==================== vending_core_flat
vending_core_flat, routing congestion:
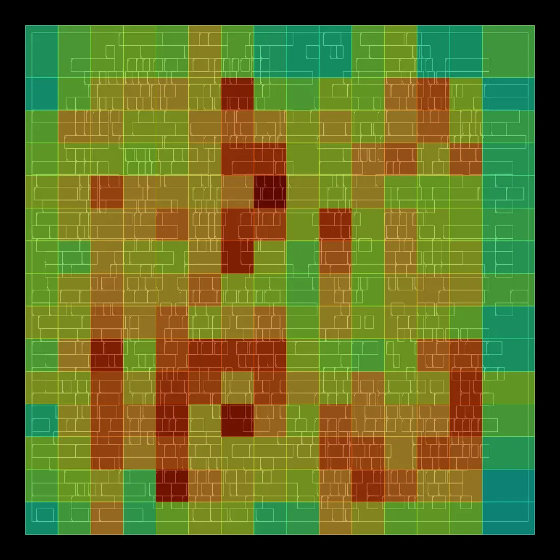

`src/rtl/vending_pkg.sv`:
```
// Shared types and helpers for the vending controller: FSM states,
// 7-segment codes and BCD digit extraction.
package vending_pkg;

  typedef enum logic [1:0] {
    ST_IDLE,
    ST_VEND,
    ST_REFUND
  } state_t;

  // Segment order {g,f,e,d,c,b,a}, active-high
  localparam logic [6:0] SEG_0     = 7'h3F;
  localparam logic [6:0] SEG_1     = 7'h06;
  localparam logic [6:0] SEG_2     = 7'h5B;
  localparam logic [6:0] SEG_3     = 7'h4F;
  localparam logic [6:0] SEG_4     = 7'h66;
  localparam logic [6:0] SEG_5     = 7'h6D;
  localparam logic [6:0] SEG_6     = 7'h7D;
  localparam logic [6:0] SEG_7     = 7'h07;
  localparam logic [6:0] SEG_8     = 7'h7F;
  localparam logic [6:0] SEG_9     = 7'h6F;
  localparam logic [6:0] SEG_BLANK = 7'h00;

  function automatic logic [6:0] seg_code(input logic [3:0] d);
    case (d)
      4'd0:    return SEG_0;
      4'd1:    return SEG_1;
      4'd2:    return SEG_2;
      4'd3:    return SEG_3;
      4'd4:    return SEG_4;
      4'd5:    return SEG_5;
      4'd6:    return SEG_6;
      4'd7:    return SEG_7;
      4'd8:    return SEG_8;
      4'd9:    return SEG_9;
      default: return SEG_BLANK;
    endcase
  endfunction

  function automatic logic [3:0] bcd_digit(input int unsigned value, input int unsigned idx);
    int unsigned v;
    v = value;
    for (int unsigned k = 0; k < idx; k++) v = v / 10;
    return 4'(v % 10);
  endfunction

endpackage

```
`src/rtl/vending_if.sv`:
```
// Button inputs and motor/display outputs of the vending controller.
interface vending_if #(
  parameter int unsigned N_PROD   = 4,
  parameter int unsigned CREDIT_W = 7,
  parameter int unsigned DIGITS   = 2
);
  logic                coin;
  logic [N_PROD-1:0]   sel;
  logic                cancel;
  logic [N_PROD-1:0]   motor;
  logic                refund;
  logic                deny;
  logic                busy;
  logic [CREDIT_W-1:0] credit;
  logic [6:0]          seg;
  logic [DIGITS-1:0]   an;

  modport master (
    output coin, sel, cancel,
    input  motor, refund, deny, busy, credit, seg, an
  );

  modport slave (
    input  coin, sel, cancel,
    output motor, refund, deny, busy, credit, seg, an
  );
endinterface

```
`src/rtl/vending_display.sv`:
```
// Multiplexed 7-segment display of the credit, units digit on an[0].
module vending_display import vending_pkg::*; #(
  parameter int unsigned CREDIT_W   = 7,
  parameter int unsigned DIGITS     = 2,
  parameter int unsigned MUX_CYCLES = 100_000
) (
  input  logic                clk,
  input  logic                reset,
  input  logic [CREDIT_W-1:0] credit,
  output logic [6:0]          seg,
  output logic [DIGITS-1:0]   an
);
  localparam int unsigned MUX_W = $clog2(MUX_CYCLES + 1);
  localparam int unsigned DIG_W = (DIGITS > 1) ? $clog2(DIGITS) : 1;

  logic [MUX_W-1:0]  r_mux_cnt;
  logic [DIG_W-1:0]  r_digit;
  logic [DIG_W-1:0]  w_digit_nxt;
  logic              w_wrap;
  logic [3:0]        w_bcd;
  logic [DIGITS-1:0] w_an_nxt;
  logic [DIGITS-1:0] r_an;
  logic [6:0]        r_seg;

  // seg and an are both registered from the next digit index, so they switch together
  always_comb begin
    w_wrap      = (r_mux_cnt == MUX_W'(MUX_CYCLES - 1));
    w_digit_nxt = r_digit;
    if (w_wrap) w_digit_nxt = (r_digit == DIG_W'(DIGITS - 1)) ? '0 : r_digit + 1'b1;
    w_bcd    = '0;
    w_an_nxt = '0;
    for (int unsigned d = 0; d < DIGITS; d++) begin
      if (w_digit_nxt == DIG_W'(d)) begin
        w_bcd       = bcd_digit(32'(credit), d);
        w_an_nxt[d] = 1'b1;
      end
    end
  end

  always_ff @(posedge clk or posedge reset) begin
    if (reset) begin
      r_mux_cnt <= '0;
      r_digit   <= '0;
      r_an      <= DIGITS'(1);
      r_seg     <= SEG_0;
    end else begin
      r_mux_cnt <= w_wrap ? '0 : r_mux_cnt + 1'b1;
      r_digit   <= w_digit_nxt;
      r_an      <= w_an_nxt;
      r_seg     <= seg_code(w_bcd);
    end
  end

  assign seg = r_seg;
  assign an  = r_an;

endmodule

```
`src/rtl/vending_core.sv`:
```
// Vending controller: synchronised button edges drive a credit register and
// an IDLE/VEND/REFUND FSM; credit is shown on the multiplexed display.
module vending_core import vending_pkg::*; #(
  parameter int unsigned                  N_PROD        = 4,
  parameter int unsigned                  CREDIT_W      = 7,
  parameter int unsigned                  COIN_VALUE    = 5,
  parameter int unsigned                  CREDIT_MAX    = 95,
  parameter logic [N_PROD*CREDIT_W-1:0]   PRICES        = {7'd20, 7'd15, 7'd5, 7'd5},
  parameter int unsigned                  MOTOR_CYCLES  = 50_000_000,
  parameter int unsigned                  REFUND_CYCLES = 25_000_000,
  parameter int unsigned                  MUX_CYCLES    = 100_000,
  parameter int unsigned                  DIGITS        = 2
) (
  input logic      clk,
  input logic      reset,
  vending_if.slave bus
);
  localparam int unsigned IN_W    = N_PROD + 2;
  localparam int unsigned T_MAX   = (MOTOR_CYCLES > REFUND_CYCLES) ? MOTOR_CYCLES : REFUND_CYCLES;
  localparam int unsigned TIMER_W = $clog2(T_MAX + 1);
  localparam logic [CREDIT_W:0]   COIN_EXT    = (CREDIT_W+1)'(COIN_VALUE);
  localparam logic [CREDIT_W:0]   MAX_EXT     = (CREDIT_W+1)'(CREDIT_MAX);
  localparam logic [TIMER_W-1:0]  MOTOR_LOAD  = TIMER_W'(MOTOR_CYCLES - 1);
  localparam logic [TIMER_W-1:0]  REFUND_LOAD = TIMER_W'(REFUND_CYCLES - 1);

  logic [IN_W-1:0]     w_in, r_sync1, r_sync2, r_prev, w_edge;
  logic                w_coin_e, w_cancel_e;
  logic [N_PROD-1:0]   w_sel_e;
  logic                w_sel_hit;
  logic [N_PROD-1:0]   w_sel_oh;
  logic [CREDIT_W-1:0] w_price;
  logic [CREDIT_W:0]   w_coin_sum;

  state_t              r_state, w_state_nxt;
  logic [CREDIT_W-1:0] r_credit, w_credit_nxt;
  logic [TIMER_W-1:0]  r_timer, w_timer_nxt;
  logic [N_PROD-1:0]   r_motor, w_motor_nxt;
  logic                r_refund, w_refund_nxt;
  logic                r_deny, w_deny_nxt;
  logic                r_busy;
  logic [6:0]          w_seg;
  logic [DIGITS-1:0]   w_an;

  assign w_in = {bus.coin, bus.cancel, bus.sel};

  always_ff @(posedge clk or posedge reset) begin
    if (reset) begin
      r_sync1 <= '0;
      r_sync2 <= '0;
      r_prev  <= '0;
    end else begin
      r_sync1 <= w_in;
      r_sync2 <= r_sync1;
      r_prev  <= r_sync2;
    end
  end

  assign w_edge     = r_sync2 & ~r_prev;
  assign w_coin_e   = w_edge[N_PROD+1];
  assign w_cancel_e = w_edge[N_PROD];
  assign w_sel_e    = w_edge[N_PROD-1:0];

  // Scan from the top so the lowest asserted index is the last to win
  always_comb begin
    w_sel_hit = 1'b0;
    w_sel_oh  = '0;
    w_price   = '0;
    for (int unsigned i = N_PROD; i > 0; i--) begin
      if (w_sel_e[i-1]) begin
        w_sel_hit     = 1'b1;
        w_sel_oh      = '0;
        w_sel_oh[i-1] = 1'b1;
        w_price       = PRICES[(i-1)*CREDIT_W +: CREDIT_W];
      end
    end
  end

  always_comb begin
    w_state_nxt  = r_state;
    w_credit_nxt = r_credit;
    w_timer_nxt  = r_timer;
    w_motor_nxt  = r_motor;
    w_refund_nxt = 1'b0;
    w_deny_nxt   = 1'b0;
    w_coin_sum   = {1'b0, r_credit} + COIN_EXT;

    if (w_coin_e) begin
      if (w_coin_sum <= MAX_EXT) w_credit_nxt = CREDIT_W'(w_coin_sum);
      else                       w_deny_nxt   = 1'b1;
    end

    case (r_state)
      ST_IDLE: begin
        if (w_sel_hit) begin
          if ({1'b0, r_credit} >= {1'b0, w_price}) begin
            w_credit_nxt = w_credit_nxt - w_price;
            w_motor_nxt  = w_sel_oh;
            w_timer_nxt  = MOTOR_LOAD;
            w_state_nxt  = ST_VEND;
          end else begin
            w_deny_nxt = 1'b1;
          end
        end else if (w_cancel_e) begin
          if (r_credit != '0) begin
            w_state_nxt = ST_REFUND;
            w_timer_nxt = '0;
          end else begin
            w_deny_nxt = 1'b1;
          end
        end
      end
      ST_VEND: begin
        if (r_timer == '0) begin
          w_motor_nxt = '0;
          w_state_nxt = ST_IDLE;
        end else begin
          w_timer_nxt = r_timer - 1'b1;
        end
      end
      ST_REFUND: begin
        if (r_timer == '0) begin
          if ({1'b0, r_credit} >= COIN_EXT) begin
            w_refund_nxt = 1'b1;
            w_credit_nxt = w_credit_nxt - CREDIT_W'(COIN_VALUE);
            w_timer_nxt  = REFUND_LOAD;
          end else if (r_credit == '0) begin
            w_state_nxt = ST_IDLE;
          end
        end else begin
          w_timer_nxt = r_timer - 1'b1;
        end
      end
      default: w_state_nxt = ST_IDLE;
    endcase
  end

  always_ff @(posedge clk or posedge reset) begin
    if (reset) begin
      r_state  <= ST_IDLE;
      r_credit <= '0;
      r_timer  <= '0;
      r_motor  <= '0;
      r_refund <= 1'b0;
      r_deny   <= 1'b0;
      r_busy   <= 1'b0;
    end else begin
      r_state  <= w_state_nxt;
      r_credit <= w_credit_nxt;
      r_timer  <= w_timer_nxt;
      r_motor  <= w_motor_nxt;
      r_refund <= w_refund_nxt;
      r_deny   <= w_deny_nxt;
      r_busy   <= (w_state_nxt != ST_IDLE);
    end
  end

  vending_display #(
    .CREDIT_W   (CREDIT_W),
    .DIGITS     (DIGITS),
    .MUX_CYCLES (MUX_CYCLES)
  ) u_display (
    .clk    (clk),
    .reset  (reset),
    .credit (r_credit),
    .seg    (w_seg),
    .an     (w_an)
  );

  assign bus.motor  = r_motor;
  assign bus.refund = r_refund;
  assign bus.deny   = r_deny;
  assign bus.busy   = r_busy;
  assign bus.credit = r_credit;
  assign bus.seg    = w_seg;
  assign bus.an     = w_an;

endmodule

```
`src/flat_wrapper.sv`:
```
// flat-port wrapper written by rule: the top's interface ports become plain ports
module vending_core_flat import vending_pkg::*;
#(
  parameter int unsigned                  N_PROD        = 4,
  parameter int unsigned                  CREDIT_W      = 7,
  parameter int unsigned                  COIN_VALUE    = 5,
  parameter int unsigned                  CREDIT_MAX    = 95,
  parameter logic [N_PROD*CREDIT_W-1:0]   PRICES        = {7'd20, 7'd15, 7'd5, 7'd5},
  parameter int unsigned                  MOTOR_CYCLES  = 50_000_000,
  parameter int unsigned                  REFUND_CYCLES = 25_000_000,
  parameter int unsigned                  MUX_CYCLES    = 100_000,
  parameter int unsigned                  DIGITS        = 2
)
  (clk, reset, bus_coin, bus_sel, bus_cancel, bus_motor, bus_refund, bus_deny, bus_busy, bus_credit, bus_seg, bus_an);
  vending_if #(.N_PROD(N_PROD), .CREDIT_W(CREDIT_W), .DIGITS(DIGITS)) bus_i ();
  input logic clk;
  input logic reset;
  input wire logic [$bits(bus_i.coin)-1:0] bus_coin;
  input wire logic [$bits(bus_i.sel)-1:0] bus_sel;
  input wire logic [$bits(bus_i.cancel)-1:0] bus_cancel;
  output wire logic [$bits(bus_i.motor)-1:0] bus_motor;
  output wire logic [$bits(bus_i.refund)-1:0] bus_refund;
  output wire logic [$bits(bus_i.deny)-1:0] bus_deny;
  output wire logic [$bits(bus_i.busy)-1:0] bus_busy;
  output wire logic [$bits(bus_i.credit)-1:0] bus_credit;
  output wire logic [$bits(bus_i.seg)-1:0] bus_seg;
  output wire logic [$bits(bus_i.an)-1:0] bus_an;
  assign bus_i.coin = bus_coin;
  assign bus_i.sel = bus_sel;
  assign bus_i.cancel = bus_cancel;
  assign bus_motor = bus_i.motor;
  assign bus_refund = bus_i.refund;
  assign bus_deny = bus_i.deny;
  assign bus_busy = bus_i.busy;
  assign bus_credit = bus_i.credit;
  assign bus_seg = bus_i.seg;
  assign bus_an = bus_i.an;
  vending_core #(.N_PROD(N_PROD), .CREDIT_W(CREDIT_W), .COIN_VALUE(COIN_VALUE), .CREDIT_MAX(CREDIT_MAX), .PRICES(PRICES), .MOTOR_CYCLES(MOTOR_CYCLES), .REFUND_CYCLES(REFUND_CYCLES), .MUX_CYCLES(MUX_CYCLES), .DIGITS(DIGITS)) u_core (.clk(clk), .reset(reset), .bus(bus_i));
endmodule
```
`config.mk`:
```
export PLATFORM = sky130hd
export DESIGN_NAME = vending_core_flat
export DESIGN_NICKNAME = d
export VERILOG_FILES = /design/src/rtl/vending_pkg.sv /design/src/rtl/vending_if.sv /design/src/rtl/vending_display.sv /design/src/rtl/vending_core.sv /design/src/flat_wrapper.sv
export SDC_FILE = /design/constraint.sdc
export NUM_CORES = 1
export LEC_CHECK = 0
export CAP_MARGIN = 20
export CORE_UTILIZATION = 55
export CTS_BUF_LIST = sky130_fd_sc_hd__clkbuf_8
export DETAILED_ROUTE_END_ITERATION = 12
export PLACE_DENSITY = 0.74
export SLEW_MARGIN = 10
export SYNTH_ARGS = -nofsm -noshare
export SYNTH_HDL_FRONTEND = slang
export SYNTH_HIERARCHICAL = 1
export SYNTH_SLANG_ARGS = --single-unit
```
`constraint.sdc`:
```
create_clock -name clk -period 14.6 [get_ports clk]
set_input_delay 4.38 -clock clk [delete_from_list [all_inputs] [get_ports clk]]
set_output_delay 4.38 -clock clk [all_outputs]
set_load 0.005 [all_outputs]
```
==================== fifo_uart_tx
### src/rtl/fifo_uart_tx_pkg.sv
// Shared types and constants for the FIFO-fed UART transmitter.
package fifo_uart_tx_pkg;

  typedef enum logic [2:0] {
    IDLE,
    START,
    DATA,
    PARITY,
    STOP
  } state_e;

  localparam logic PAR_EVEN  = 1'b0;
  localparam logic PAR_ODD   = 1'b1;
  localparam logic LINE_IDLE = 1'b1;

endpackage

### src/rtl/fifo_uart_tx_parity_calc.sv
// Combinational parity generator: even parity is the XOR of the word, odd its complement.
module parity_calc
  import fifo_uart_tx_pkg::*;
#(
  parameter int DATA_WIDTH = 8
) (
  input  logic [DATA_WIDTH-1:0] data,
  input  logic                  par_typ,
  output logic                  par_bit
);

  assign par_bit = (^data) ^ (par_typ == PAR_ODD);

endmodule

### src/rtl/fifo_uart_tx.sv
// Pops words from a first-word-fall-through FIFO and sends each one as a UART frame,
// one bit per CLK: start, data LSB first, optional parity, stop.
module fifo_uart_tx
  import fifo_uart_tx_pkg::*;
#(
  parameter int DATA_WIDTH = 8
) (
  input  logic                  CLK,
  input  logic                  RST,
  input  logic                  EMPTY,
  input  logic [DATA_WIDTH-1:0] RD_DATA,
  input  logic                  PAR_EN,
  input  logic                  PAR_TYP,
  output logic                  R_INC,
  output logic                  TX_OUT,
  output logic                  BUSY
);

  localparam int              CNT_W    = (DATA_WIDTH > 1) ? $clog2(DATA_WIDTH) : 1;
  localparam logic [CNT_W-1:0] CNT_LAST = CNT_W'(DATA_WIDTH - 1);

  state_e                  state_q, state_d;
  logic [DATA_WIDTH-1:0]   shift_q, shift_d;
  logic [CNT_W-1:0]        cnt_q, cnt_d;
  logic                    par_en_q, par_en_d;
  logic                    par_bit_q, par_bit_d;
  logic                    tx_q, tx_d;
  logic                    busy_q, busy_d;
  logic                    pop;
  logic                    par_bit_in;

  // A word can only be taken when the line is idle or finishing its stop bit.
  assign pop   = !RST && !EMPTY && (state_q == IDLE || state_q == STOP);
  assign R_INC = pop;

  // Parity is taken from the word at pop time, so it stays valid while the
  // shift register empties out.
  parity_calc #(
    .DATA_WIDTH (DATA_WIDTH)
  ) u_parity (
    .data    (RD_DATA),
    .par_typ (PAR_TYP),
    .par_bit (par_bit_in)
  );

  // NOTE: sequential state uses non-blocking assignments so every flop samples pre-edge values.
  always_ff @(posedge CLK or posedge RST) begin
    if (RST) state_q <= IDLE;
    else     state_q <= state_d;
  end

  // NOTE: every combinational output gets a default first, so no path can infer a latch.
  always_comb begin
    state_d = state_q;
    unique case (state_q)
      IDLE:    if (pop) state_d = START;
      START:   state_d = DATA;
      DATA:    if (cnt_q == CNT_LAST) state_d = par_en_q ? PARITY : STOP;
      PARITY:  state_d = STOP;
      STOP:    state_d = pop ? START : IDLE;
      default: state_d = IDLE;
    endcase
  end

  always_comb begin
    shift_d   = shift_q;
    cnt_d     = cnt_q;
    par_en_d  = par_en_q;
    par_bit_d = par_bit_q;
    if (pop) begin
      shift_d   = RD_DATA;
      par_en_d  = PAR_EN;
      par_bit_d = par_bit_in;
    end else if (state_q == DATA) begin
      shift_d = shift_q >> 1;
      cnt_d   = (cnt_q == CNT_LAST) ? '0 : cnt_q + 1'b1;
    end
  end

  // Line level is registered from the state being entered, so TX_OUT lines up with state_q.
  always_comb begin
    tx_d   = LINE_IDLE;
    busy_d = (state_d != IDLE);
    unique case (state_d)
      START:   tx_d = 1'b0;
      DATA:    tx_d = shift_d[0];
      PARITY:  tx_d = par_bit_d;
      default: tx_d = LINE_IDLE;
    endcase
  end

  always_ff @(posedge CLK or posedge RST) begin
    if (RST) begin
      shift_q   <= '0;
      cnt_q     <= '0;
      par_en_q  <= 1'b0;
      par_bit_q <= 1'b0;
      tx_q      <= LINE_IDLE;
      busy_q    <= 1'b0;
    end else begin
      shift_q   <= shift_d;
      cnt_q     <= cnt_d;
      par_en_q  <= par_en_d;
      par_bit_q <= par_bit_d;
      tx_q      <= tx_d;
      busy_q    <= busy_d;
    end
  end

  assign TX_OUT = tx_q;
  assign BUSY   = busy_q;

endmodule

### config.mk
export PLATFORM = sky130hd
export DESIGN_NAME = fifo_uart_tx
export DESIGN_NICKNAME = d
export VERILOG_FILES = /design/src/rtl/fifo_uart_tx_pkg.sv /design/src/rtl/fifo_uart_tx_parity_calc.sv /design/src/rtl/fifo_uart_tx.sv
export SDC_FILE = /design/constraint.sdc
export NUM_CORES = 1
export LEC_CHECK = 0
export CORE_UTILIZATION = 30
export DETAILED_ROUTE_END_ITERATION = 8
export HOLD_SLACK_MARGIN = 0.06
export PLACE_DENSITY = 0.56
export SYNTH_ARGS = -nofsm -noshare
export SYNTH_HDL_FRONTEND = slang
export SYNTH_SLANG_ARGS = --single-unit
export TNS_END_PERCENT = 1
### constraint.sdc
create_clock -name CLK -period 4.9 [get_ports CLK]
set_input_delay 0.49 -clock CLK [delete_from_list [all_inputs] [get_ports CLK]]
set_output_delay 0.49 -clock CLK [all_outputs]
set_load 0.05 [all_outputs]
==================== mem_access_ctrl_flat
--- config.mk ---
export PLATFORM = sky130hd
export DESIGN_NAME = mem_access_ctrl_flat
export DESIGN_NICKNAME = d
export VERILOG_FILES = /design/src/rtl/mem_ctrl_pkg.sv /design/src/rtl/mem_access_ctrl_if.sv /design/src/rtl/mem_access_ctrl_load_extender.sv /design/src/rtl/mem_access_ctrl.sv /design/src/flat_wrapper.sv
export SDC_FILE = /design/constraint.sdc
export NUM_CORES = 1
export LEC_CHECK = 0
export CAP_MARGIN = 40
export CORE_MARGIN = 2
export CORE_UTILIZATION = 30
export DETAILED_ROUTE_END_ITERATION = 8
export GPL_TIMING_DRIVEN = 0
export PLACE_DENSITY = 0.72
export SLEW_MARGIN = 20
export SYNTH_ARGS = -nofsm -noshare
export SYNTH_HDL_FRONTEND = slang
export SYNTH_HIERARCHICAL = 1
export SYNTH_SLANG_ARGS = --single-unit
export TNS_END_PERCENT = 30
--- constraint.sdc ---
create_clock -name clk -period 3.2 [get_ports clk]
set_clock_uncertainty 0.1 [all_clocks]
set_input_delay 0.64 -clock clk [delete_from_list [all_inputs] [get_ports clk]]
set_output_delay 0.64 -clock clk [all_outputs]
set_load 0.01 [all_outputs]
--- src/rtl/mem_ctrl_pkg.sv ---
// Shared encodings and FSM state type for the initiator-side memory access controller.
package mem_ctrl_pkg;

  localparam logic [1:0] MAS_BYTE    = 2'b00;
  localparam logic [1:0] MAS_HALF    = 2'b01;
  localparam logic [1:0] MAS_WORD    = 2'b10;
  localparam logic [1:0] MAS_ILLEGAL = 2'b11;

  localparam logic RW_READ  = 1'b1;
  localparam logic RW_WRITE = 1'b0;

  typedef enum logic [1:0] {
    ST_IDLE   = 2'd0,
    ST_ACCESS = 2'd1,
    ST_RESP   = 2'd2
  } state_t;

  // Halfwords must sit on even addresses, words on 4-byte boundaries.
  function automatic logic misaligned(input logic [1:0] size, input logic [1:0] lsb);
    return ((size == MAS_HALF) && lsb[0]) || ((size == MAS_WORD) && (lsb != 2'b00));
  endfunction

endpackage

--- src/rtl/mem_access_ctrl_if.sv ---
// CPU-side request bus and RAM-side level-sensitive bus of the memory access controller.
interface cpu_bus_if #(parameter int ADDR_W = 9);
  logic              req;
  logic              rw;
  logic [1:0]        size;
  logic              signed_ld;
  logic [ADDR_W-1:0] addr;
  logic [31:0]       wdata;
  logic              busy;
  logic              ack;
  logic              err;
  logic [31:0]       rdata;

  modport master (output req, rw, size, signed_ld, addr, wdata,
                  input  busy, ack, err, rdata);
  modport slave  (input  req, rw, size, signed_ld, addr, wdata,
                  output busy, ack, err, rdata);
endinterface

interface ram_bus_if #(parameter int ADDR_W = 9);
  logic              ram_enable;
  logic              ram_readWrite;
  logic [ADDR_W-1:0] ram_address;
  logic [31:0]       ram_dataIn;
  logic [1:0]        ram_MAS;
  logic              ram_done;
  logic [31:0]       ram_dataOut;

  modport master (output ram_enable, ram_readWrite, ram_address, ram_dataIn, ram_MAS,
                  input  ram_done, ram_dataOut);
  modport slave  (input  ram_enable, ram_readWrite, ram_address, ram_dataIn, ram_MAS,
                  output ram_done, ram_dataOut);
endinterface

--- src/rtl/mem_access_ctrl_load_extender.sv ---
// Combinational load-data shaping: zero or sign extension of byte/halfword reads.
module load_extender
  import mem_ctrl_pkg::*;
(
  input  logic [31:0] d,
  input  logic [1:0]  size,
  input  logic        signed_ld,
  output logic [31:0] q
);

  always_comb begin
    q = d;
    case (size)
      MAS_BYTE: q = {{24{signed_ld & d[7]}}, d[7:0]};
      MAS_HALF: q = {{16{signed_ld & d[15]}}, d[15:0]};
      default:  q = d;
    endcase
  end

endmodule

--- src/rtl/mem_access_ctrl.sv ---
// Single-transaction load/store controller driving the 512x8 data RAM.
// Optional build macro MEM_ALIGN_CHECK_EN rejects misaligned halfword/word requests.
//
// state     | meaning
// ----------+---------------------------------------------------------
// ST_IDLE   | waiting for req; RAM disabled
// ST_ACCESS | ram_enable held, counting settle/timeout, waiting ram_done
// ST_RESP   | one-cycle ack (err valid), RAM disabled, back to idle
module mem_access_ctrl
  import mem_ctrl_pkg::*;
#(
  parameter int ADDR_W         = 9,
  parameter int SETTLE_CYCLES  = 1,
  parameter int TIMEOUT_CYCLES = 16
)(
  input  logic       clk,
  input  logic       reset_n,
  cpu_bus_if.slave   cpu,
  ram_bus_if.master  ram
);

  localparam logic [7:0] SETTLE_M1  = 8'(SETTLE_CYCLES - 1);
  localparam logic [7:0] TIMEOUT_M1 = 8'(TIMEOUT_CYCLES - 1);

  state_t            state, state_d;
  logic [7:0]        cnt, cnt_d;
  logic              ack_q, ack_d;
  logic              err_q, err_d;
  logic [31:0]       rdata_q, rdata_d;
  logic              en_q, en_d;
  logic              rw_q, rw_d;
  logic [ADDR_W-1:0] addr_q, addr_d;
  logic [31:0]       din_q, din_d;
  logic [1:0]        mas_q, mas_d;
  logic              sgn_q, sgn_d;
  logic [31:0]       shaped;
  logic              align_fault;

`ifdef MEM_ALIGN_CHECK_EN
  assign align_fault = misaligned(cpu.size, cpu.addr[1:0]);
`else
  assign align_fault = 1'b0;
`endif

  load_extender u_load_extender (
    .d         (ram.ram_dataOut),
    .size      (mas_q),
    .signed_ld (sgn_q),
    .q         (shaped)
  );

  always_ff @(posedge clk) begin
    if (!reset_n) begin
      state   <= ST_IDLE;
      cnt     <= 8'd0;
      ack_q   <= 1'b0;
      err_q   <= 1'b0;
      rdata_q <= 32'd0;
      en_q    <= 1'b0;
      rw_q    <= RW_READ;
      addr_q  <= '0;
      din_q   <= 32'd0;
      mas_q   <= MAS_BYTE;
      sgn_q   <= 1'b0;
    end else begin
      state   <= state_d;
      cnt     <= cnt_d;
      ack_q   <= ack_d;
      err_q   <= err_d;
      rdata_q <= rdata_d;
      en_q    <= en_d;
      rw_q    <= rw_d;
      addr_q  <= addr_d;
      din_q   <= din_d;
      mas_q   <= mas_d;
      sgn_q   <= sgn_d;
    end
  end

  always_comb begin
    state_d = state;
    cnt_d   = cnt;
    ack_d   = 1'b0;
    err_d   = 1'b0;
    rdata_d = rdata_q;
    en_d    = en_q;
    rw_d    = rw_q;
    addr_d  = addr_q;
    din_d   = din_q;
    mas_d   = mas_q;
    sgn_d   = sgn_q;

    case (state)
      ST_IDLE: begin
        if (cpu.req) begin
          if ((cpu.size == MAS_ILLEGAL) || align_fault) begin
            state_d = ST_RESP;
            ack_d   = 1'b1;
            err_d   = 1'b1;
          end else begin
            state_d = ST_ACCESS;
            en_d    = 1'b1;
            rw_d    = cpu.rw;
            addr_d  = cpu.addr;
            din_d   = cpu.wdata;
            mas_d   = cpu.size;
            sgn_d   = cpu.signed_ld;
            cnt_d   = 8'd0;
          end
        end
      end

      ST_ACCESS: begin
        cnt_d = (cnt == 8'hFF) ? cnt : cnt + 8'd1;
        // A done that arrives before the settle window closes is ignored.
        if ((cnt >= SETTLE_M1) && ram.ram_done) begin
          state_d = ST_RESP;
          en_d    = 1'b0;
          ack_d   = 1'b1;
          if (rw_q == RW_READ) rdata_d = shaped;
        end else if (cnt == TIMEOUT_M1) begin
          state_d = ST_RESP;
          en_d    = 1'b0;
          ack_d   = 1'b1;
          err_d   = 1'b1;
          rdata_d = 32'd0;
        end
      end

      ST_RESP: begin
        state_d = ST_IDLE;
      end

      default: begin
        state_d = ST_IDLE;
        en_d    = 1'b0;
      end
    endcase
  end

  assign cpu.busy  = (state != ST_IDLE);
  assign cpu.ack   = ack_q;
  assign cpu.err   = err_q;
  assign cpu.rdata = rdata_q;

  assign ram.ram_enable    = en_q;
  assign ram.ram_readWrite = rw_q;
  assign ram.ram_address   = addr_q;
  assign ram.ram_dataIn    = din_q;
  assign ram.ram_MAS       = mas_q;

endmodule
--- src/flat_wrapper.sv ---
// flat-port wrapper written by rule: the top's interface ports become plain ports
module mem_access_ctrl_flat import mem_ctrl_pkg::*;
#(
  parameter int ADDR_W         = 9,
  parameter int SETTLE_CYCLES  = 1,
  parameter int TIMEOUT_CYCLES = 16
)
  (clk, reset_n, cpu_req, cpu_rw, cpu_size, cpu_signed_ld, cpu_addr, cpu_wdata, cpu_busy, cpu_ack, cpu_err, cpu_rdata, ram_ram_enable, ram_ram_readWrite, ram_ram_address, ram_ram_dataIn, ram_ram_MAS, ram_ram_done, ram_ram_dataOut);
  cpu_bus_if #(.ADDR_W(ADDR_W)) cpu_i ();
  ram_bus_if #(.ADDR_W(ADDR_W)) ram_i ();
  input  logic clk;
  input  logic reset_n;
  input wire logic [$bits(cpu_i.req)-1:0] cpu_req;
  input wire logic [$bits(cpu_i.rw)-1:0] cpu_rw;
  input wire logic [$bits(cpu_i.size)-1:0] cpu_size;
  input wire logic [$bits(cpu_i.signed_ld)-1:0] cpu_signed_ld;
  input wire logic [$bits(cpu_i.addr)-1:0] cpu_addr;
  input wire logic [$bits(cpu_i.wdata)-1:0] cpu_wdata;
  output wire logic [$bits(cpu_i.busy)-1:0] cpu_busy;
  output wire logic [$bits(cpu_i.ack)-1:0] cpu_ack;
  output wire logic [$bits(cpu_i.err)-1:0] cpu_err;
  output wire logic [$bits(cpu_i.rdata)-1:0] cpu_rdata;
  output wire logic [$bits(ram_i.ram_enable)-1:0] ram_ram_enable;
  output wire logic [$bits(ram_i.ram_readWrite)-1:0] ram_ram_readWrite;
  output wire logic [$bits(ram_i.ram_address)-1:0] ram_ram_address;
  output wire logic [$bits(ram_i.ram_dataIn)-1:0] ram_ram_dataIn;
  output wire logic [$bits(ram_i.ram_MAS)-1:0] ram_ram_MAS;
  input wire logic [$bits(ram_i.ram_done)-1:0] ram_ram_done;
  input wire logic [$bits(ram_i.ram_dataOut)-1:0] ram_ram_dataOut;
  assign cpu_i.req = cpu_req;
  assign cpu_i.rw = cpu_rw;
  assign cpu_i.size = cpu_size;
  assign cpu_i.signed_ld = cpu_signed_ld;
  assign cpu_i.addr = cpu_addr;
  assign cpu_i.wdata = cpu_wdata;
  assign cpu_busy = cpu_i.busy;
  assign cpu_ack = cpu_i.ack;
  assign cpu_err = cpu_i.err;
  assign cpu_rdata = cpu_i.rdata;
  assign ram_ram_enable = ram_i.ram_enable;
  assign ram_ram_readWrite = ram_i.ram_readWrite;
  assign ram_ram_address = ram_i.ram_address;
  assign ram_ram_dataIn = ram_i.ram_dataIn;
  assign ram_ram_MAS = ram_i.ram_MAS;
  assign ram_i.ram_done = ram_ram_done;
  assign ram_i.ram_dataOut = ram_ram_dataOut;
  mem_access_ctrl #(.ADDR_W(ADDR_W), .SETTLE_CYCLES(SETTLE_CYCLES), .TIMEOUT_CYCLES(TIMEOUT_CYCLES)) u_core (.clk(clk), .reset_n(reset_n), .cpu(cpu_i), .ram(ram_i));
endmodule
mem_access_ctrl_flat, register map, names as in the netlist:
The bar under the picture is 20 µm long.
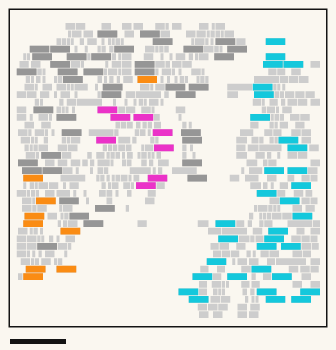
[`u_core/cpu.rdata`] cyan | sequential cells: 32
[`u_core/ram.ram_address`] orange | sequential cells: 9
[`u_core/cnt`] magenta | sequential cells: 8 | where: centre
not coloured: 41
final cell utilization of the core: 48.6%
Storage cell area: 1800 µm²
P_seq: 1200 µW
proportion of cell area occupied by registers: 32.1%

==> flow_summary.html, mem_access_ctrl_flat <==
<h3>Flow metrics</h3>
<table>
<tr><th>Metric</th><th>Value</th></tr>
<tr><th colspan="2">Cells and area</th></tr>
<tr><td>Dominant logic cell types in the final layout</td><td>sky130_fd_sc_hd__clkdlybuf4s50_1 (153), sky130_fd_sc_hd__nand2_1 (120), sky130_fd_sc_hd__dfxtp_1 (90)</td></tr>
<tr><td>Plain + repair buffers</td><td>189</td></tr>
<tr><td>Count of placed standard cells in the final layout, fillers left out</td><td>726</td></tr>
<tr><td>Final non-clock buffer share</td><td>31.7%</td></tr>
<tr><td>Clock buffer instance count of the final layout</td><td>11</td></tr>
<tr><th colspan="2">Die</th></tr>
<tr><td>Chip Height</td><td>113 µm</td></tr>
<tr><td>Num ports</td><td>161</td></tr>
<tr><th colspan="2">Worst setup path</th></tr>
<tr><td>Critical Path, Cell by Cell</td><td>nor2_1 &gt; inv_1 &gt; clkdlybuf4s50_1</td></tr>
<tr><td>Worst path max stage delay</td><td>0.54 ns</td></tr>
<tr><td>Worst setup path category</td><td>register to output pin</td></tr>
<tr><td>Critical path required time</td><td>2.46 ns</td></tr>
<tr><td>Arrival time of the worst setup path</td><td>1.45 ns</td></tr>
<tr><th colspan="2">Routing</th></tr>
<tr><td>Top Metal Used</td><td>met4</td></tr>
<tr><th colspan="2">GRT</th></tr>
<tr><td>Largest net degree at the start of global routing</td><td>17</td></tr>
<tr><th colspan="2">Outcome</th></tr>
<tr><td>Run status</td><td>finished, final reports clean</td></tr>
<tr><th colspan="2">Worst hold path</th></tr>
<tr><td>Startpoint of the worst hold path</td><td>u_core/ram.ram_address[6]</td></tr>
<tr><th colspan="2">Flow run</th></tr>
<tr><td>Number of warnings in the stage logs</td><td>26</td></tr>
<tr><th colspan="2">Logic synthesis</th></tr>
<tr><td>Largest combinational cell category by area</td><td>AND-OR/OR-AND gates</td></tr>
</table>
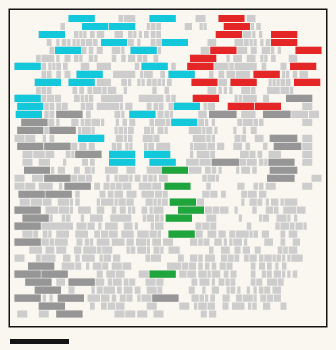
vending_core_flat: register map, names as in the netlist
The bar under the picture is 20 µm long.
[`u_core/r_timer`] cyan | sequential cells: 26
[`u_core/bus.credit`] green | sequential cells: 7
[`u_core/u_display/r_mux_cnt`] red | sequential cells: 17
not coloured: 36

About 'routing congestion' of vending_core_flat:
fraction of met2 tracks used by global routing: 43.8%
final cell utilization of the core: 62.0%

==> flow_summary.html, vending_core_flat <==
<h3>Flow metrics</h3>
<table>
<tr><th>Metric</th><th>Value</th></tr>
<tr><th colspan="2">Logic synthesis</th></tr>
<tr><td>Mapped Area</td><td>6140 µm²</td></tr>
<tr><td>Synth Net Count</td><td>754</td></tr>
<tr><td>Leading post-synthesis cells by cell area</td><td>sky130_fd_sc_hd__dfrtp_1 (32%), sky130_fd_sc_hd__ha_1 (6.1%), sky130_fd_sc_hd__o21ai_0 (5.1%), sky130_fd_sc_hd__nor2_1 (4.6%), sky130_fd_sc_hd__a21oi_1 (4.5%)</td></tr>
<tr><td>Gate count after technology mapping</td><td>715</td></tr>
<tr><th colspan="2">Outcome</th></tr>
<tr><td>Run status</td><td>finished, final reports clean</td></tr>
<tr><th colspan="2">STA</th></tr>
<tr><td>RSZ-0062 raised after global routing</td><td>no</td></tr>
<tr><td>Worst slew pin tran</td><td>1.10 ns</td></tr>
<tr><th colspan="2">Routing</th></tr>
<tr><td>Remaining antenna violation count</td><td>0</td></tr>
<tr><td>Iteration-0 DRC count of the detailed router</td><td>407</td></tr>
<tr><td>Met3 wire len</td><td>621 µm</td></tr>
<tr><th colspan="2">Die</th></tr>
<tr><td>Starting density of the core</td><td>56.6%</td></tr>
<tr><td>Num ports</td><td>31</td></tr>
<tr><td>Die span in x</td><td>108 µm</td></tr>
<tr><th colspan="2">Worst setup path</th></tr>
<tr><td>RR Endpoint</td><td>u_core/u_display/seg[5]</td></tr>
<tr><th colspan="2">Power</th></tr>
<tr><td>Switching power</td><td>828 µW</td></tr>
<tr><td>P_seq</td><td>361 µW</td></tr>
<tr><th colspan="2">Cells and area</th></tr>
<tr><td>Combinational fraction of the cell area</td><td>55.3%</td></tr>
<tr><td>Number of logic gates</td><td>568</td></tr>
<tr><th colspan="2">Placement</th></tr>
<tr><td>Buffers added on ports</td><td>30</td></tr>
<tr><th colspan="2">CTS</th></tr>
<tr><td>Maximum level of the CTS H-tree</td><td>3</td></tr>
</table>
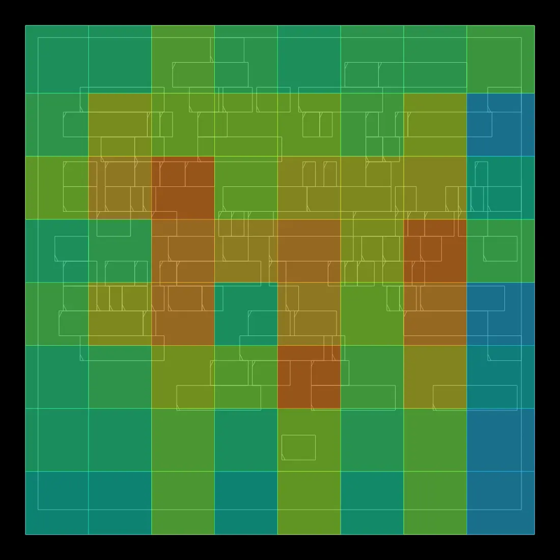
fifo_uart_tx: routing congestion
fraction of met2 tracks used by global routing: 18.1%
final cell utilization of the core: 39.5%
M3 GR Usage: 4.42%
gr usage total: 11.6%

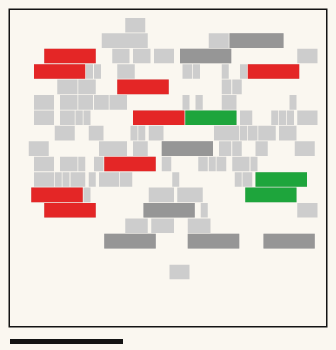
fifo_uart_tx: register map, names as in the netlist
The bar under the picture is 20 µm long.
[`state_q`] green | sequential cells: 3
[`shift_q`] red | sequential cells: 8
not coloured: 7
proportion of cell area occupied by registers: 41.9%
P_seq: 256 µW
Storage cell area: 452 µm²

==> flow_summary.html, fifo_uart_tx <==
<h3>Flow metrics</h3>
<table>
<tr><th>Metric</th><th>Value</th></tr>
<tr><th colspan="2">Routing</th></tr>
<tr><td>TritonRoute pass-1 iters</td><td>4</td></tr>
<tr><td>Remaining antenna violation count</td><td>0</td></tr>
<tr><td>Total met2 wirelength after detailed routing</td><td>693 µm</td></tr>
<tr><th colspan="2">Placement</th></tr>
<tr><td>Cell area after placement</td><td>1040 µm²</td></tr>
<tr><th colspan="2">STA</th></tr>
<tr><td>RSZ-0062 raised after global routing</td><td>no</td></tr>
<tr><td>Relative slew margins</td><td>48.5%</td></tr>
<tr><th colspan="2">Power</th></tr>
<tr><td>Switching part of the total</td><td>37.1%</td></tr>
<tr><td>Total power</td><td>594 µW</td></tr>
<tr><td>Static power due to leakage</td><td>0.000491 µW</td></tr>
<tr><th colspan="2">Outcome</th></tr>
<tr><td>Run status</td><td>finished, final reports clean</td></tr>
<tr><th colspan="2">Worst setup path</th></tr>
<tr><td>Reg-to-reg setup timing slack</td><td>3.26 ns</td></tr>
<tr><td>Worst path max stage delay</td><td>0.84 ns</td></tr>
<tr><td>Critical Path, Cell by Cell</td><td>clkdlybuf4s50_1 &gt; nor2_1 &gt; nand2_2 &gt; inv_2 &gt; clkdlybuf4s50_1</td></tr>
<tr><td>Termination of the worst setup path</td><td>R_INC</td></tr>
<tr><td>Number of cells on the worst reg-to-reg path</td><td>2</td></tr>
<tr><th colspan="2">GRT</th></tr>
<tr><td>Total congestion overflow</td><td>0</td></tr>
<tr><td>Number of global-route vias before repair</td><td>628</td></tr>
<tr><th colspan="2">Logic synthesis</th></tr>
<tr><td>Mapped Area</td><td>866 µm²</td></tr>
<tr><td>Proportion of synthesized area in mux cells</td><td>5.06%</td></tr>
<tr><td>Count of state elements after synthesis</td><td>18</td></tr>
<tr><th colspan="2">Cells and area</th></tr>
<tr><td>Dominant logic cell types in the final layout</td><td>sky130_fd_sc_hd__dfrtp_1 (17), sky130_fd_sc_hd__nand2_1 (16), sky130_fd_sc_hd__clkdlybuf4s50_1 (15)</td></tr>
<tr><td>Layout sequential cell count</td><td>18</td></tr>
<tr><th colspan="2">Die</th></tr>
<tr><td>Die span in x</td><td>55.7 µm</td></tr>
<tr><td>Number of well taps</td><td>31</td></tr>
</table>

==> screenshots <==
Placed cells, one colour a class.
The bar under the picture is 20 µm long.
panel A
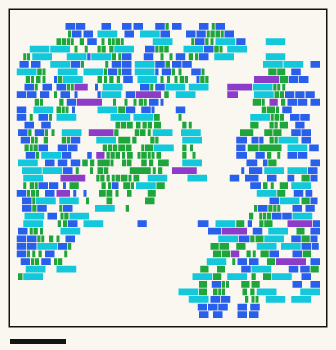
panel B
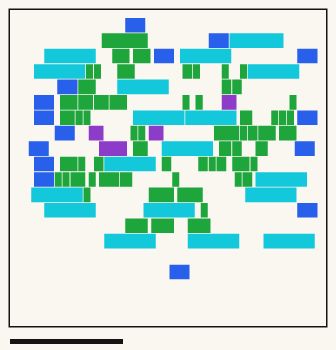
panel C
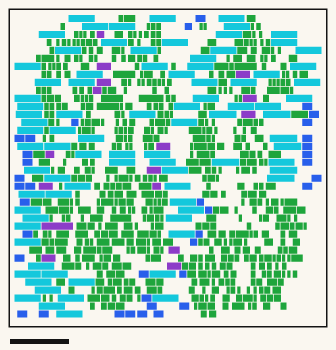
- mem_access_ctrl_flat = panel A
- fifo_uart_tx = panel B
- vending_core_flat = panel C
- highest utilization: panel C


==================== hack_boot_ctrl
hack_boot_ctrl, routing congestion:
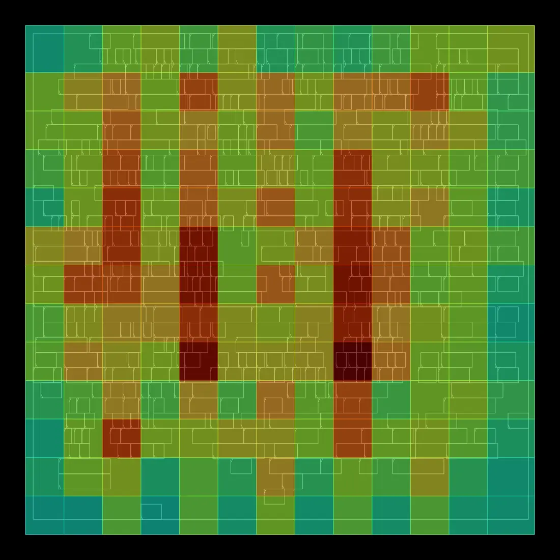

**config.mk**
```make
export PLATFORM = sky130hd
export DESIGN_NAME = hack_boot_ctrl
export DESIGN_NICKNAME = d
export VERILOG_FILES = /design/src/rtl/hack_boot_ctrl.sv
export SDC_FILE = /design/constraint.sdc
export NUM_CORES = 1
export LEC_CHECK = 0
export CAP_MARGIN = 5
export CORE_UTILIZATION = 50
export CTS_BUF_LIST = sky130_fd_sc_hd__clkbuf_8
export CTS_CLUSTER_DIAMETER = 50
export DETAILED_ROUTE_END_ITERATION = 12
export GPL_ROUTABILITY_DRIVEN = 0
export PLACE_DENSITY = 0.78
export SYNTH_ARGS = -nofsm -noshare
export SYNTH_HDL_FRONTEND = slang
export SYNTH_SLANG_ARGS = --single-unit
```
**constraint.sdc**
```tcl
create_clock -name clk -period 6.8 [get_ports clk]
set_clock_uncertainty 0.05 [all_clocks]
set_input_delay 2.04 -clock clk [delete_from_list [all_inputs] [get_ports clk]]
set_output_delay 2.04 -clock clk [all_outputs]
set_load 0.01 [all_outputs]
```
**src/rtl/hack_boot_ctrl.sv**
```systemverilog
// Boot loader controller for a Hack CPU: streams program words into instruction ROM,
// holds the CPU in reset while loading, then releases it after a short settle window.
module hack_boot_ctrl (
  input  logic        clk,
  input  logic        reset,
  input  logic        load_start,
  input  logic        in_valid,
  input  logic [15:0] in_data,
  input  logic        in_last,
  output logic        in_ready,
  output logic        rom_we,
  output logic [14:0] rom_addr,
  output logic [15:0] rom_wdata,
  output logic        cpu_reset,
  output logic [15:0] words_loaded,
  output logic        load_err
);

  typedef enum logic [2:0] {IDLE, LOAD, HOLD, RUN, ERR} state_t;

  state_t      state;
  logic [14:0] ptr;
  logic [15:0] cnt;
  logic        hold_cnt;

  // Both decoded purely from the state register, so no input reaches them combinationally.
  assign in_ready  = (state == LOAD);
  assign cpu_reset = (state != RUN);

  always_ff @(posedge clk or posedge reset) begin
    if (reset) begin
      state        <= IDLE;
      rom_we       <= 1'b0;
      rom_addr     <= '0;
      rom_wdata    <= '0;
      words_loaded <= '0;
      load_err     <= 1'b0;
      ptr          <= '0;
      cnt          <= '0;
      hold_cnt     <= 1'b0;
    end else begin
      rom_we <= 1'b0;
      case (state)
        IDLE: begin
          if (load_start) begin
            state <= LOAD;
            ptr   <= '0;
            cnt   <= '0;
          end
        end
        LOAD: begin
          if (in_valid) begin
            rom_we    <= 1'b1;
            rom_addr  <= ptr;
            rom_wdata <= in_data;
            ptr       <= ptr + 15'd1;
            cnt       <= cnt + 16'd1;
            if (in_last) begin
              state        <= HOLD;
              hold_cnt     <= 1'b0;
              words_loaded <= cnt + 16'd1;
            end else if (ptr == 15'h7FFF) begin
              // ROM is full and the stream did not end: the last word is still written.
              state        <= ERR;
              load_err     <= 1'b1;
              words_loaded <= cnt + 16'd1;
            end
          end
        end
        HOLD: begin
          if (hold_cnt) state <= RUN;
          else          hold_cnt <= 1'b1;
        end
        RUN, ERR: begin
          if (load_start) begin
            state    <= LOAD;
            ptr      <= '0;
            cnt      <= '0;
            load_err <= 1'b0;
          end
        end
        default: state <= IDLE;
      endcase
    end
  end

endmodule

```
==================== gcd_iter_ctrl_flat
File: src/rtl/gcd_iter_ctrl_if.sv
// Handshake and swap-stage bundle for the iterative GCD engine.
// slave = engine side, master = requester / swap-stage side.
interface gcd_iter_ctrl_if #(
    parameter int BW = 8
);
    logic          start;
    logic [BW-1:0] A_in;
    logic [BW-1:0] B_in;
    logic          ready;
    logic          done;
    logic [BW-1:0] result;
    logic          err;
    logic [BW:0]   iter_cnt;
    logic [BW-1:0] A;
    logic [BW-1:0] B;
    logic          Control;
    logic          FlagZ;
    logic [BW-1:0] RA;
    logic [BW-1:0] RB;

    modport slave (
        input  start, A_in, B_in, RA, RB,
        output ready, done, result, err, iter_cnt,
        output A, B, Control, FlagZ
    );

    modport master (
        output start, A_in, B_in, RA, RB,
        input  ready, done, result, err, iter_cnt,
        input  A, B, Control, FlagZ
    );
endinterface

File: src/rtl/gcd_iter_ctrl.sv
// Euclid-by-subtraction GCD engine driving an external
// combinational operand-swap stage; ready/start/done handshake.
module gcd_iter_ctrl #(
    parameter int BW       = 8,
    parameter int MAX_ITER = 511
) (
    input logic          clk,
    input logic          rst_n,
    gcd_iter_ctrl_if.slave bus
);
    localparam logic [BW:0] MAX_CNT = (BW+1)'(MAX_ITER);

    typedef enum logic [1:0] {
        ST_IDLE,
        ST_CHECK,
        ST_SUB,
        ST_DONE
    } state_t;

    state_t        state_q, state_d;
    logic [BW-1:0] a_q, a_d;
    logic [BW-1:0] b_q, b_d;
    logic [BW-1:0] result_q, result_d;
    logic          err_q, err_d;
    logic [BW:0]   iter_cnt_q, iter_cnt_d;

    logic          flag_z;
    logic          ctrl;

    assign flag_z = (b_q == '0);
    assign ctrl   = (a_q >= b_q);

    assign bus.A        = a_q;
    assign bus.B        = b_q;
    assign bus.Control  = ctrl;
    assign bus.FlagZ    = flag_z;
    assign bus.ready    = (state_q == ST_IDLE);
    assign bus.done     = (state_q == ST_DONE);
    assign bus.result   = result_q;
    assign bus.err      = err_q;
    assign bus.iter_cnt = iter_cnt_q;

    // State and datapath registers; reset aborts any job silently.
    always_ff @(posedge clk or negedge rst_n) begin
        if (!rst_n) begin
            state_q    <= ST_IDLE;
            a_q        <= '0;
            b_q        <= '0;
            result_q   <= '0;
            err_q      <= 1'b0;
            iter_cnt_q <= '0;
        end else begin
            state_q    <= state_d;
            a_q        <= a_d;
            b_q        <= b_d;
            result_q   <= result_d;
            err_q      <= err_d;
            iter_cnt_q <= iter_cnt_d;
        end
    end

    // Next state: capture swapped pair in CHECK, subtract in SUB.
    always_comb begin
        state_d    = state_q;
        a_d        = a_q;
        b_d        = b_q;
        result_d   = result_q;
        err_d      = err_q;
        iter_cnt_d = iter_cnt_q;
        unique case (state_q)
            ST_IDLE: begin
                if (bus.start) begin
                    a_d        = bus.A_in;
                    b_d        = bus.B_in;
                    iter_cnt_d = '0;
                    err_d      = 1'b0;
                    state_d    = ST_CHECK;
                end
            end
            ST_CHECK: begin
                if (flag_z) begin
                    result_d = a_q;
                    state_d  = ST_DONE;
                end else if (iter_cnt_q == MAX_CNT) begin
                    result_d = a_q;
                    err_d    = 1'b1;
                    state_d  = ST_DONE;
                end else begin
                    a_d     = bus.RA;
                    b_d     = bus.RB;
                    state_d = ST_SUB;
                end
            end
            ST_SUB: begin
                a_d        = a_q - b_q;
                iter_cnt_d = iter_cnt_q + (BW+1)'(1);
                state_d    = ST_CHECK;
            end
            ST_DONE: begin
                state_d = ST_IDLE;
            end
            default: begin
                state_d = ST_IDLE;
            end
        endcase
    end
endmodule

File: src/flat_wrapper.sv
// flat-port wrapper written by rule: the top's interface ports become plain ports
module gcd_iter_ctrl_flat 
#(
    parameter int BW       = 8,
    parameter int MAX_ITER = 511
)
  (clk, rst_n, bus_start, bus_A_in, bus_B_in, bus_RA, bus_RB, bus_ready, bus_done, bus_result, bus_err, bus_iter_cnt, bus_A, bus_B, bus_Control, bus_FlagZ);
  gcd_iter_ctrl_if #(.BW(BW)) bus_i ();
  input logic clk;
  input logic rst_n;
  input wire logic [$bits(bus_i.start)-1:0] bus_start;
  input wire logic [$bits(bus_i.A_in)-1:0] bus_A_in;
  input wire logic [$bits(bus_i.B_in)-1:0] bus_B_in;
  input wire logic [$bits(bus_i.RA)-1:0] bus_RA;
  input wire logic [$bits(bus_i.RB)-1:0] bus_RB;
  output wire logic [$bits(bus_i.ready)-1:0] bus_ready;
  output wire logic [$bits(bus_i.done)-1:0] bus_done;
  output wire logic [$bits(bus_i.result)-1:0] bus_result;
  output wire logic [$bits(bus_i.err)-1:0] bus_err;
  output wire logic [$bits(bus_i.iter_cnt)-1:0] bus_iter_cnt;
  output wire logic [$bits(bus_i.A)-1:0] bus_A;
  output wire logic [$bits(bus_i.B)-1:0] bus_B;
  output wire logic [$bits(bus_i.Control)-1:0] bus_Control;
  output wire logic [$bits(bus_i.FlagZ)-1:0] bus_FlagZ;
  assign bus_i.start = bus_start;
  assign bus_i.A_in = bus_A_in;
  assign bus_i.B_in = bus_B_in;
  assign bus_i.RA = bus_RA;
  assign bus_i.RB = bus_RB;
  assign bus_ready = bus_i.ready;
  assign bus_done = bus_i.done;
  assign bus_result = bus_i.result;
  assign bus_err = bus_i.err;
  assign bus_iter_cnt = bus_i.iter_cnt;
  assign bus_A = bus_i.A;
  assign bus_B = bus_i.B;
  assign bus_Control = bus_i.Control;
  assign bus_FlagZ = bus_i.FlagZ;
  gcd_iter_ctrl #(.BW(BW), .MAX_ITER(MAX_ITER)) u_core (.clk(clk), .rst_n(rst_n), .bus(bus_i));
endmodule
File: config.mk
export PLATFORM = sky130hd
export DESIGN_NAME = gcd_iter_ctrl_flat
export DESIGN_NICKNAME = d
export VERILOG_FILES = /design/src/rtl/gcd_iter_ctrl_if.sv /design/src/rtl/gcd_iter_ctrl.sv /design/src/flat_wrapper.sv
export SDC_FILE = /design/constraint.sdc
export NUM_CORES = 1
export LEC_CHECK = 0
export CORE_MARGIN = 5
export CORE_UTILIZATION = 41
export CTS_BUF_LIST = sky130_fd_sc_hd__clkbuf_8 sky130_fd_sc_hd__clkbuf_16
export DETAILED_ROUTE_END_ITERATION = 16
export PLACE_DENSITY_LB_ADDON = 0.3
export RECOVER_POWER = 25
export SYNTH_ARGS = -nofsm -noshare
export SYNTH_HDL_FRONTEND = slang
export SYNTH_SLANG_ARGS = --single-unit
File: constraint.sdc
create_clock -name clk -period 2.3 [get_ports clk]
set_clock_uncertainty 0.1 [all_clocks]
set_input_delay 0.575 -clock clk [delete_from_list [all_inputs] [get_ports clk]]
set_output_delay 0.575 -clock clk [all_outputs]
set_load 0.01 [all_outputs]
==================== tis_mem_node_flat
===== src/rtl/tis_mem_node_if.sv =====
// Request/acknowledge bus between a tis_mem_node and its attached nodes.
// master = the node array side, slave = the memory node.
interface tis_mem_node_if #(
   parameter int unsigned WIDTH  = 11,
   parameter int unsigned NPORTS = 4,
   parameter int unsigned DEPTH  = 15
) ();
   localparam int unsigned CW = $clog2(DEPTH + 1);

   logic [NPORTS-1:0]       push_req;
   logic [NPORTS*WIDTH-1:0] push_data;
   logic [NPORTS-1:0]       push_ack;
   logic [NPORTS-1:0]       pop_req;
   logic [NPORTS-1:0]       pop_ack;
   logic [WIDTH-1:0]        pop_data;
   logic [CW-1:0]           count;
   logic                    empty;
   logic                    full;

   modport master (
      output push_req, push_data, pop_req,
      input  push_ack, pop_ack, pop_data, count, empty, full
   );

   modport slave (
      input  push_req, push_data, pop_req,
      output push_ack, pop_ack, pop_data, count, empty, full
   );
endinterface


===== src/rtl/tis_mem_node.sv =====
// Shared LIFO/FIFO memory node: one push and one pop per cycle, each chosen
// by its own round-robin arbiter across NPORTS blocking req/ack ports.
module tis_mem_node #(
   parameter int unsigned WIDTH  = 11,
   parameter int unsigned DEPTH  = 15,
   parameter int unsigned NPORTS = 4,
   parameter int unsigned MODE   = 0
) (
   input  logic           clk,
   input  logic           rst,
   tis_mem_node_if.slave  bus
);
   localparam int unsigned CW = $clog2(DEPTH + 1);
   localparam int unsigned AW = $clog2(DEPTH);
   localparam int unsigned PW = (NPORTS > 1) ? $clog2(NPORTS) : 1;

   logic [WIDTH-1:0]  mem_q [DEPTH];
   logic [CW-1:0]     count_q, count_d;
   logic              empty_q, empty_d;
   logic              full_q, full_d;
   logic [AW-1:0]     wr_ptr_q, wr_ptr_d;
   logic [AW-1:0]     rd_ptr_q, rd_ptr_d;
   logic [PW-1:0]     push_ptr_q, push_ptr_d;
   logic [PW-1:0]     pop_ptr_q, pop_ptr_d;

   logic              push_go_c, pop_go_c;
   logic [PW-1:0]     push_sel_c, pop_sel_c;
   logic [NPORTS-1:0] push_ack_c, pop_ack_c;
   logic [AW-1:0]     wr_idx_c, rd_idx_c;
   logic [WIDTH-1:0]  wr_data_c;

   // First requester at or above ptr, wrapping; MSB of result flags a hit.
   function automatic logic [PW:0] rr_pick(input logic [NPORTS-1:0] req,
                                           input logic [PW-1:0]     ptr);
      logic [PW:0] pick;
      int unsigned k;
      pick = '0;
      for (int unsigned i = 0; i < NPORTS; i++) begin
         k = 32'(ptr) + i;
         if (k >= NPORTS) k = k - NPORTS;
         if (!pick[PW] && req[PW'(k)]) pick = {1'b1, PW'(k)};
      end
      return pick;
   endfunction

   function automatic logic [PW-1:0] port_inc(input logic [PW-1:0] p);
      return (32'(p) == NPORTS - 1) ? '0 : PW'(32'(p) + 1);
   endfunction

   function automatic logic [AW-1:0] addr_inc(input logic [AW-1:0] a);
      return (32'(a) == DEPTH - 1) ? '0 : AW'(32'(a) + 1);
   endfunction

   // Grants depend only on requests, arbiter pointers and registered count.
   always_comb begin
      push_go_c  = 1'b0;
      push_sel_c = '0;
      pop_go_c   = 1'b0;
      pop_sel_c  = '0;
      push_ack_c = '0;
      pop_ack_c  = '0;
      if (!rst && !full_q)  {push_go_c, push_sel_c} = rr_pick(bus.push_req, push_ptr_q);
      if (!rst && !empty_q) {pop_go_c, pop_sel_c}   = rr_pick(bus.pop_req, pop_ptr_q);
      if (push_go_c) push_ack_c[push_sel_c] = 1'b1;
      if (pop_go_c)  pop_ack_c[pop_sel_c]   = 1'b1;
   end

   // Storage addressing; a stack push racing a pop overwrites the old top.
   always_comb begin
      wr_data_c = bus.push_data[push_sel_c*WIDTH +: WIDTH];
      if (MODE == 0) begin
         wr_idx_c = AW'(pop_go_c ? count_q - 1'b1 : count_q);
         rd_idx_c = AW'(count_q - 1'b1);
      end else begin
         wr_idx_c = wr_ptr_q;
         rd_idx_c = rd_ptr_q;
      end
   end

   always_comb begin
      count_d    = count_q;
      wr_ptr_d   = wr_ptr_q;
      rd_ptr_d   = rd_ptr_q;
      push_ptr_d = push_ptr_q;
      pop_ptr_d  = pop_ptr_q;
      if (push_go_c && !pop_go_c)      count_d = count_q + 1'b1;
      else if (!push_go_c && pop_go_c) count_d = count_q - 1'b1;
      if (MODE != 0 && push_go_c) wr_ptr_d = addr_inc(wr_ptr_q);
      if (MODE != 0 && pop_go_c)  rd_ptr_d = addr_inc(rd_ptr_q);
      if (push_go_c) push_ptr_d = port_inc(push_sel_c);
      if (pop_go_c)  pop_ptr_d  = port_inc(pop_sel_c);
      empty_d = (count_d == '0);
      full_d  = (count_d == CW'(DEPTH));
   end

   always_ff @(posedge clk or posedge rst) begin
      if (rst) begin
         count_q    <= '0;
         empty_q    <= 1'b1;
         full_q     <= 1'b0;
         wr_ptr_q   <= '0;
         rd_ptr_q   <= '0;
         push_ptr_q <= '0;
         pop_ptr_q  <= '0;
      end else begin
         count_q    <= count_d;
         empty_q    <= empty_d;
         full_q     <= full_d;
         wr_ptr_q   <= wr_ptr_d;
         rd_ptr_q   <= rd_ptr_d;
         push_ptr_q <= push_ptr_d;
         pop_ptr_q  <= pop_ptr_d;
      end
   end

   // Contents need no reset; push_go_c is already suppressed during rst.
   always_ff @(posedge clk) begin
      if (push_go_c) mem_q[wr_idx_c] <= wr_data_c;
   end

   assign bus.push_ack = push_ack_c;
   assign bus.pop_ack  = pop_ack_c;
   assign bus.pop_data = empty_q ? '0 : mem_q[rd_idx_c];
   assign bus.count    = count_q;
   assign bus.empty    = empty_q;
   assign bus.full     = full_q;
endmodule


===== src/flat_wrapper.sv =====
// flat-port wrapper written by rule: the top's interface ports become plain ports
module tis_mem_node_flat 
#(
   parameter int unsigned WIDTH  = 11,
   parameter int unsigned DEPTH  = 15,
   parameter int unsigned NPORTS = 4,
   parameter int unsigned MODE   = 0
)
  (clk, rst, bus_push_req, bus_push_data, bus_pop_req, bus_push_ack, bus_pop_ack, bus_pop_data, bus_count, bus_empty, bus_full);
  tis_mem_node_if #(.WIDTH(WIDTH), .NPORTS(NPORTS), .DEPTH(DEPTH)) bus_i ();
  input  logic clk;
  input  logic rst;
  input wire logic [$bits(bus_i.push_req)-1:0] bus_push_req;
  input wire logic [$bits(bus_i.push_data)-1:0] bus_push_data;
  input wire logic [$bits(bus_i.pop_req)-1:0] bus_pop_req;
  output wire logic [$bits(bus_i.push_ack)-1:0] bus_push_ack;
  output wire logic [$bits(bus_i.pop_ack)-1:0] bus_pop_ack;
  output wire logic [$bits(bus_i.pop_data)-1:0] bus_pop_data;
  output wire logic [$bits(bus_i.count)-1:0] bus_count;
  output wire logic [$bits(bus_i.empty)-1:0] bus_empty;
  output wire logic [$bits(bus_i.full)-1:0] bus_full;
  assign bus_i.push_req = bus_push_req;
  assign bus_i.push_data = bus_push_data;
  assign bus_i.pop_req = bus_pop_req;
  assign bus_push_ack = bus_i.push_ack;
  assign bus_pop_ack = bus_i.pop_ack;
  assign bus_pop_data = bus_i.pop_data;
  assign bus_count = bus_i.count;
  assign bus_empty = bus_i.empty;
  assign bus_full = bus_i.full;
  tis_mem_node #(.WIDTH(WIDTH), .DEPTH(DEPTH), .NPORTS(NPORTS), .MODE(MODE)) u_core (.clk(clk), .rst(rst), .bus(bus_i));
endmodule

===== config.mk =====
export PLATFORM = sky130hd
export DESIGN_NAME = tis_mem_node_flat
export DESIGN_NICKNAME = d
export VERILOG_FILES = /design/src/rtl/tis_mem_node_if.sv /design/src/rtl/tis_mem_node.sv /design/src/flat_wrapper.sv
export SDC_FILE = /design/constraint.sdc
export NUM_CORES = 1
export LEC_CHECK = 0
export CELL_PAD_IN_SITES_DETAIL_PLACEMENT = 1
export CELL_PAD_IN_SITES_GLOBAL_PLACEMENT = 1
export CORE_UTILIZATION = 35
export CTS_CLUSTER_DIAMETER = 100
export DETAILED_ROUTE_END_ITERATION = 12
export PLACE_DENSITY = 0.69
export SETUP_SLACK_MARGIN = 0.4
export SYNTH_ARGS = -nofsm -noshare
export SYNTH_HDL_FRONTEND = slang
export SYNTH_SLANG_ARGS = --single-unit

===== constraint.sdc =====
create_clock -name clk -period 4.01 [get_ports clk]
set_input_delay 0.6015 -clock clk [delete_from_list [all_inputs] [get_ports clk]]
set_output_delay 0.6015 -clock clk [all_outputs]
set_load 0.02 [all_outputs]

==================== spi_cmd_ctrl_flat
$ cat src/rtl/spi_cmd_if.sv
// Bundle of SPI byte-stream, register-bank and status signals shared by
// spi_cmd_ctrl (slave side) and whatever drives the SPI datapath (master side).
interface spi_cmd_if #(
  parameter int NREG_BITS = 4
);
  logic                 cs;
  logic [7:0]           rx_byte;
  logic                 rx_valid;
  logic [7:0]           tx_byte;
  logic                 wr_en;
  logic [NREG_BITS-1:0] wr_addr;
  logic [7:0]           wr_data;
  logic [NREG_BITS-1:0] rd_addr;
  logic [7:0]           rd_data;
  logic                 ledState;
  logic [7:0]           err_cnt;

  modport master (
    output cs, rx_byte, rx_valid, rd_data,
    input  tx_byte, wr_en, wr_addr, wr_data, rd_addr, ledState, err_cnt
  );

  modport slave (
    input  cs, rx_byte, rx_valid, rd_data,
    output tx_byte, wr_en, wr_addr, wr_data, rd_addr, ledState, err_cnt
  );
endinterface

$ cat src/rtl/spi_cmd_ctrl.sv
// SPI command decoder: turns cmd/addr/data byte frames into register
// writes, register reads, LED control and a saturating protocol-error count.
//
// state   | meaning
// IDLE    | deselected, waiting for cs=0
// CMD     | waiting for the command byte
// ADDR    | waiting for the address byte (read or write)
// WDATA   | waiting for the write data byte
// RDOUT   | read data loaded, waiting for the master's dummy byte
// DISCARD | frame finished or aborted, ignore bytes until cs=1
module spi_cmd_ctrl #(
  parameter int TIMEOUT_CYCLES = 1000,
  parameter int NREG_BITS      = 4
) (
  input logic       clk,
  input logic       rst,
  spi_cmd_if.slave  bus
);

  localparam int CNT_W = $clog2(TIMEOUT_CYCLES + 1);

  typedef enum logic [2:0] {IDLE, CMD, ADDR, WDATA, RDOUT, DISCARD} state_t;

  state_t           state, state_next;
  logic [CNT_W-1:0] cnt, cnt_next;
  logic             is_read;
  logic             rd_load;

  logic err_inc, led_upd, led_val, wr_fire, addr_latch, rd_latch;
  logic flag_set, flag_rd, counting, timed_out;

  assign counting  = (state == ADDR) || (state == WDATA) || (state == RDOUT);
  assign timed_out = counting && (cnt == CNT_W'(TIMEOUT_CYCLES));

  always_ff @(posedge clk) begin
    if (rst) state <= IDLE;
    else     state <= state_next;
  end

  always_comb begin
    state_next = state;
    err_inc    = 1'b0;
    led_upd    = 1'b0;
    led_val    = 1'b1;
    wr_fire    = 1'b0;
    addr_latch = 1'b0;
    rd_latch   = 1'b0;
    flag_set   = 1'b0;
    flag_rd    = 1'b0;
    cnt_next   = (bus.rx_valid || !counting) ? '0 : cnt + CNT_W'(1);

    case (state)
      IDLE: if (!bus.cs) state_next = CMD;
      CMD: begin
        if (bus.rx_valid) begin
          case (bus.rx_byte)
            8'hA5: begin state_next = ADDR; flag_set = 1'b1; flag_rd = 1'b0; end
            8'h5A: begin state_next = ADDR; flag_set = 1'b1; flag_rd = 1'b1; end
            8'hFF: begin state_next = DISCARD; led_upd = 1'b1; led_val = 1'b0; end
            8'h01: begin state_next = DISCARD; led_upd = 1'b1; led_val = 1'b1; end
            default: begin state_next = DISCARD; err_inc = 1'b1; end
          endcase
        end
      end
      ADDR: begin
        if (timed_out) begin
          state_next = DISCARD;
          err_inc    = 1'b1;
        end else if (bus.rx_valid) begin
          if (is_read) begin
            rd_latch   = 1'b1;
            state_next = RDOUT;
          end else begin
            addr_latch = 1'b1;
            state_next = WDATA;
          end
        end
      end
      WDATA: begin
        if (timed_out) begin
          state_next = DISCARD;
          err_inc    = 1'b1;
        end else if (bus.rx_valid) begin
          wr_fire    = 1'b1;
          state_next = DISCARD;
        end
      end
      RDOUT: begin
        if (timed_out) begin
          state_next = DISCARD;
          err_inc    = 1'b1;
        end else if (bus.rx_valid) begin
          state_next = DISCARD;
        end
      end
      DISCARD: state_next = DISCARD;
      default: state_next = IDLE;
    endcase

    // Deselect overrides everything decoded this cycle; only a frame cut
    // short before its data byte counts as an error.
    if (bus.cs) begin
      state_next = IDLE;
      err_inc    = (state == ADDR) || (state == WDATA);
      led_upd    = 1'b0;
      wr_fire    = 1'b0;
      addr_latch = 1'b0;
      rd_latch   = 1'b0;
      flag_set   = 1'b0;
    end
  end

  always_ff @(posedge clk) begin
    if (rst) begin
      cnt          <= '0;
      is_read      <= 1'b0;
      rd_load      <= 1'b0;
      bus.tx_byte  <= 8'h00;
      bus.wr_en    <= 1'b0;
      bus.wr_addr  <= '0;
      bus.wr_data  <= 8'h00;
      bus.rd_addr  <= '0;
      bus.ledState <= 1'b1;
      bus.err_cnt  <= 8'h00;
    end else begin
      cnt       <= cnt_next;
      rd_load   <= rd_latch;
      bus.wr_en <= wr_fire;
      if (flag_set)   is_read      <= flag_rd;
      if (addr_latch) bus.wr_addr  <= bus.rx_byte[NREG_BITS-1:0];
      if (rd_latch)   bus.rd_addr  <= bus.rx_byte[NREG_BITS-1:0];
      if (rd_load)    bus.tx_byte  <= bus.rd_data;
      if (wr_fire)    bus.wr_data  <= bus.rx_byte;
      if (led_upd)    bus.ledState <= led_val;
      if (err_inc && (bus.err_cnt != 8'hFF)) bus.err_cnt <= bus.err_cnt + 8'd1;
    end
  end

endmodule

$ cat src/flat_wrapper.sv
// flat-port wrapper written by rule: the top's interface ports become plain ports
module spi_cmd_ctrl_flat 
#(
  parameter int TIMEOUT_CYCLES = 1000,
  parameter int NREG_BITS      = 4
)
  (clk, rst, bus_cs, bus_rx_byte, bus_rx_valid, bus_rd_data, bus_tx_byte, bus_wr_en, bus_wr_addr, bus_wr_data, bus_rd_addr, bus_ledState, bus_err_cnt);
  spi_cmd_if #(.NREG_BITS(NREG_BITS)) bus_i ();
  input logic clk;
  input logic rst;
  input wire logic [$bits(bus_i.cs)-1:0] bus_cs;
  input wire logic [$bits(bus_i.rx_byte)-1:0] bus_rx_byte;
  input wire logic [$bits(bus_i.rx_valid)-1:0] bus_rx_valid;
  input wire logic [$bits(bus_i.rd_data)-1:0] bus_rd_data;
  output wire logic [$bits(bus_i.tx_byte)-1:0] bus_tx_byte;
  output wire logic [$bits(bus_i.wr_en)-1:0] bus_wr_en;
  output wire logic [$bits(bus_i.wr_addr)-1:0] bus_wr_addr;
  output wire logic [$bits(bus_i.wr_data)-1:0] bus_wr_data;
  output wire logic [$bits(bus_i.rd_addr)-1:0] bus_rd_addr;
  output wire logic [$bits(bus_i.ledState)-1:0] bus_ledState;
  output wire logic [$bits(bus_i.err_cnt)-1:0] bus_err_cnt;
  assign bus_i.cs = bus_cs;
  assign bus_i.rx_byte = bus_rx_byte;
  assign bus_i.rx_valid = bus_rx_valid;
  assign bus_i.rd_data = bus_rd_data;
  assign bus_tx_byte = bus_i.tx_byte;
  assign bus_wr_en = bus_i.wr_en;
  assign bus_wr_addr = bus_i.wr_addr;
  assign bus_wr_data = bus_i.wr_data;
  assign bus_rd_addr = bus_i.rd_addr;
  assign bus_ledState = bus_i.ledState;
  assign bus_err_cnt = bus_i.err_cnt;
  spi_cmd_ctrl #(.TIMEOUT_CYCLES(TIMEOUT_CYCLES), .NREG_BITS(NREG_BITS)) u_core (.clk(clk), .rst(rst), .bus(bus_i));
endmodule
$ cat config.mk
export PLATFORM = sky130hd
export DESIGN_NAME = spi_cmd_ctrl_flat
export DESIGN_NICKNAME = d
export VERILOG_FILES = /design/src/rtl/spi_cmd_if.sv /design/src/rtl/spi_cmd_ctrl.sv /design/src/flat_wrapper.sv
export SDC_FILE = /design/constraint.sdc
export NUM_CORES = 1
export LEC_CHECK = 0
export ABC_AREA = 1
export ABC_CLOCK_PERIOD_IN_PS = 2600
export CAP_MARGIN = 20
export CORE_MARGIN = 2
export CORE_UTILIZATION = 35
export DETAILED_ROUTE_END_ITERATION = 7
export PLACE_DENSITY = 0.7
export SYNTH_ARGS = -nofsm -noshare
export SYNTH_HDL_FRONTEND = slang
export SYNTH_SLANG_ARGS = --single-unit
$ cat constraint.sdc
create_clock -name clk -period 2.6 [get_ports clk]
set_clock_uncertainty 0.15 [all_clocks]
set_input_delay 0.52 -clock clk [delete_from_list [all_inputs] [get_ports clk]]
set_output_delay 0.52 -clock clk [all_outputs]
set_load 0.005 [all_outputs]
spi_cmd_ctrl_flat, placed cells, one colour a class:
The bar under the picture is 20 µm long.
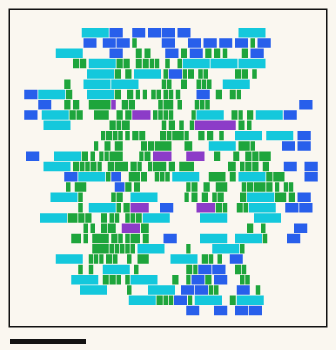
[remaining buffers and delay cells] blue | cells: 55 | share of their area: 19%
[sequential cells] cyan | cells: 49 | share of their area: 34%
[clock drivers and dummy loads] purple | cells: 8 | share of their area: 4.1%
[combinational and other logic] green | cells: 246 | share of their area: 42%
Std-Cell Rows: 28
final cell utilization of the core: 48.8%
area of the core: 6030 µm²
proportion of cell area occupied by registers: 33.3%
design area: 2940 µm²

==> flow_summary.html, spi_cmd_ctrl_flat <==
<h3>Flow metrics</h3>
<table>
<tr><th>Metric</th><th>Value</th></tr>
<tr><th colspan="2">Outcome</th></tr>
<tr><td>Run status</td><td>finished, final reports clean</td></tr>
<tr><th colspan="2">CTS</th></tr>
<tr><td># Post-CTS Setup Buffers</td><td>0</td></tr>
<tr><td>Post-CTS clock slew at the launch and capture registers of the worst setup and hold paths</td><td>0.08 ns</td></tr>
<tr><th colspan="2">Cells and area</th></tr>
<tr><td>Final non-clock buffer share</td><td>18.5%</td></tr>
<tr><td>Clock buffer instance count of the final layout</td><td>7</td></tr>
<tr><td>Number of nets in the layout</td><td>380</td></tr>
<tr><th colspan="2">Logic synthesis</th></tr>
<tr><td>Share of synthesized area occupied by flip-flops and latches</td><td>44.3%</td></tr>
<tr><td>Mapped Area</td><td>2210 µm²</td></tr>
<tr><th colspan="2">Power</th></tr>
<tr><td>Power Internal</td><td>1110 µW</td></tr>
<tr><td>Power share of the combinational group</td><td>6.0%</td></tr>
<tr><th colspan="2">Routing</th></tr>
<tr><td>DRC violations left</td><td>0</td></tr>
<tr><th colspan="2">Placement</th></tr>
<tr><td>Buffers added on ports</td><td>53</td></tr>
<tr><th colspan="2">STA</th></tr>
<tr><td>Setup Viol. Count Final</td><td>0</td></tr>
<tr><td>Final Worst Setup Slack</td><td>0.595 ns</td></tr>
<tr><th colspan="2">GRT</th></tr>
<tr><td>Gr usage total</td><td>15.1%</td></tr>
<tr><td>Fraction of met1 tracks used by global routing</td><td>20.6%</td></tr>
<tr><th colspan="2">Worst setup path</th></tr>
<tr><td>Top Family by Delay on Critical Path</td><td>simple AND/OR/NAND/NOR gates</td></tr>
</table>
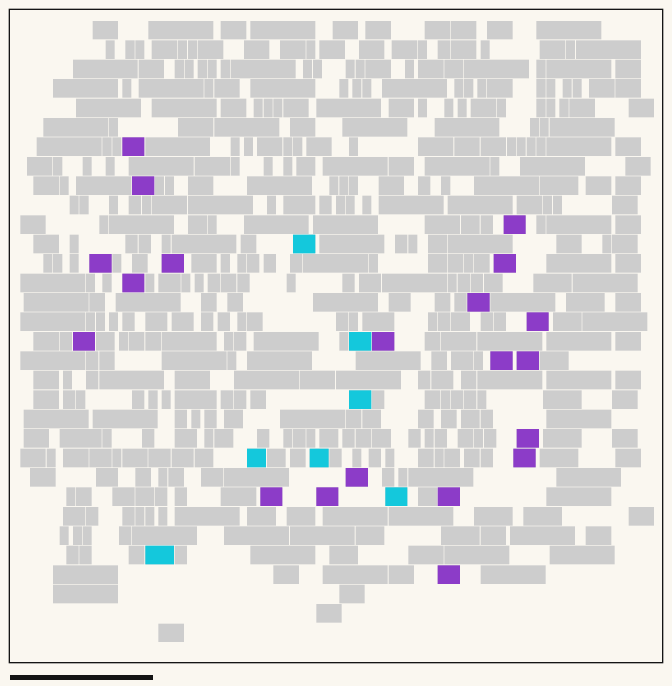
hack_boot_ctrl: gate-type map
The bar under the picture is 20 µm long.
[non-inverting ao/oa cells] cyan | cells: 7 | most used: a22o_1
[xor and xnor cells] purple | cells: 20 | most used: xnor2_1
combinational fraction of the cell area: 34.9%
count of placed standard cells in the final layout, fillers left out: 582
most common cell after layout, fill and taps aside: sky130_fd_sc_hd__nand2_1

## Picture notes: 'routing congestion' of hack_boot_ctrl
fraction of met2 tracks used by global routing: 35.2%
final cell utilization of the core: 63.9%
gr usage total: 20.7%
detailed-route wire length per cell: 14.3 µm
M3 GR Usage: 3.18%

==> flow_summary.html, hack_boot_ctrl <==
<h3>Flow metrics</h3>
<table>
<tr><th>Metric</th><th>Value</th></tr>
<tr><th colspan="2">Outcome</th></tr>
<tr><td>Run status</td><td>finished, final reports clean</td></tr>
<tr><th colspan="2">Worst hold path</th></tr>
<tr><td>Number of cells on the worst hold path</td><td>2</td></tr>
<tr><th colspan="2">Cells and area</th></tr>
<tr><td>Regs by FF count</td><td>cnt (16), rom_wdata (16), words_loaded (16)</td></tr>
<tr><td>Proportion of cell area occupied by registers</td><td>42.5%</td></tr>
<tr><td>Storage cell area</td><td>2100 µm²</td></tr>
<tr><td>Layout sequential cell count</td><td>84</td></tr>
<tr><th colspan="2">Logic synthesis</th></tr>
<tr><td>Cell variety after synth</td><td>52</td></tr>
<tr><td>Cell with the most instances after synthesis</td><td>sky130_fd_sc_hd__nand2_1</td></tr>
<tr><td>Mapped Area</td><td>3980 µm²</td></tr>
<tr><td>Largest combinational cell category by area</td><td>simple AND/OR/NAND/NOR gates</td></tr>
<tr><td>Cell total in the yosys stat output</td><td>411</td></tr>
<tr><td>Post-synth top area share</td><td>52.8%</td></tr>
<tr><th colspan="2">Power</th></tr>
<tr><td>P_seq</td><td>652 µW</td></tr>
<tr><th colspan="2">CTS</th></tr>
<tr><td>Post_cts resized</td><td>0</td></tr>
<tr><th colspan="2">STA</th></tr>
<tr><td>Post-Route Setup TNS</td><td>0 ns</td></tr>
<tr><th colspan="2">Worst setup path</th></tr>
<tr><td>First element of the critical path</td><td>in_valid</td></tr>
<tr><td>Critical path required time</td><td>7.03 ns</td></tr>
<tr><td>Startpoint type of the worst setup path</td><td>primary input</td></tr>
<tr><td>Worst path max stage delay</td><td>0.72 ns</td></tr>
<tr><th colspan="2">Placement</th></tr>
<tr><td>HPWL after DPL</td><td>5600 µm</td></tr>
<tr><th colspan="2">Die</th></tr>
<tr><td>Std-Cell Rows</td><td>32</td></tr>
<tr><td>Area enclosed by the die boundary</td><td>8320 µm²</td></tr>
<tr><th colspan="2">GRT</th></tr>
<tr><td>Largest net degree at the start of global routing</td><td>85</td></tr>
<tr><td>Most used routing layer</td><td>met2</td></tr>
</table>
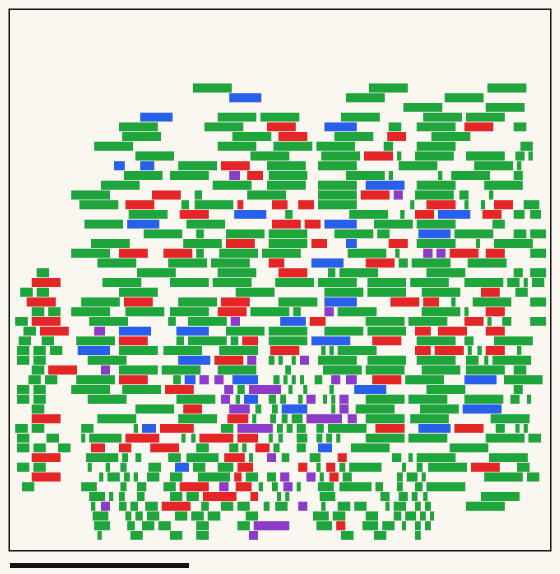
tis_mem_node_flat: drive-strength map
The bar under the picture is 50 µm long.
[_6 and larger] blue | cells: 31 | share: 5.4%
[_2 cells] red | cells: 87 | share: 15%
[_3 and _4 cells] purple | cells: 33 | share: 5.7%
[_0 and _1 cells] green | cells: 424 | share: 74%
design area: 9850 µm²
Final Worst Setup Slack: 0.386 ns

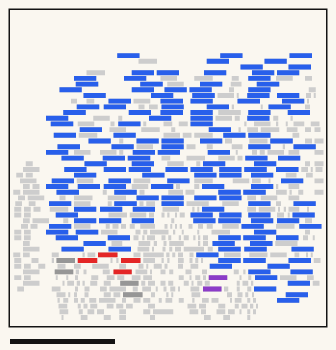
tis_mem_node_flat: register map, names as in the netlist
The bar under the picture is 50 µm long.
[`u_core.mem_q`] blue | sequential cells: 165
[`u_core.pop_ptr_q`] purple | sequential cells: 2
[`u_core.bus.count`] red | sequential cells: 4
P_seq: 2560 µW
proportion of cell area occupied by registers: 52.9%
Storage cell area: 5210 µm²

==> flow_summary.html, tis_mem_node_flat <==
<h3>Flow metrics</h3>
<table>
<tr><th>Metric</th><th>Value</th></tr>
<tr><th colspan="2">Logic synthesis</th></tr>
<tr><td>Mapped Area</td><td>7770 µm²</td></tr>
<tr><td>Leading post-synthesis cells by cell area</td><td>sky130_fd_sc_hd__edfxtp_1 (64%), sky130_fd_sc_hd__mux4_2 (13%), sky130_fd_sc_hd__dfrtp_1 (2.9%), sky130_fd_sc_hd__ha_1 (1.6%), sky130_fd_sc_hd__mux2i_1 (1.5%)</td></tr>
<tr><td>Area share of and-or/or-and cells after synthesis</td><td>6.76%</td></tr>
<tr><td>Fraction of registers with async set or reset after synthesis</td><td>5.71%</td></tr>
<tr><td>Post-synth top area share</td><td>63.8%</td></tr>
<tr><th colspan="2">STA</th></tr>
<tr><td>Relative slew margins</td><td>22.3%</td></tr>
<tr><th colspan="2">Power</th></tr>
<tr><td>Max rail drop VDD</td><td>0.380 mV</td></tr>
<tr><td>Power Internal</td><td>5250 µW</td></tr>
<tr><th colspan="2">Worst setup path</th></tr>
<tr><td>Highest net fanout along the worst path</td><td>7</td></tr>
<tr><td>Reg-to-reg setup timing slack</td><td>0.87 ns</td></tr>
<tr><td>Critical Path Stages</td><td>8</td></tr>
<tr><td>Critical path required time</td><td>3.41 ns</td></tr>
<tr><th colspan="2">CTS</th></tr>
<tr><td>Root buffer cell</td><td>sky130_fd_sc_hd__clkbuf_16</td></tr>
<tr><td>Post-CTS clock slew at the launch and capture registers of the worst setup and hold paths</td><td>0.06 ns</td></tr>
<tr><th colspan="2">Outcome</th></tr>
<tr><td>Run status</td><td>finished, final reports clean</td></tr>
<tr><th colspan="2">Routing</th></tr>
<tr><td>Final wirelength</td><td>19,200 µm</td></tr>
<tr><th colspan="2">Die</th></tr>
<tr><td>Num ports</td><td>79</td></tr>
<tr><th colspan="2">Cells and area</th></tr>
<tr><td>Count of placed standard cells in the final layout, fillers left out</td><td>855</td></tr>
</table>
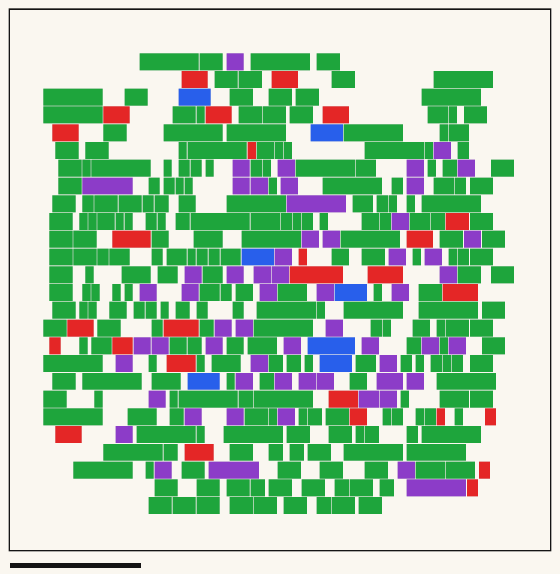
gcd_iter_ctrl_flat: drive-strength map
The bar under the picture is 20 µm long.
[_3 and _4 cells] purple | cells: 59 | share: 17%
[_0 and _1 cells] green | cells: 260 | share: 74%
[_6 and larger] blue | cells: 7 | share: 2.0%
[_2 cells] red | cells: 27 | share: 7.6%
Final Worst Setup Slack: -0.505 ns
Plain + repair buffers: 127
area grow syn2layout: 61.1%
design area: 3490 µm²

==> flow_summary.html, gcd_iter_ctrl_flat <==
<h3>Flow metrics</h3>
<table>
<tr><th>Metric</th><th>Value</th></tr>
<tr><th colspan="2">Outcome</th></tr>
<tr><td>Run status</td><td>finished with violations</td></tr>
<tr><td>Violated checks</td><td>negative setup slack</td></tr>
<tr><th colspan="2">GRT</th></tr>
<tr><td>Gr usage total</td><td>20.9%</td></tr>
<tr><td>Number of global-route vias before repair</td><td>2,222</td></tr>
<tr><td>Fraction of met2 tracks used by global routing</td><td>35.7%</td></tr>
<tr><th colspan="2">Cells and area</th></tr>
<tr><td>Number of signal-net inverters in the final layout</td><td>16</td></tr>
<tr><td>Fraction of layout instances using a drive strength above 1</td><td>26.3%</td></tr>
<tr><th colspan="2">Logic synthesis</th></tr>
<tr><td>Count of state elements after synthesis</td><td>36</td></tr>
<tr><td>Share of synthesized area occupied by flip-flops and latches</td><td>41.5%</td></tr>
<tr><td>Post-synth top area share</td><td>41.5%</td></tr>
<tr><th colspan="2">Die</th></tr>
<tr><td>Area of the core</td><td>5110 µm²</td></tr>
<tr><td>Std-Cell Rows</td><td>26</td></tr>
<tr><th colspan="2">STA</th></tr>
<tr><td>Final Worst Setup Slack</td><td>-0.505 ns</td></tr>
<tr><td>Number of hold violations in the final report</td><td>0</td></tr>
<tr><td>Setup Viol. Count Final</td><td>2</td></tr>
<tr><th colspan="2">CTS</th></tr>
<tr><td>CTS tree</td><td>done</td></tr>
<tr><td>Post_cts resized</td><td>18</td></tr>
<tr><th colspan="2">Worst setup path</th></tr>
<tr><td>Critical Path, Cell by Cell</td><td>inv_2 &gt; ha_4 &gt; inv_2 &gt; fa_2 &gt; a21o_1 &gt; a221oi_2 &gt; o21ai_1 &gt; a21o_1 &gt; buf_2</td></tr>
<tr><td>Top Family by Delay on Critical Path</td><td>AND-OR/OR-AND gates</td></tr>
<tr><td>First element of the critical path</td><td>u_core.bus.A[0]</td></tr>
<tr><th colspan="2">Power</th></tr>
<tr><td>Power Internal</td><td>2870 µW</td></tr>
<tr><td>Comb group</td><td>3490 µW</td></tr>
<tr><th colspan="2">Routing</th></tr>
<tr><td>Number of vias per cell</td><td>5.09</td></tr>
</table>


==> layout pictures side by side <==
Register map, names as in the netlist.
The bar under the picture is 20 µm long.
(a)
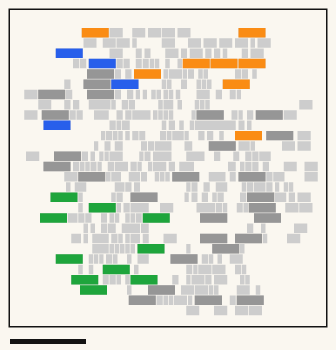
(b)
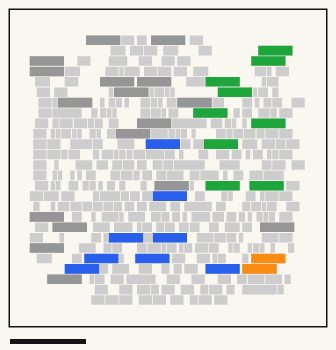
(c)
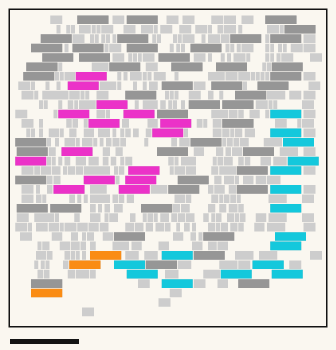
| picture | from |
|---|---|
| (a) | spi_cmd_ctrl_flat |
| (c) | hack_boot_ctrl |
| (b) | gcd_iter_ctrl_flat |
- largest die: (c)
- most cells: (c)

Key to (c):
[`ptr`] magenta | sequential cells: 15
[`words_loaded`] cyan | sequential cells: 16
[`state`] orange | sequential cells: 3
not coloured: 50


## Gallery

Placed cells, one colour a class.
picture 1
The bar under the picture is 20 µm long.
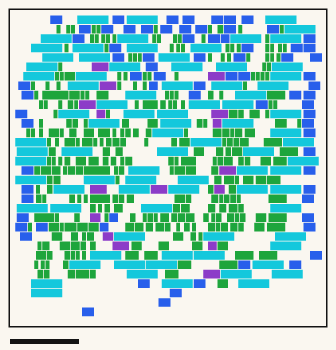
picture 2
The bar under the picture is 20 µm long.
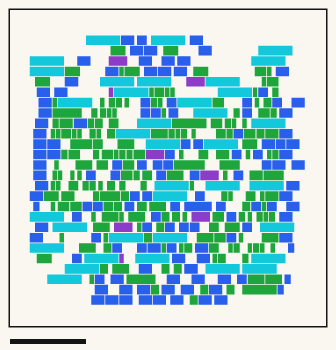
picture 3
The bar under the picture is 50 µm long.
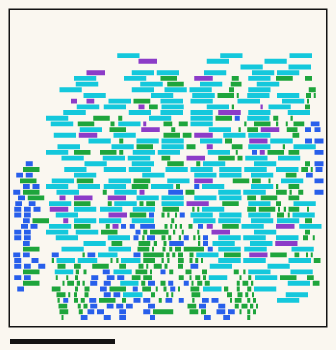
Picture 3 is tis_mem_node_flat.
Picture 1 is hack_boot_ctrl.
Picture 2 is gcd_iter_ctrl_flat.
Of these, smallest die: picture 2
Of these, fewest cells: picture 2

No activity file was given, so power comes from the tool's default toggle rates.
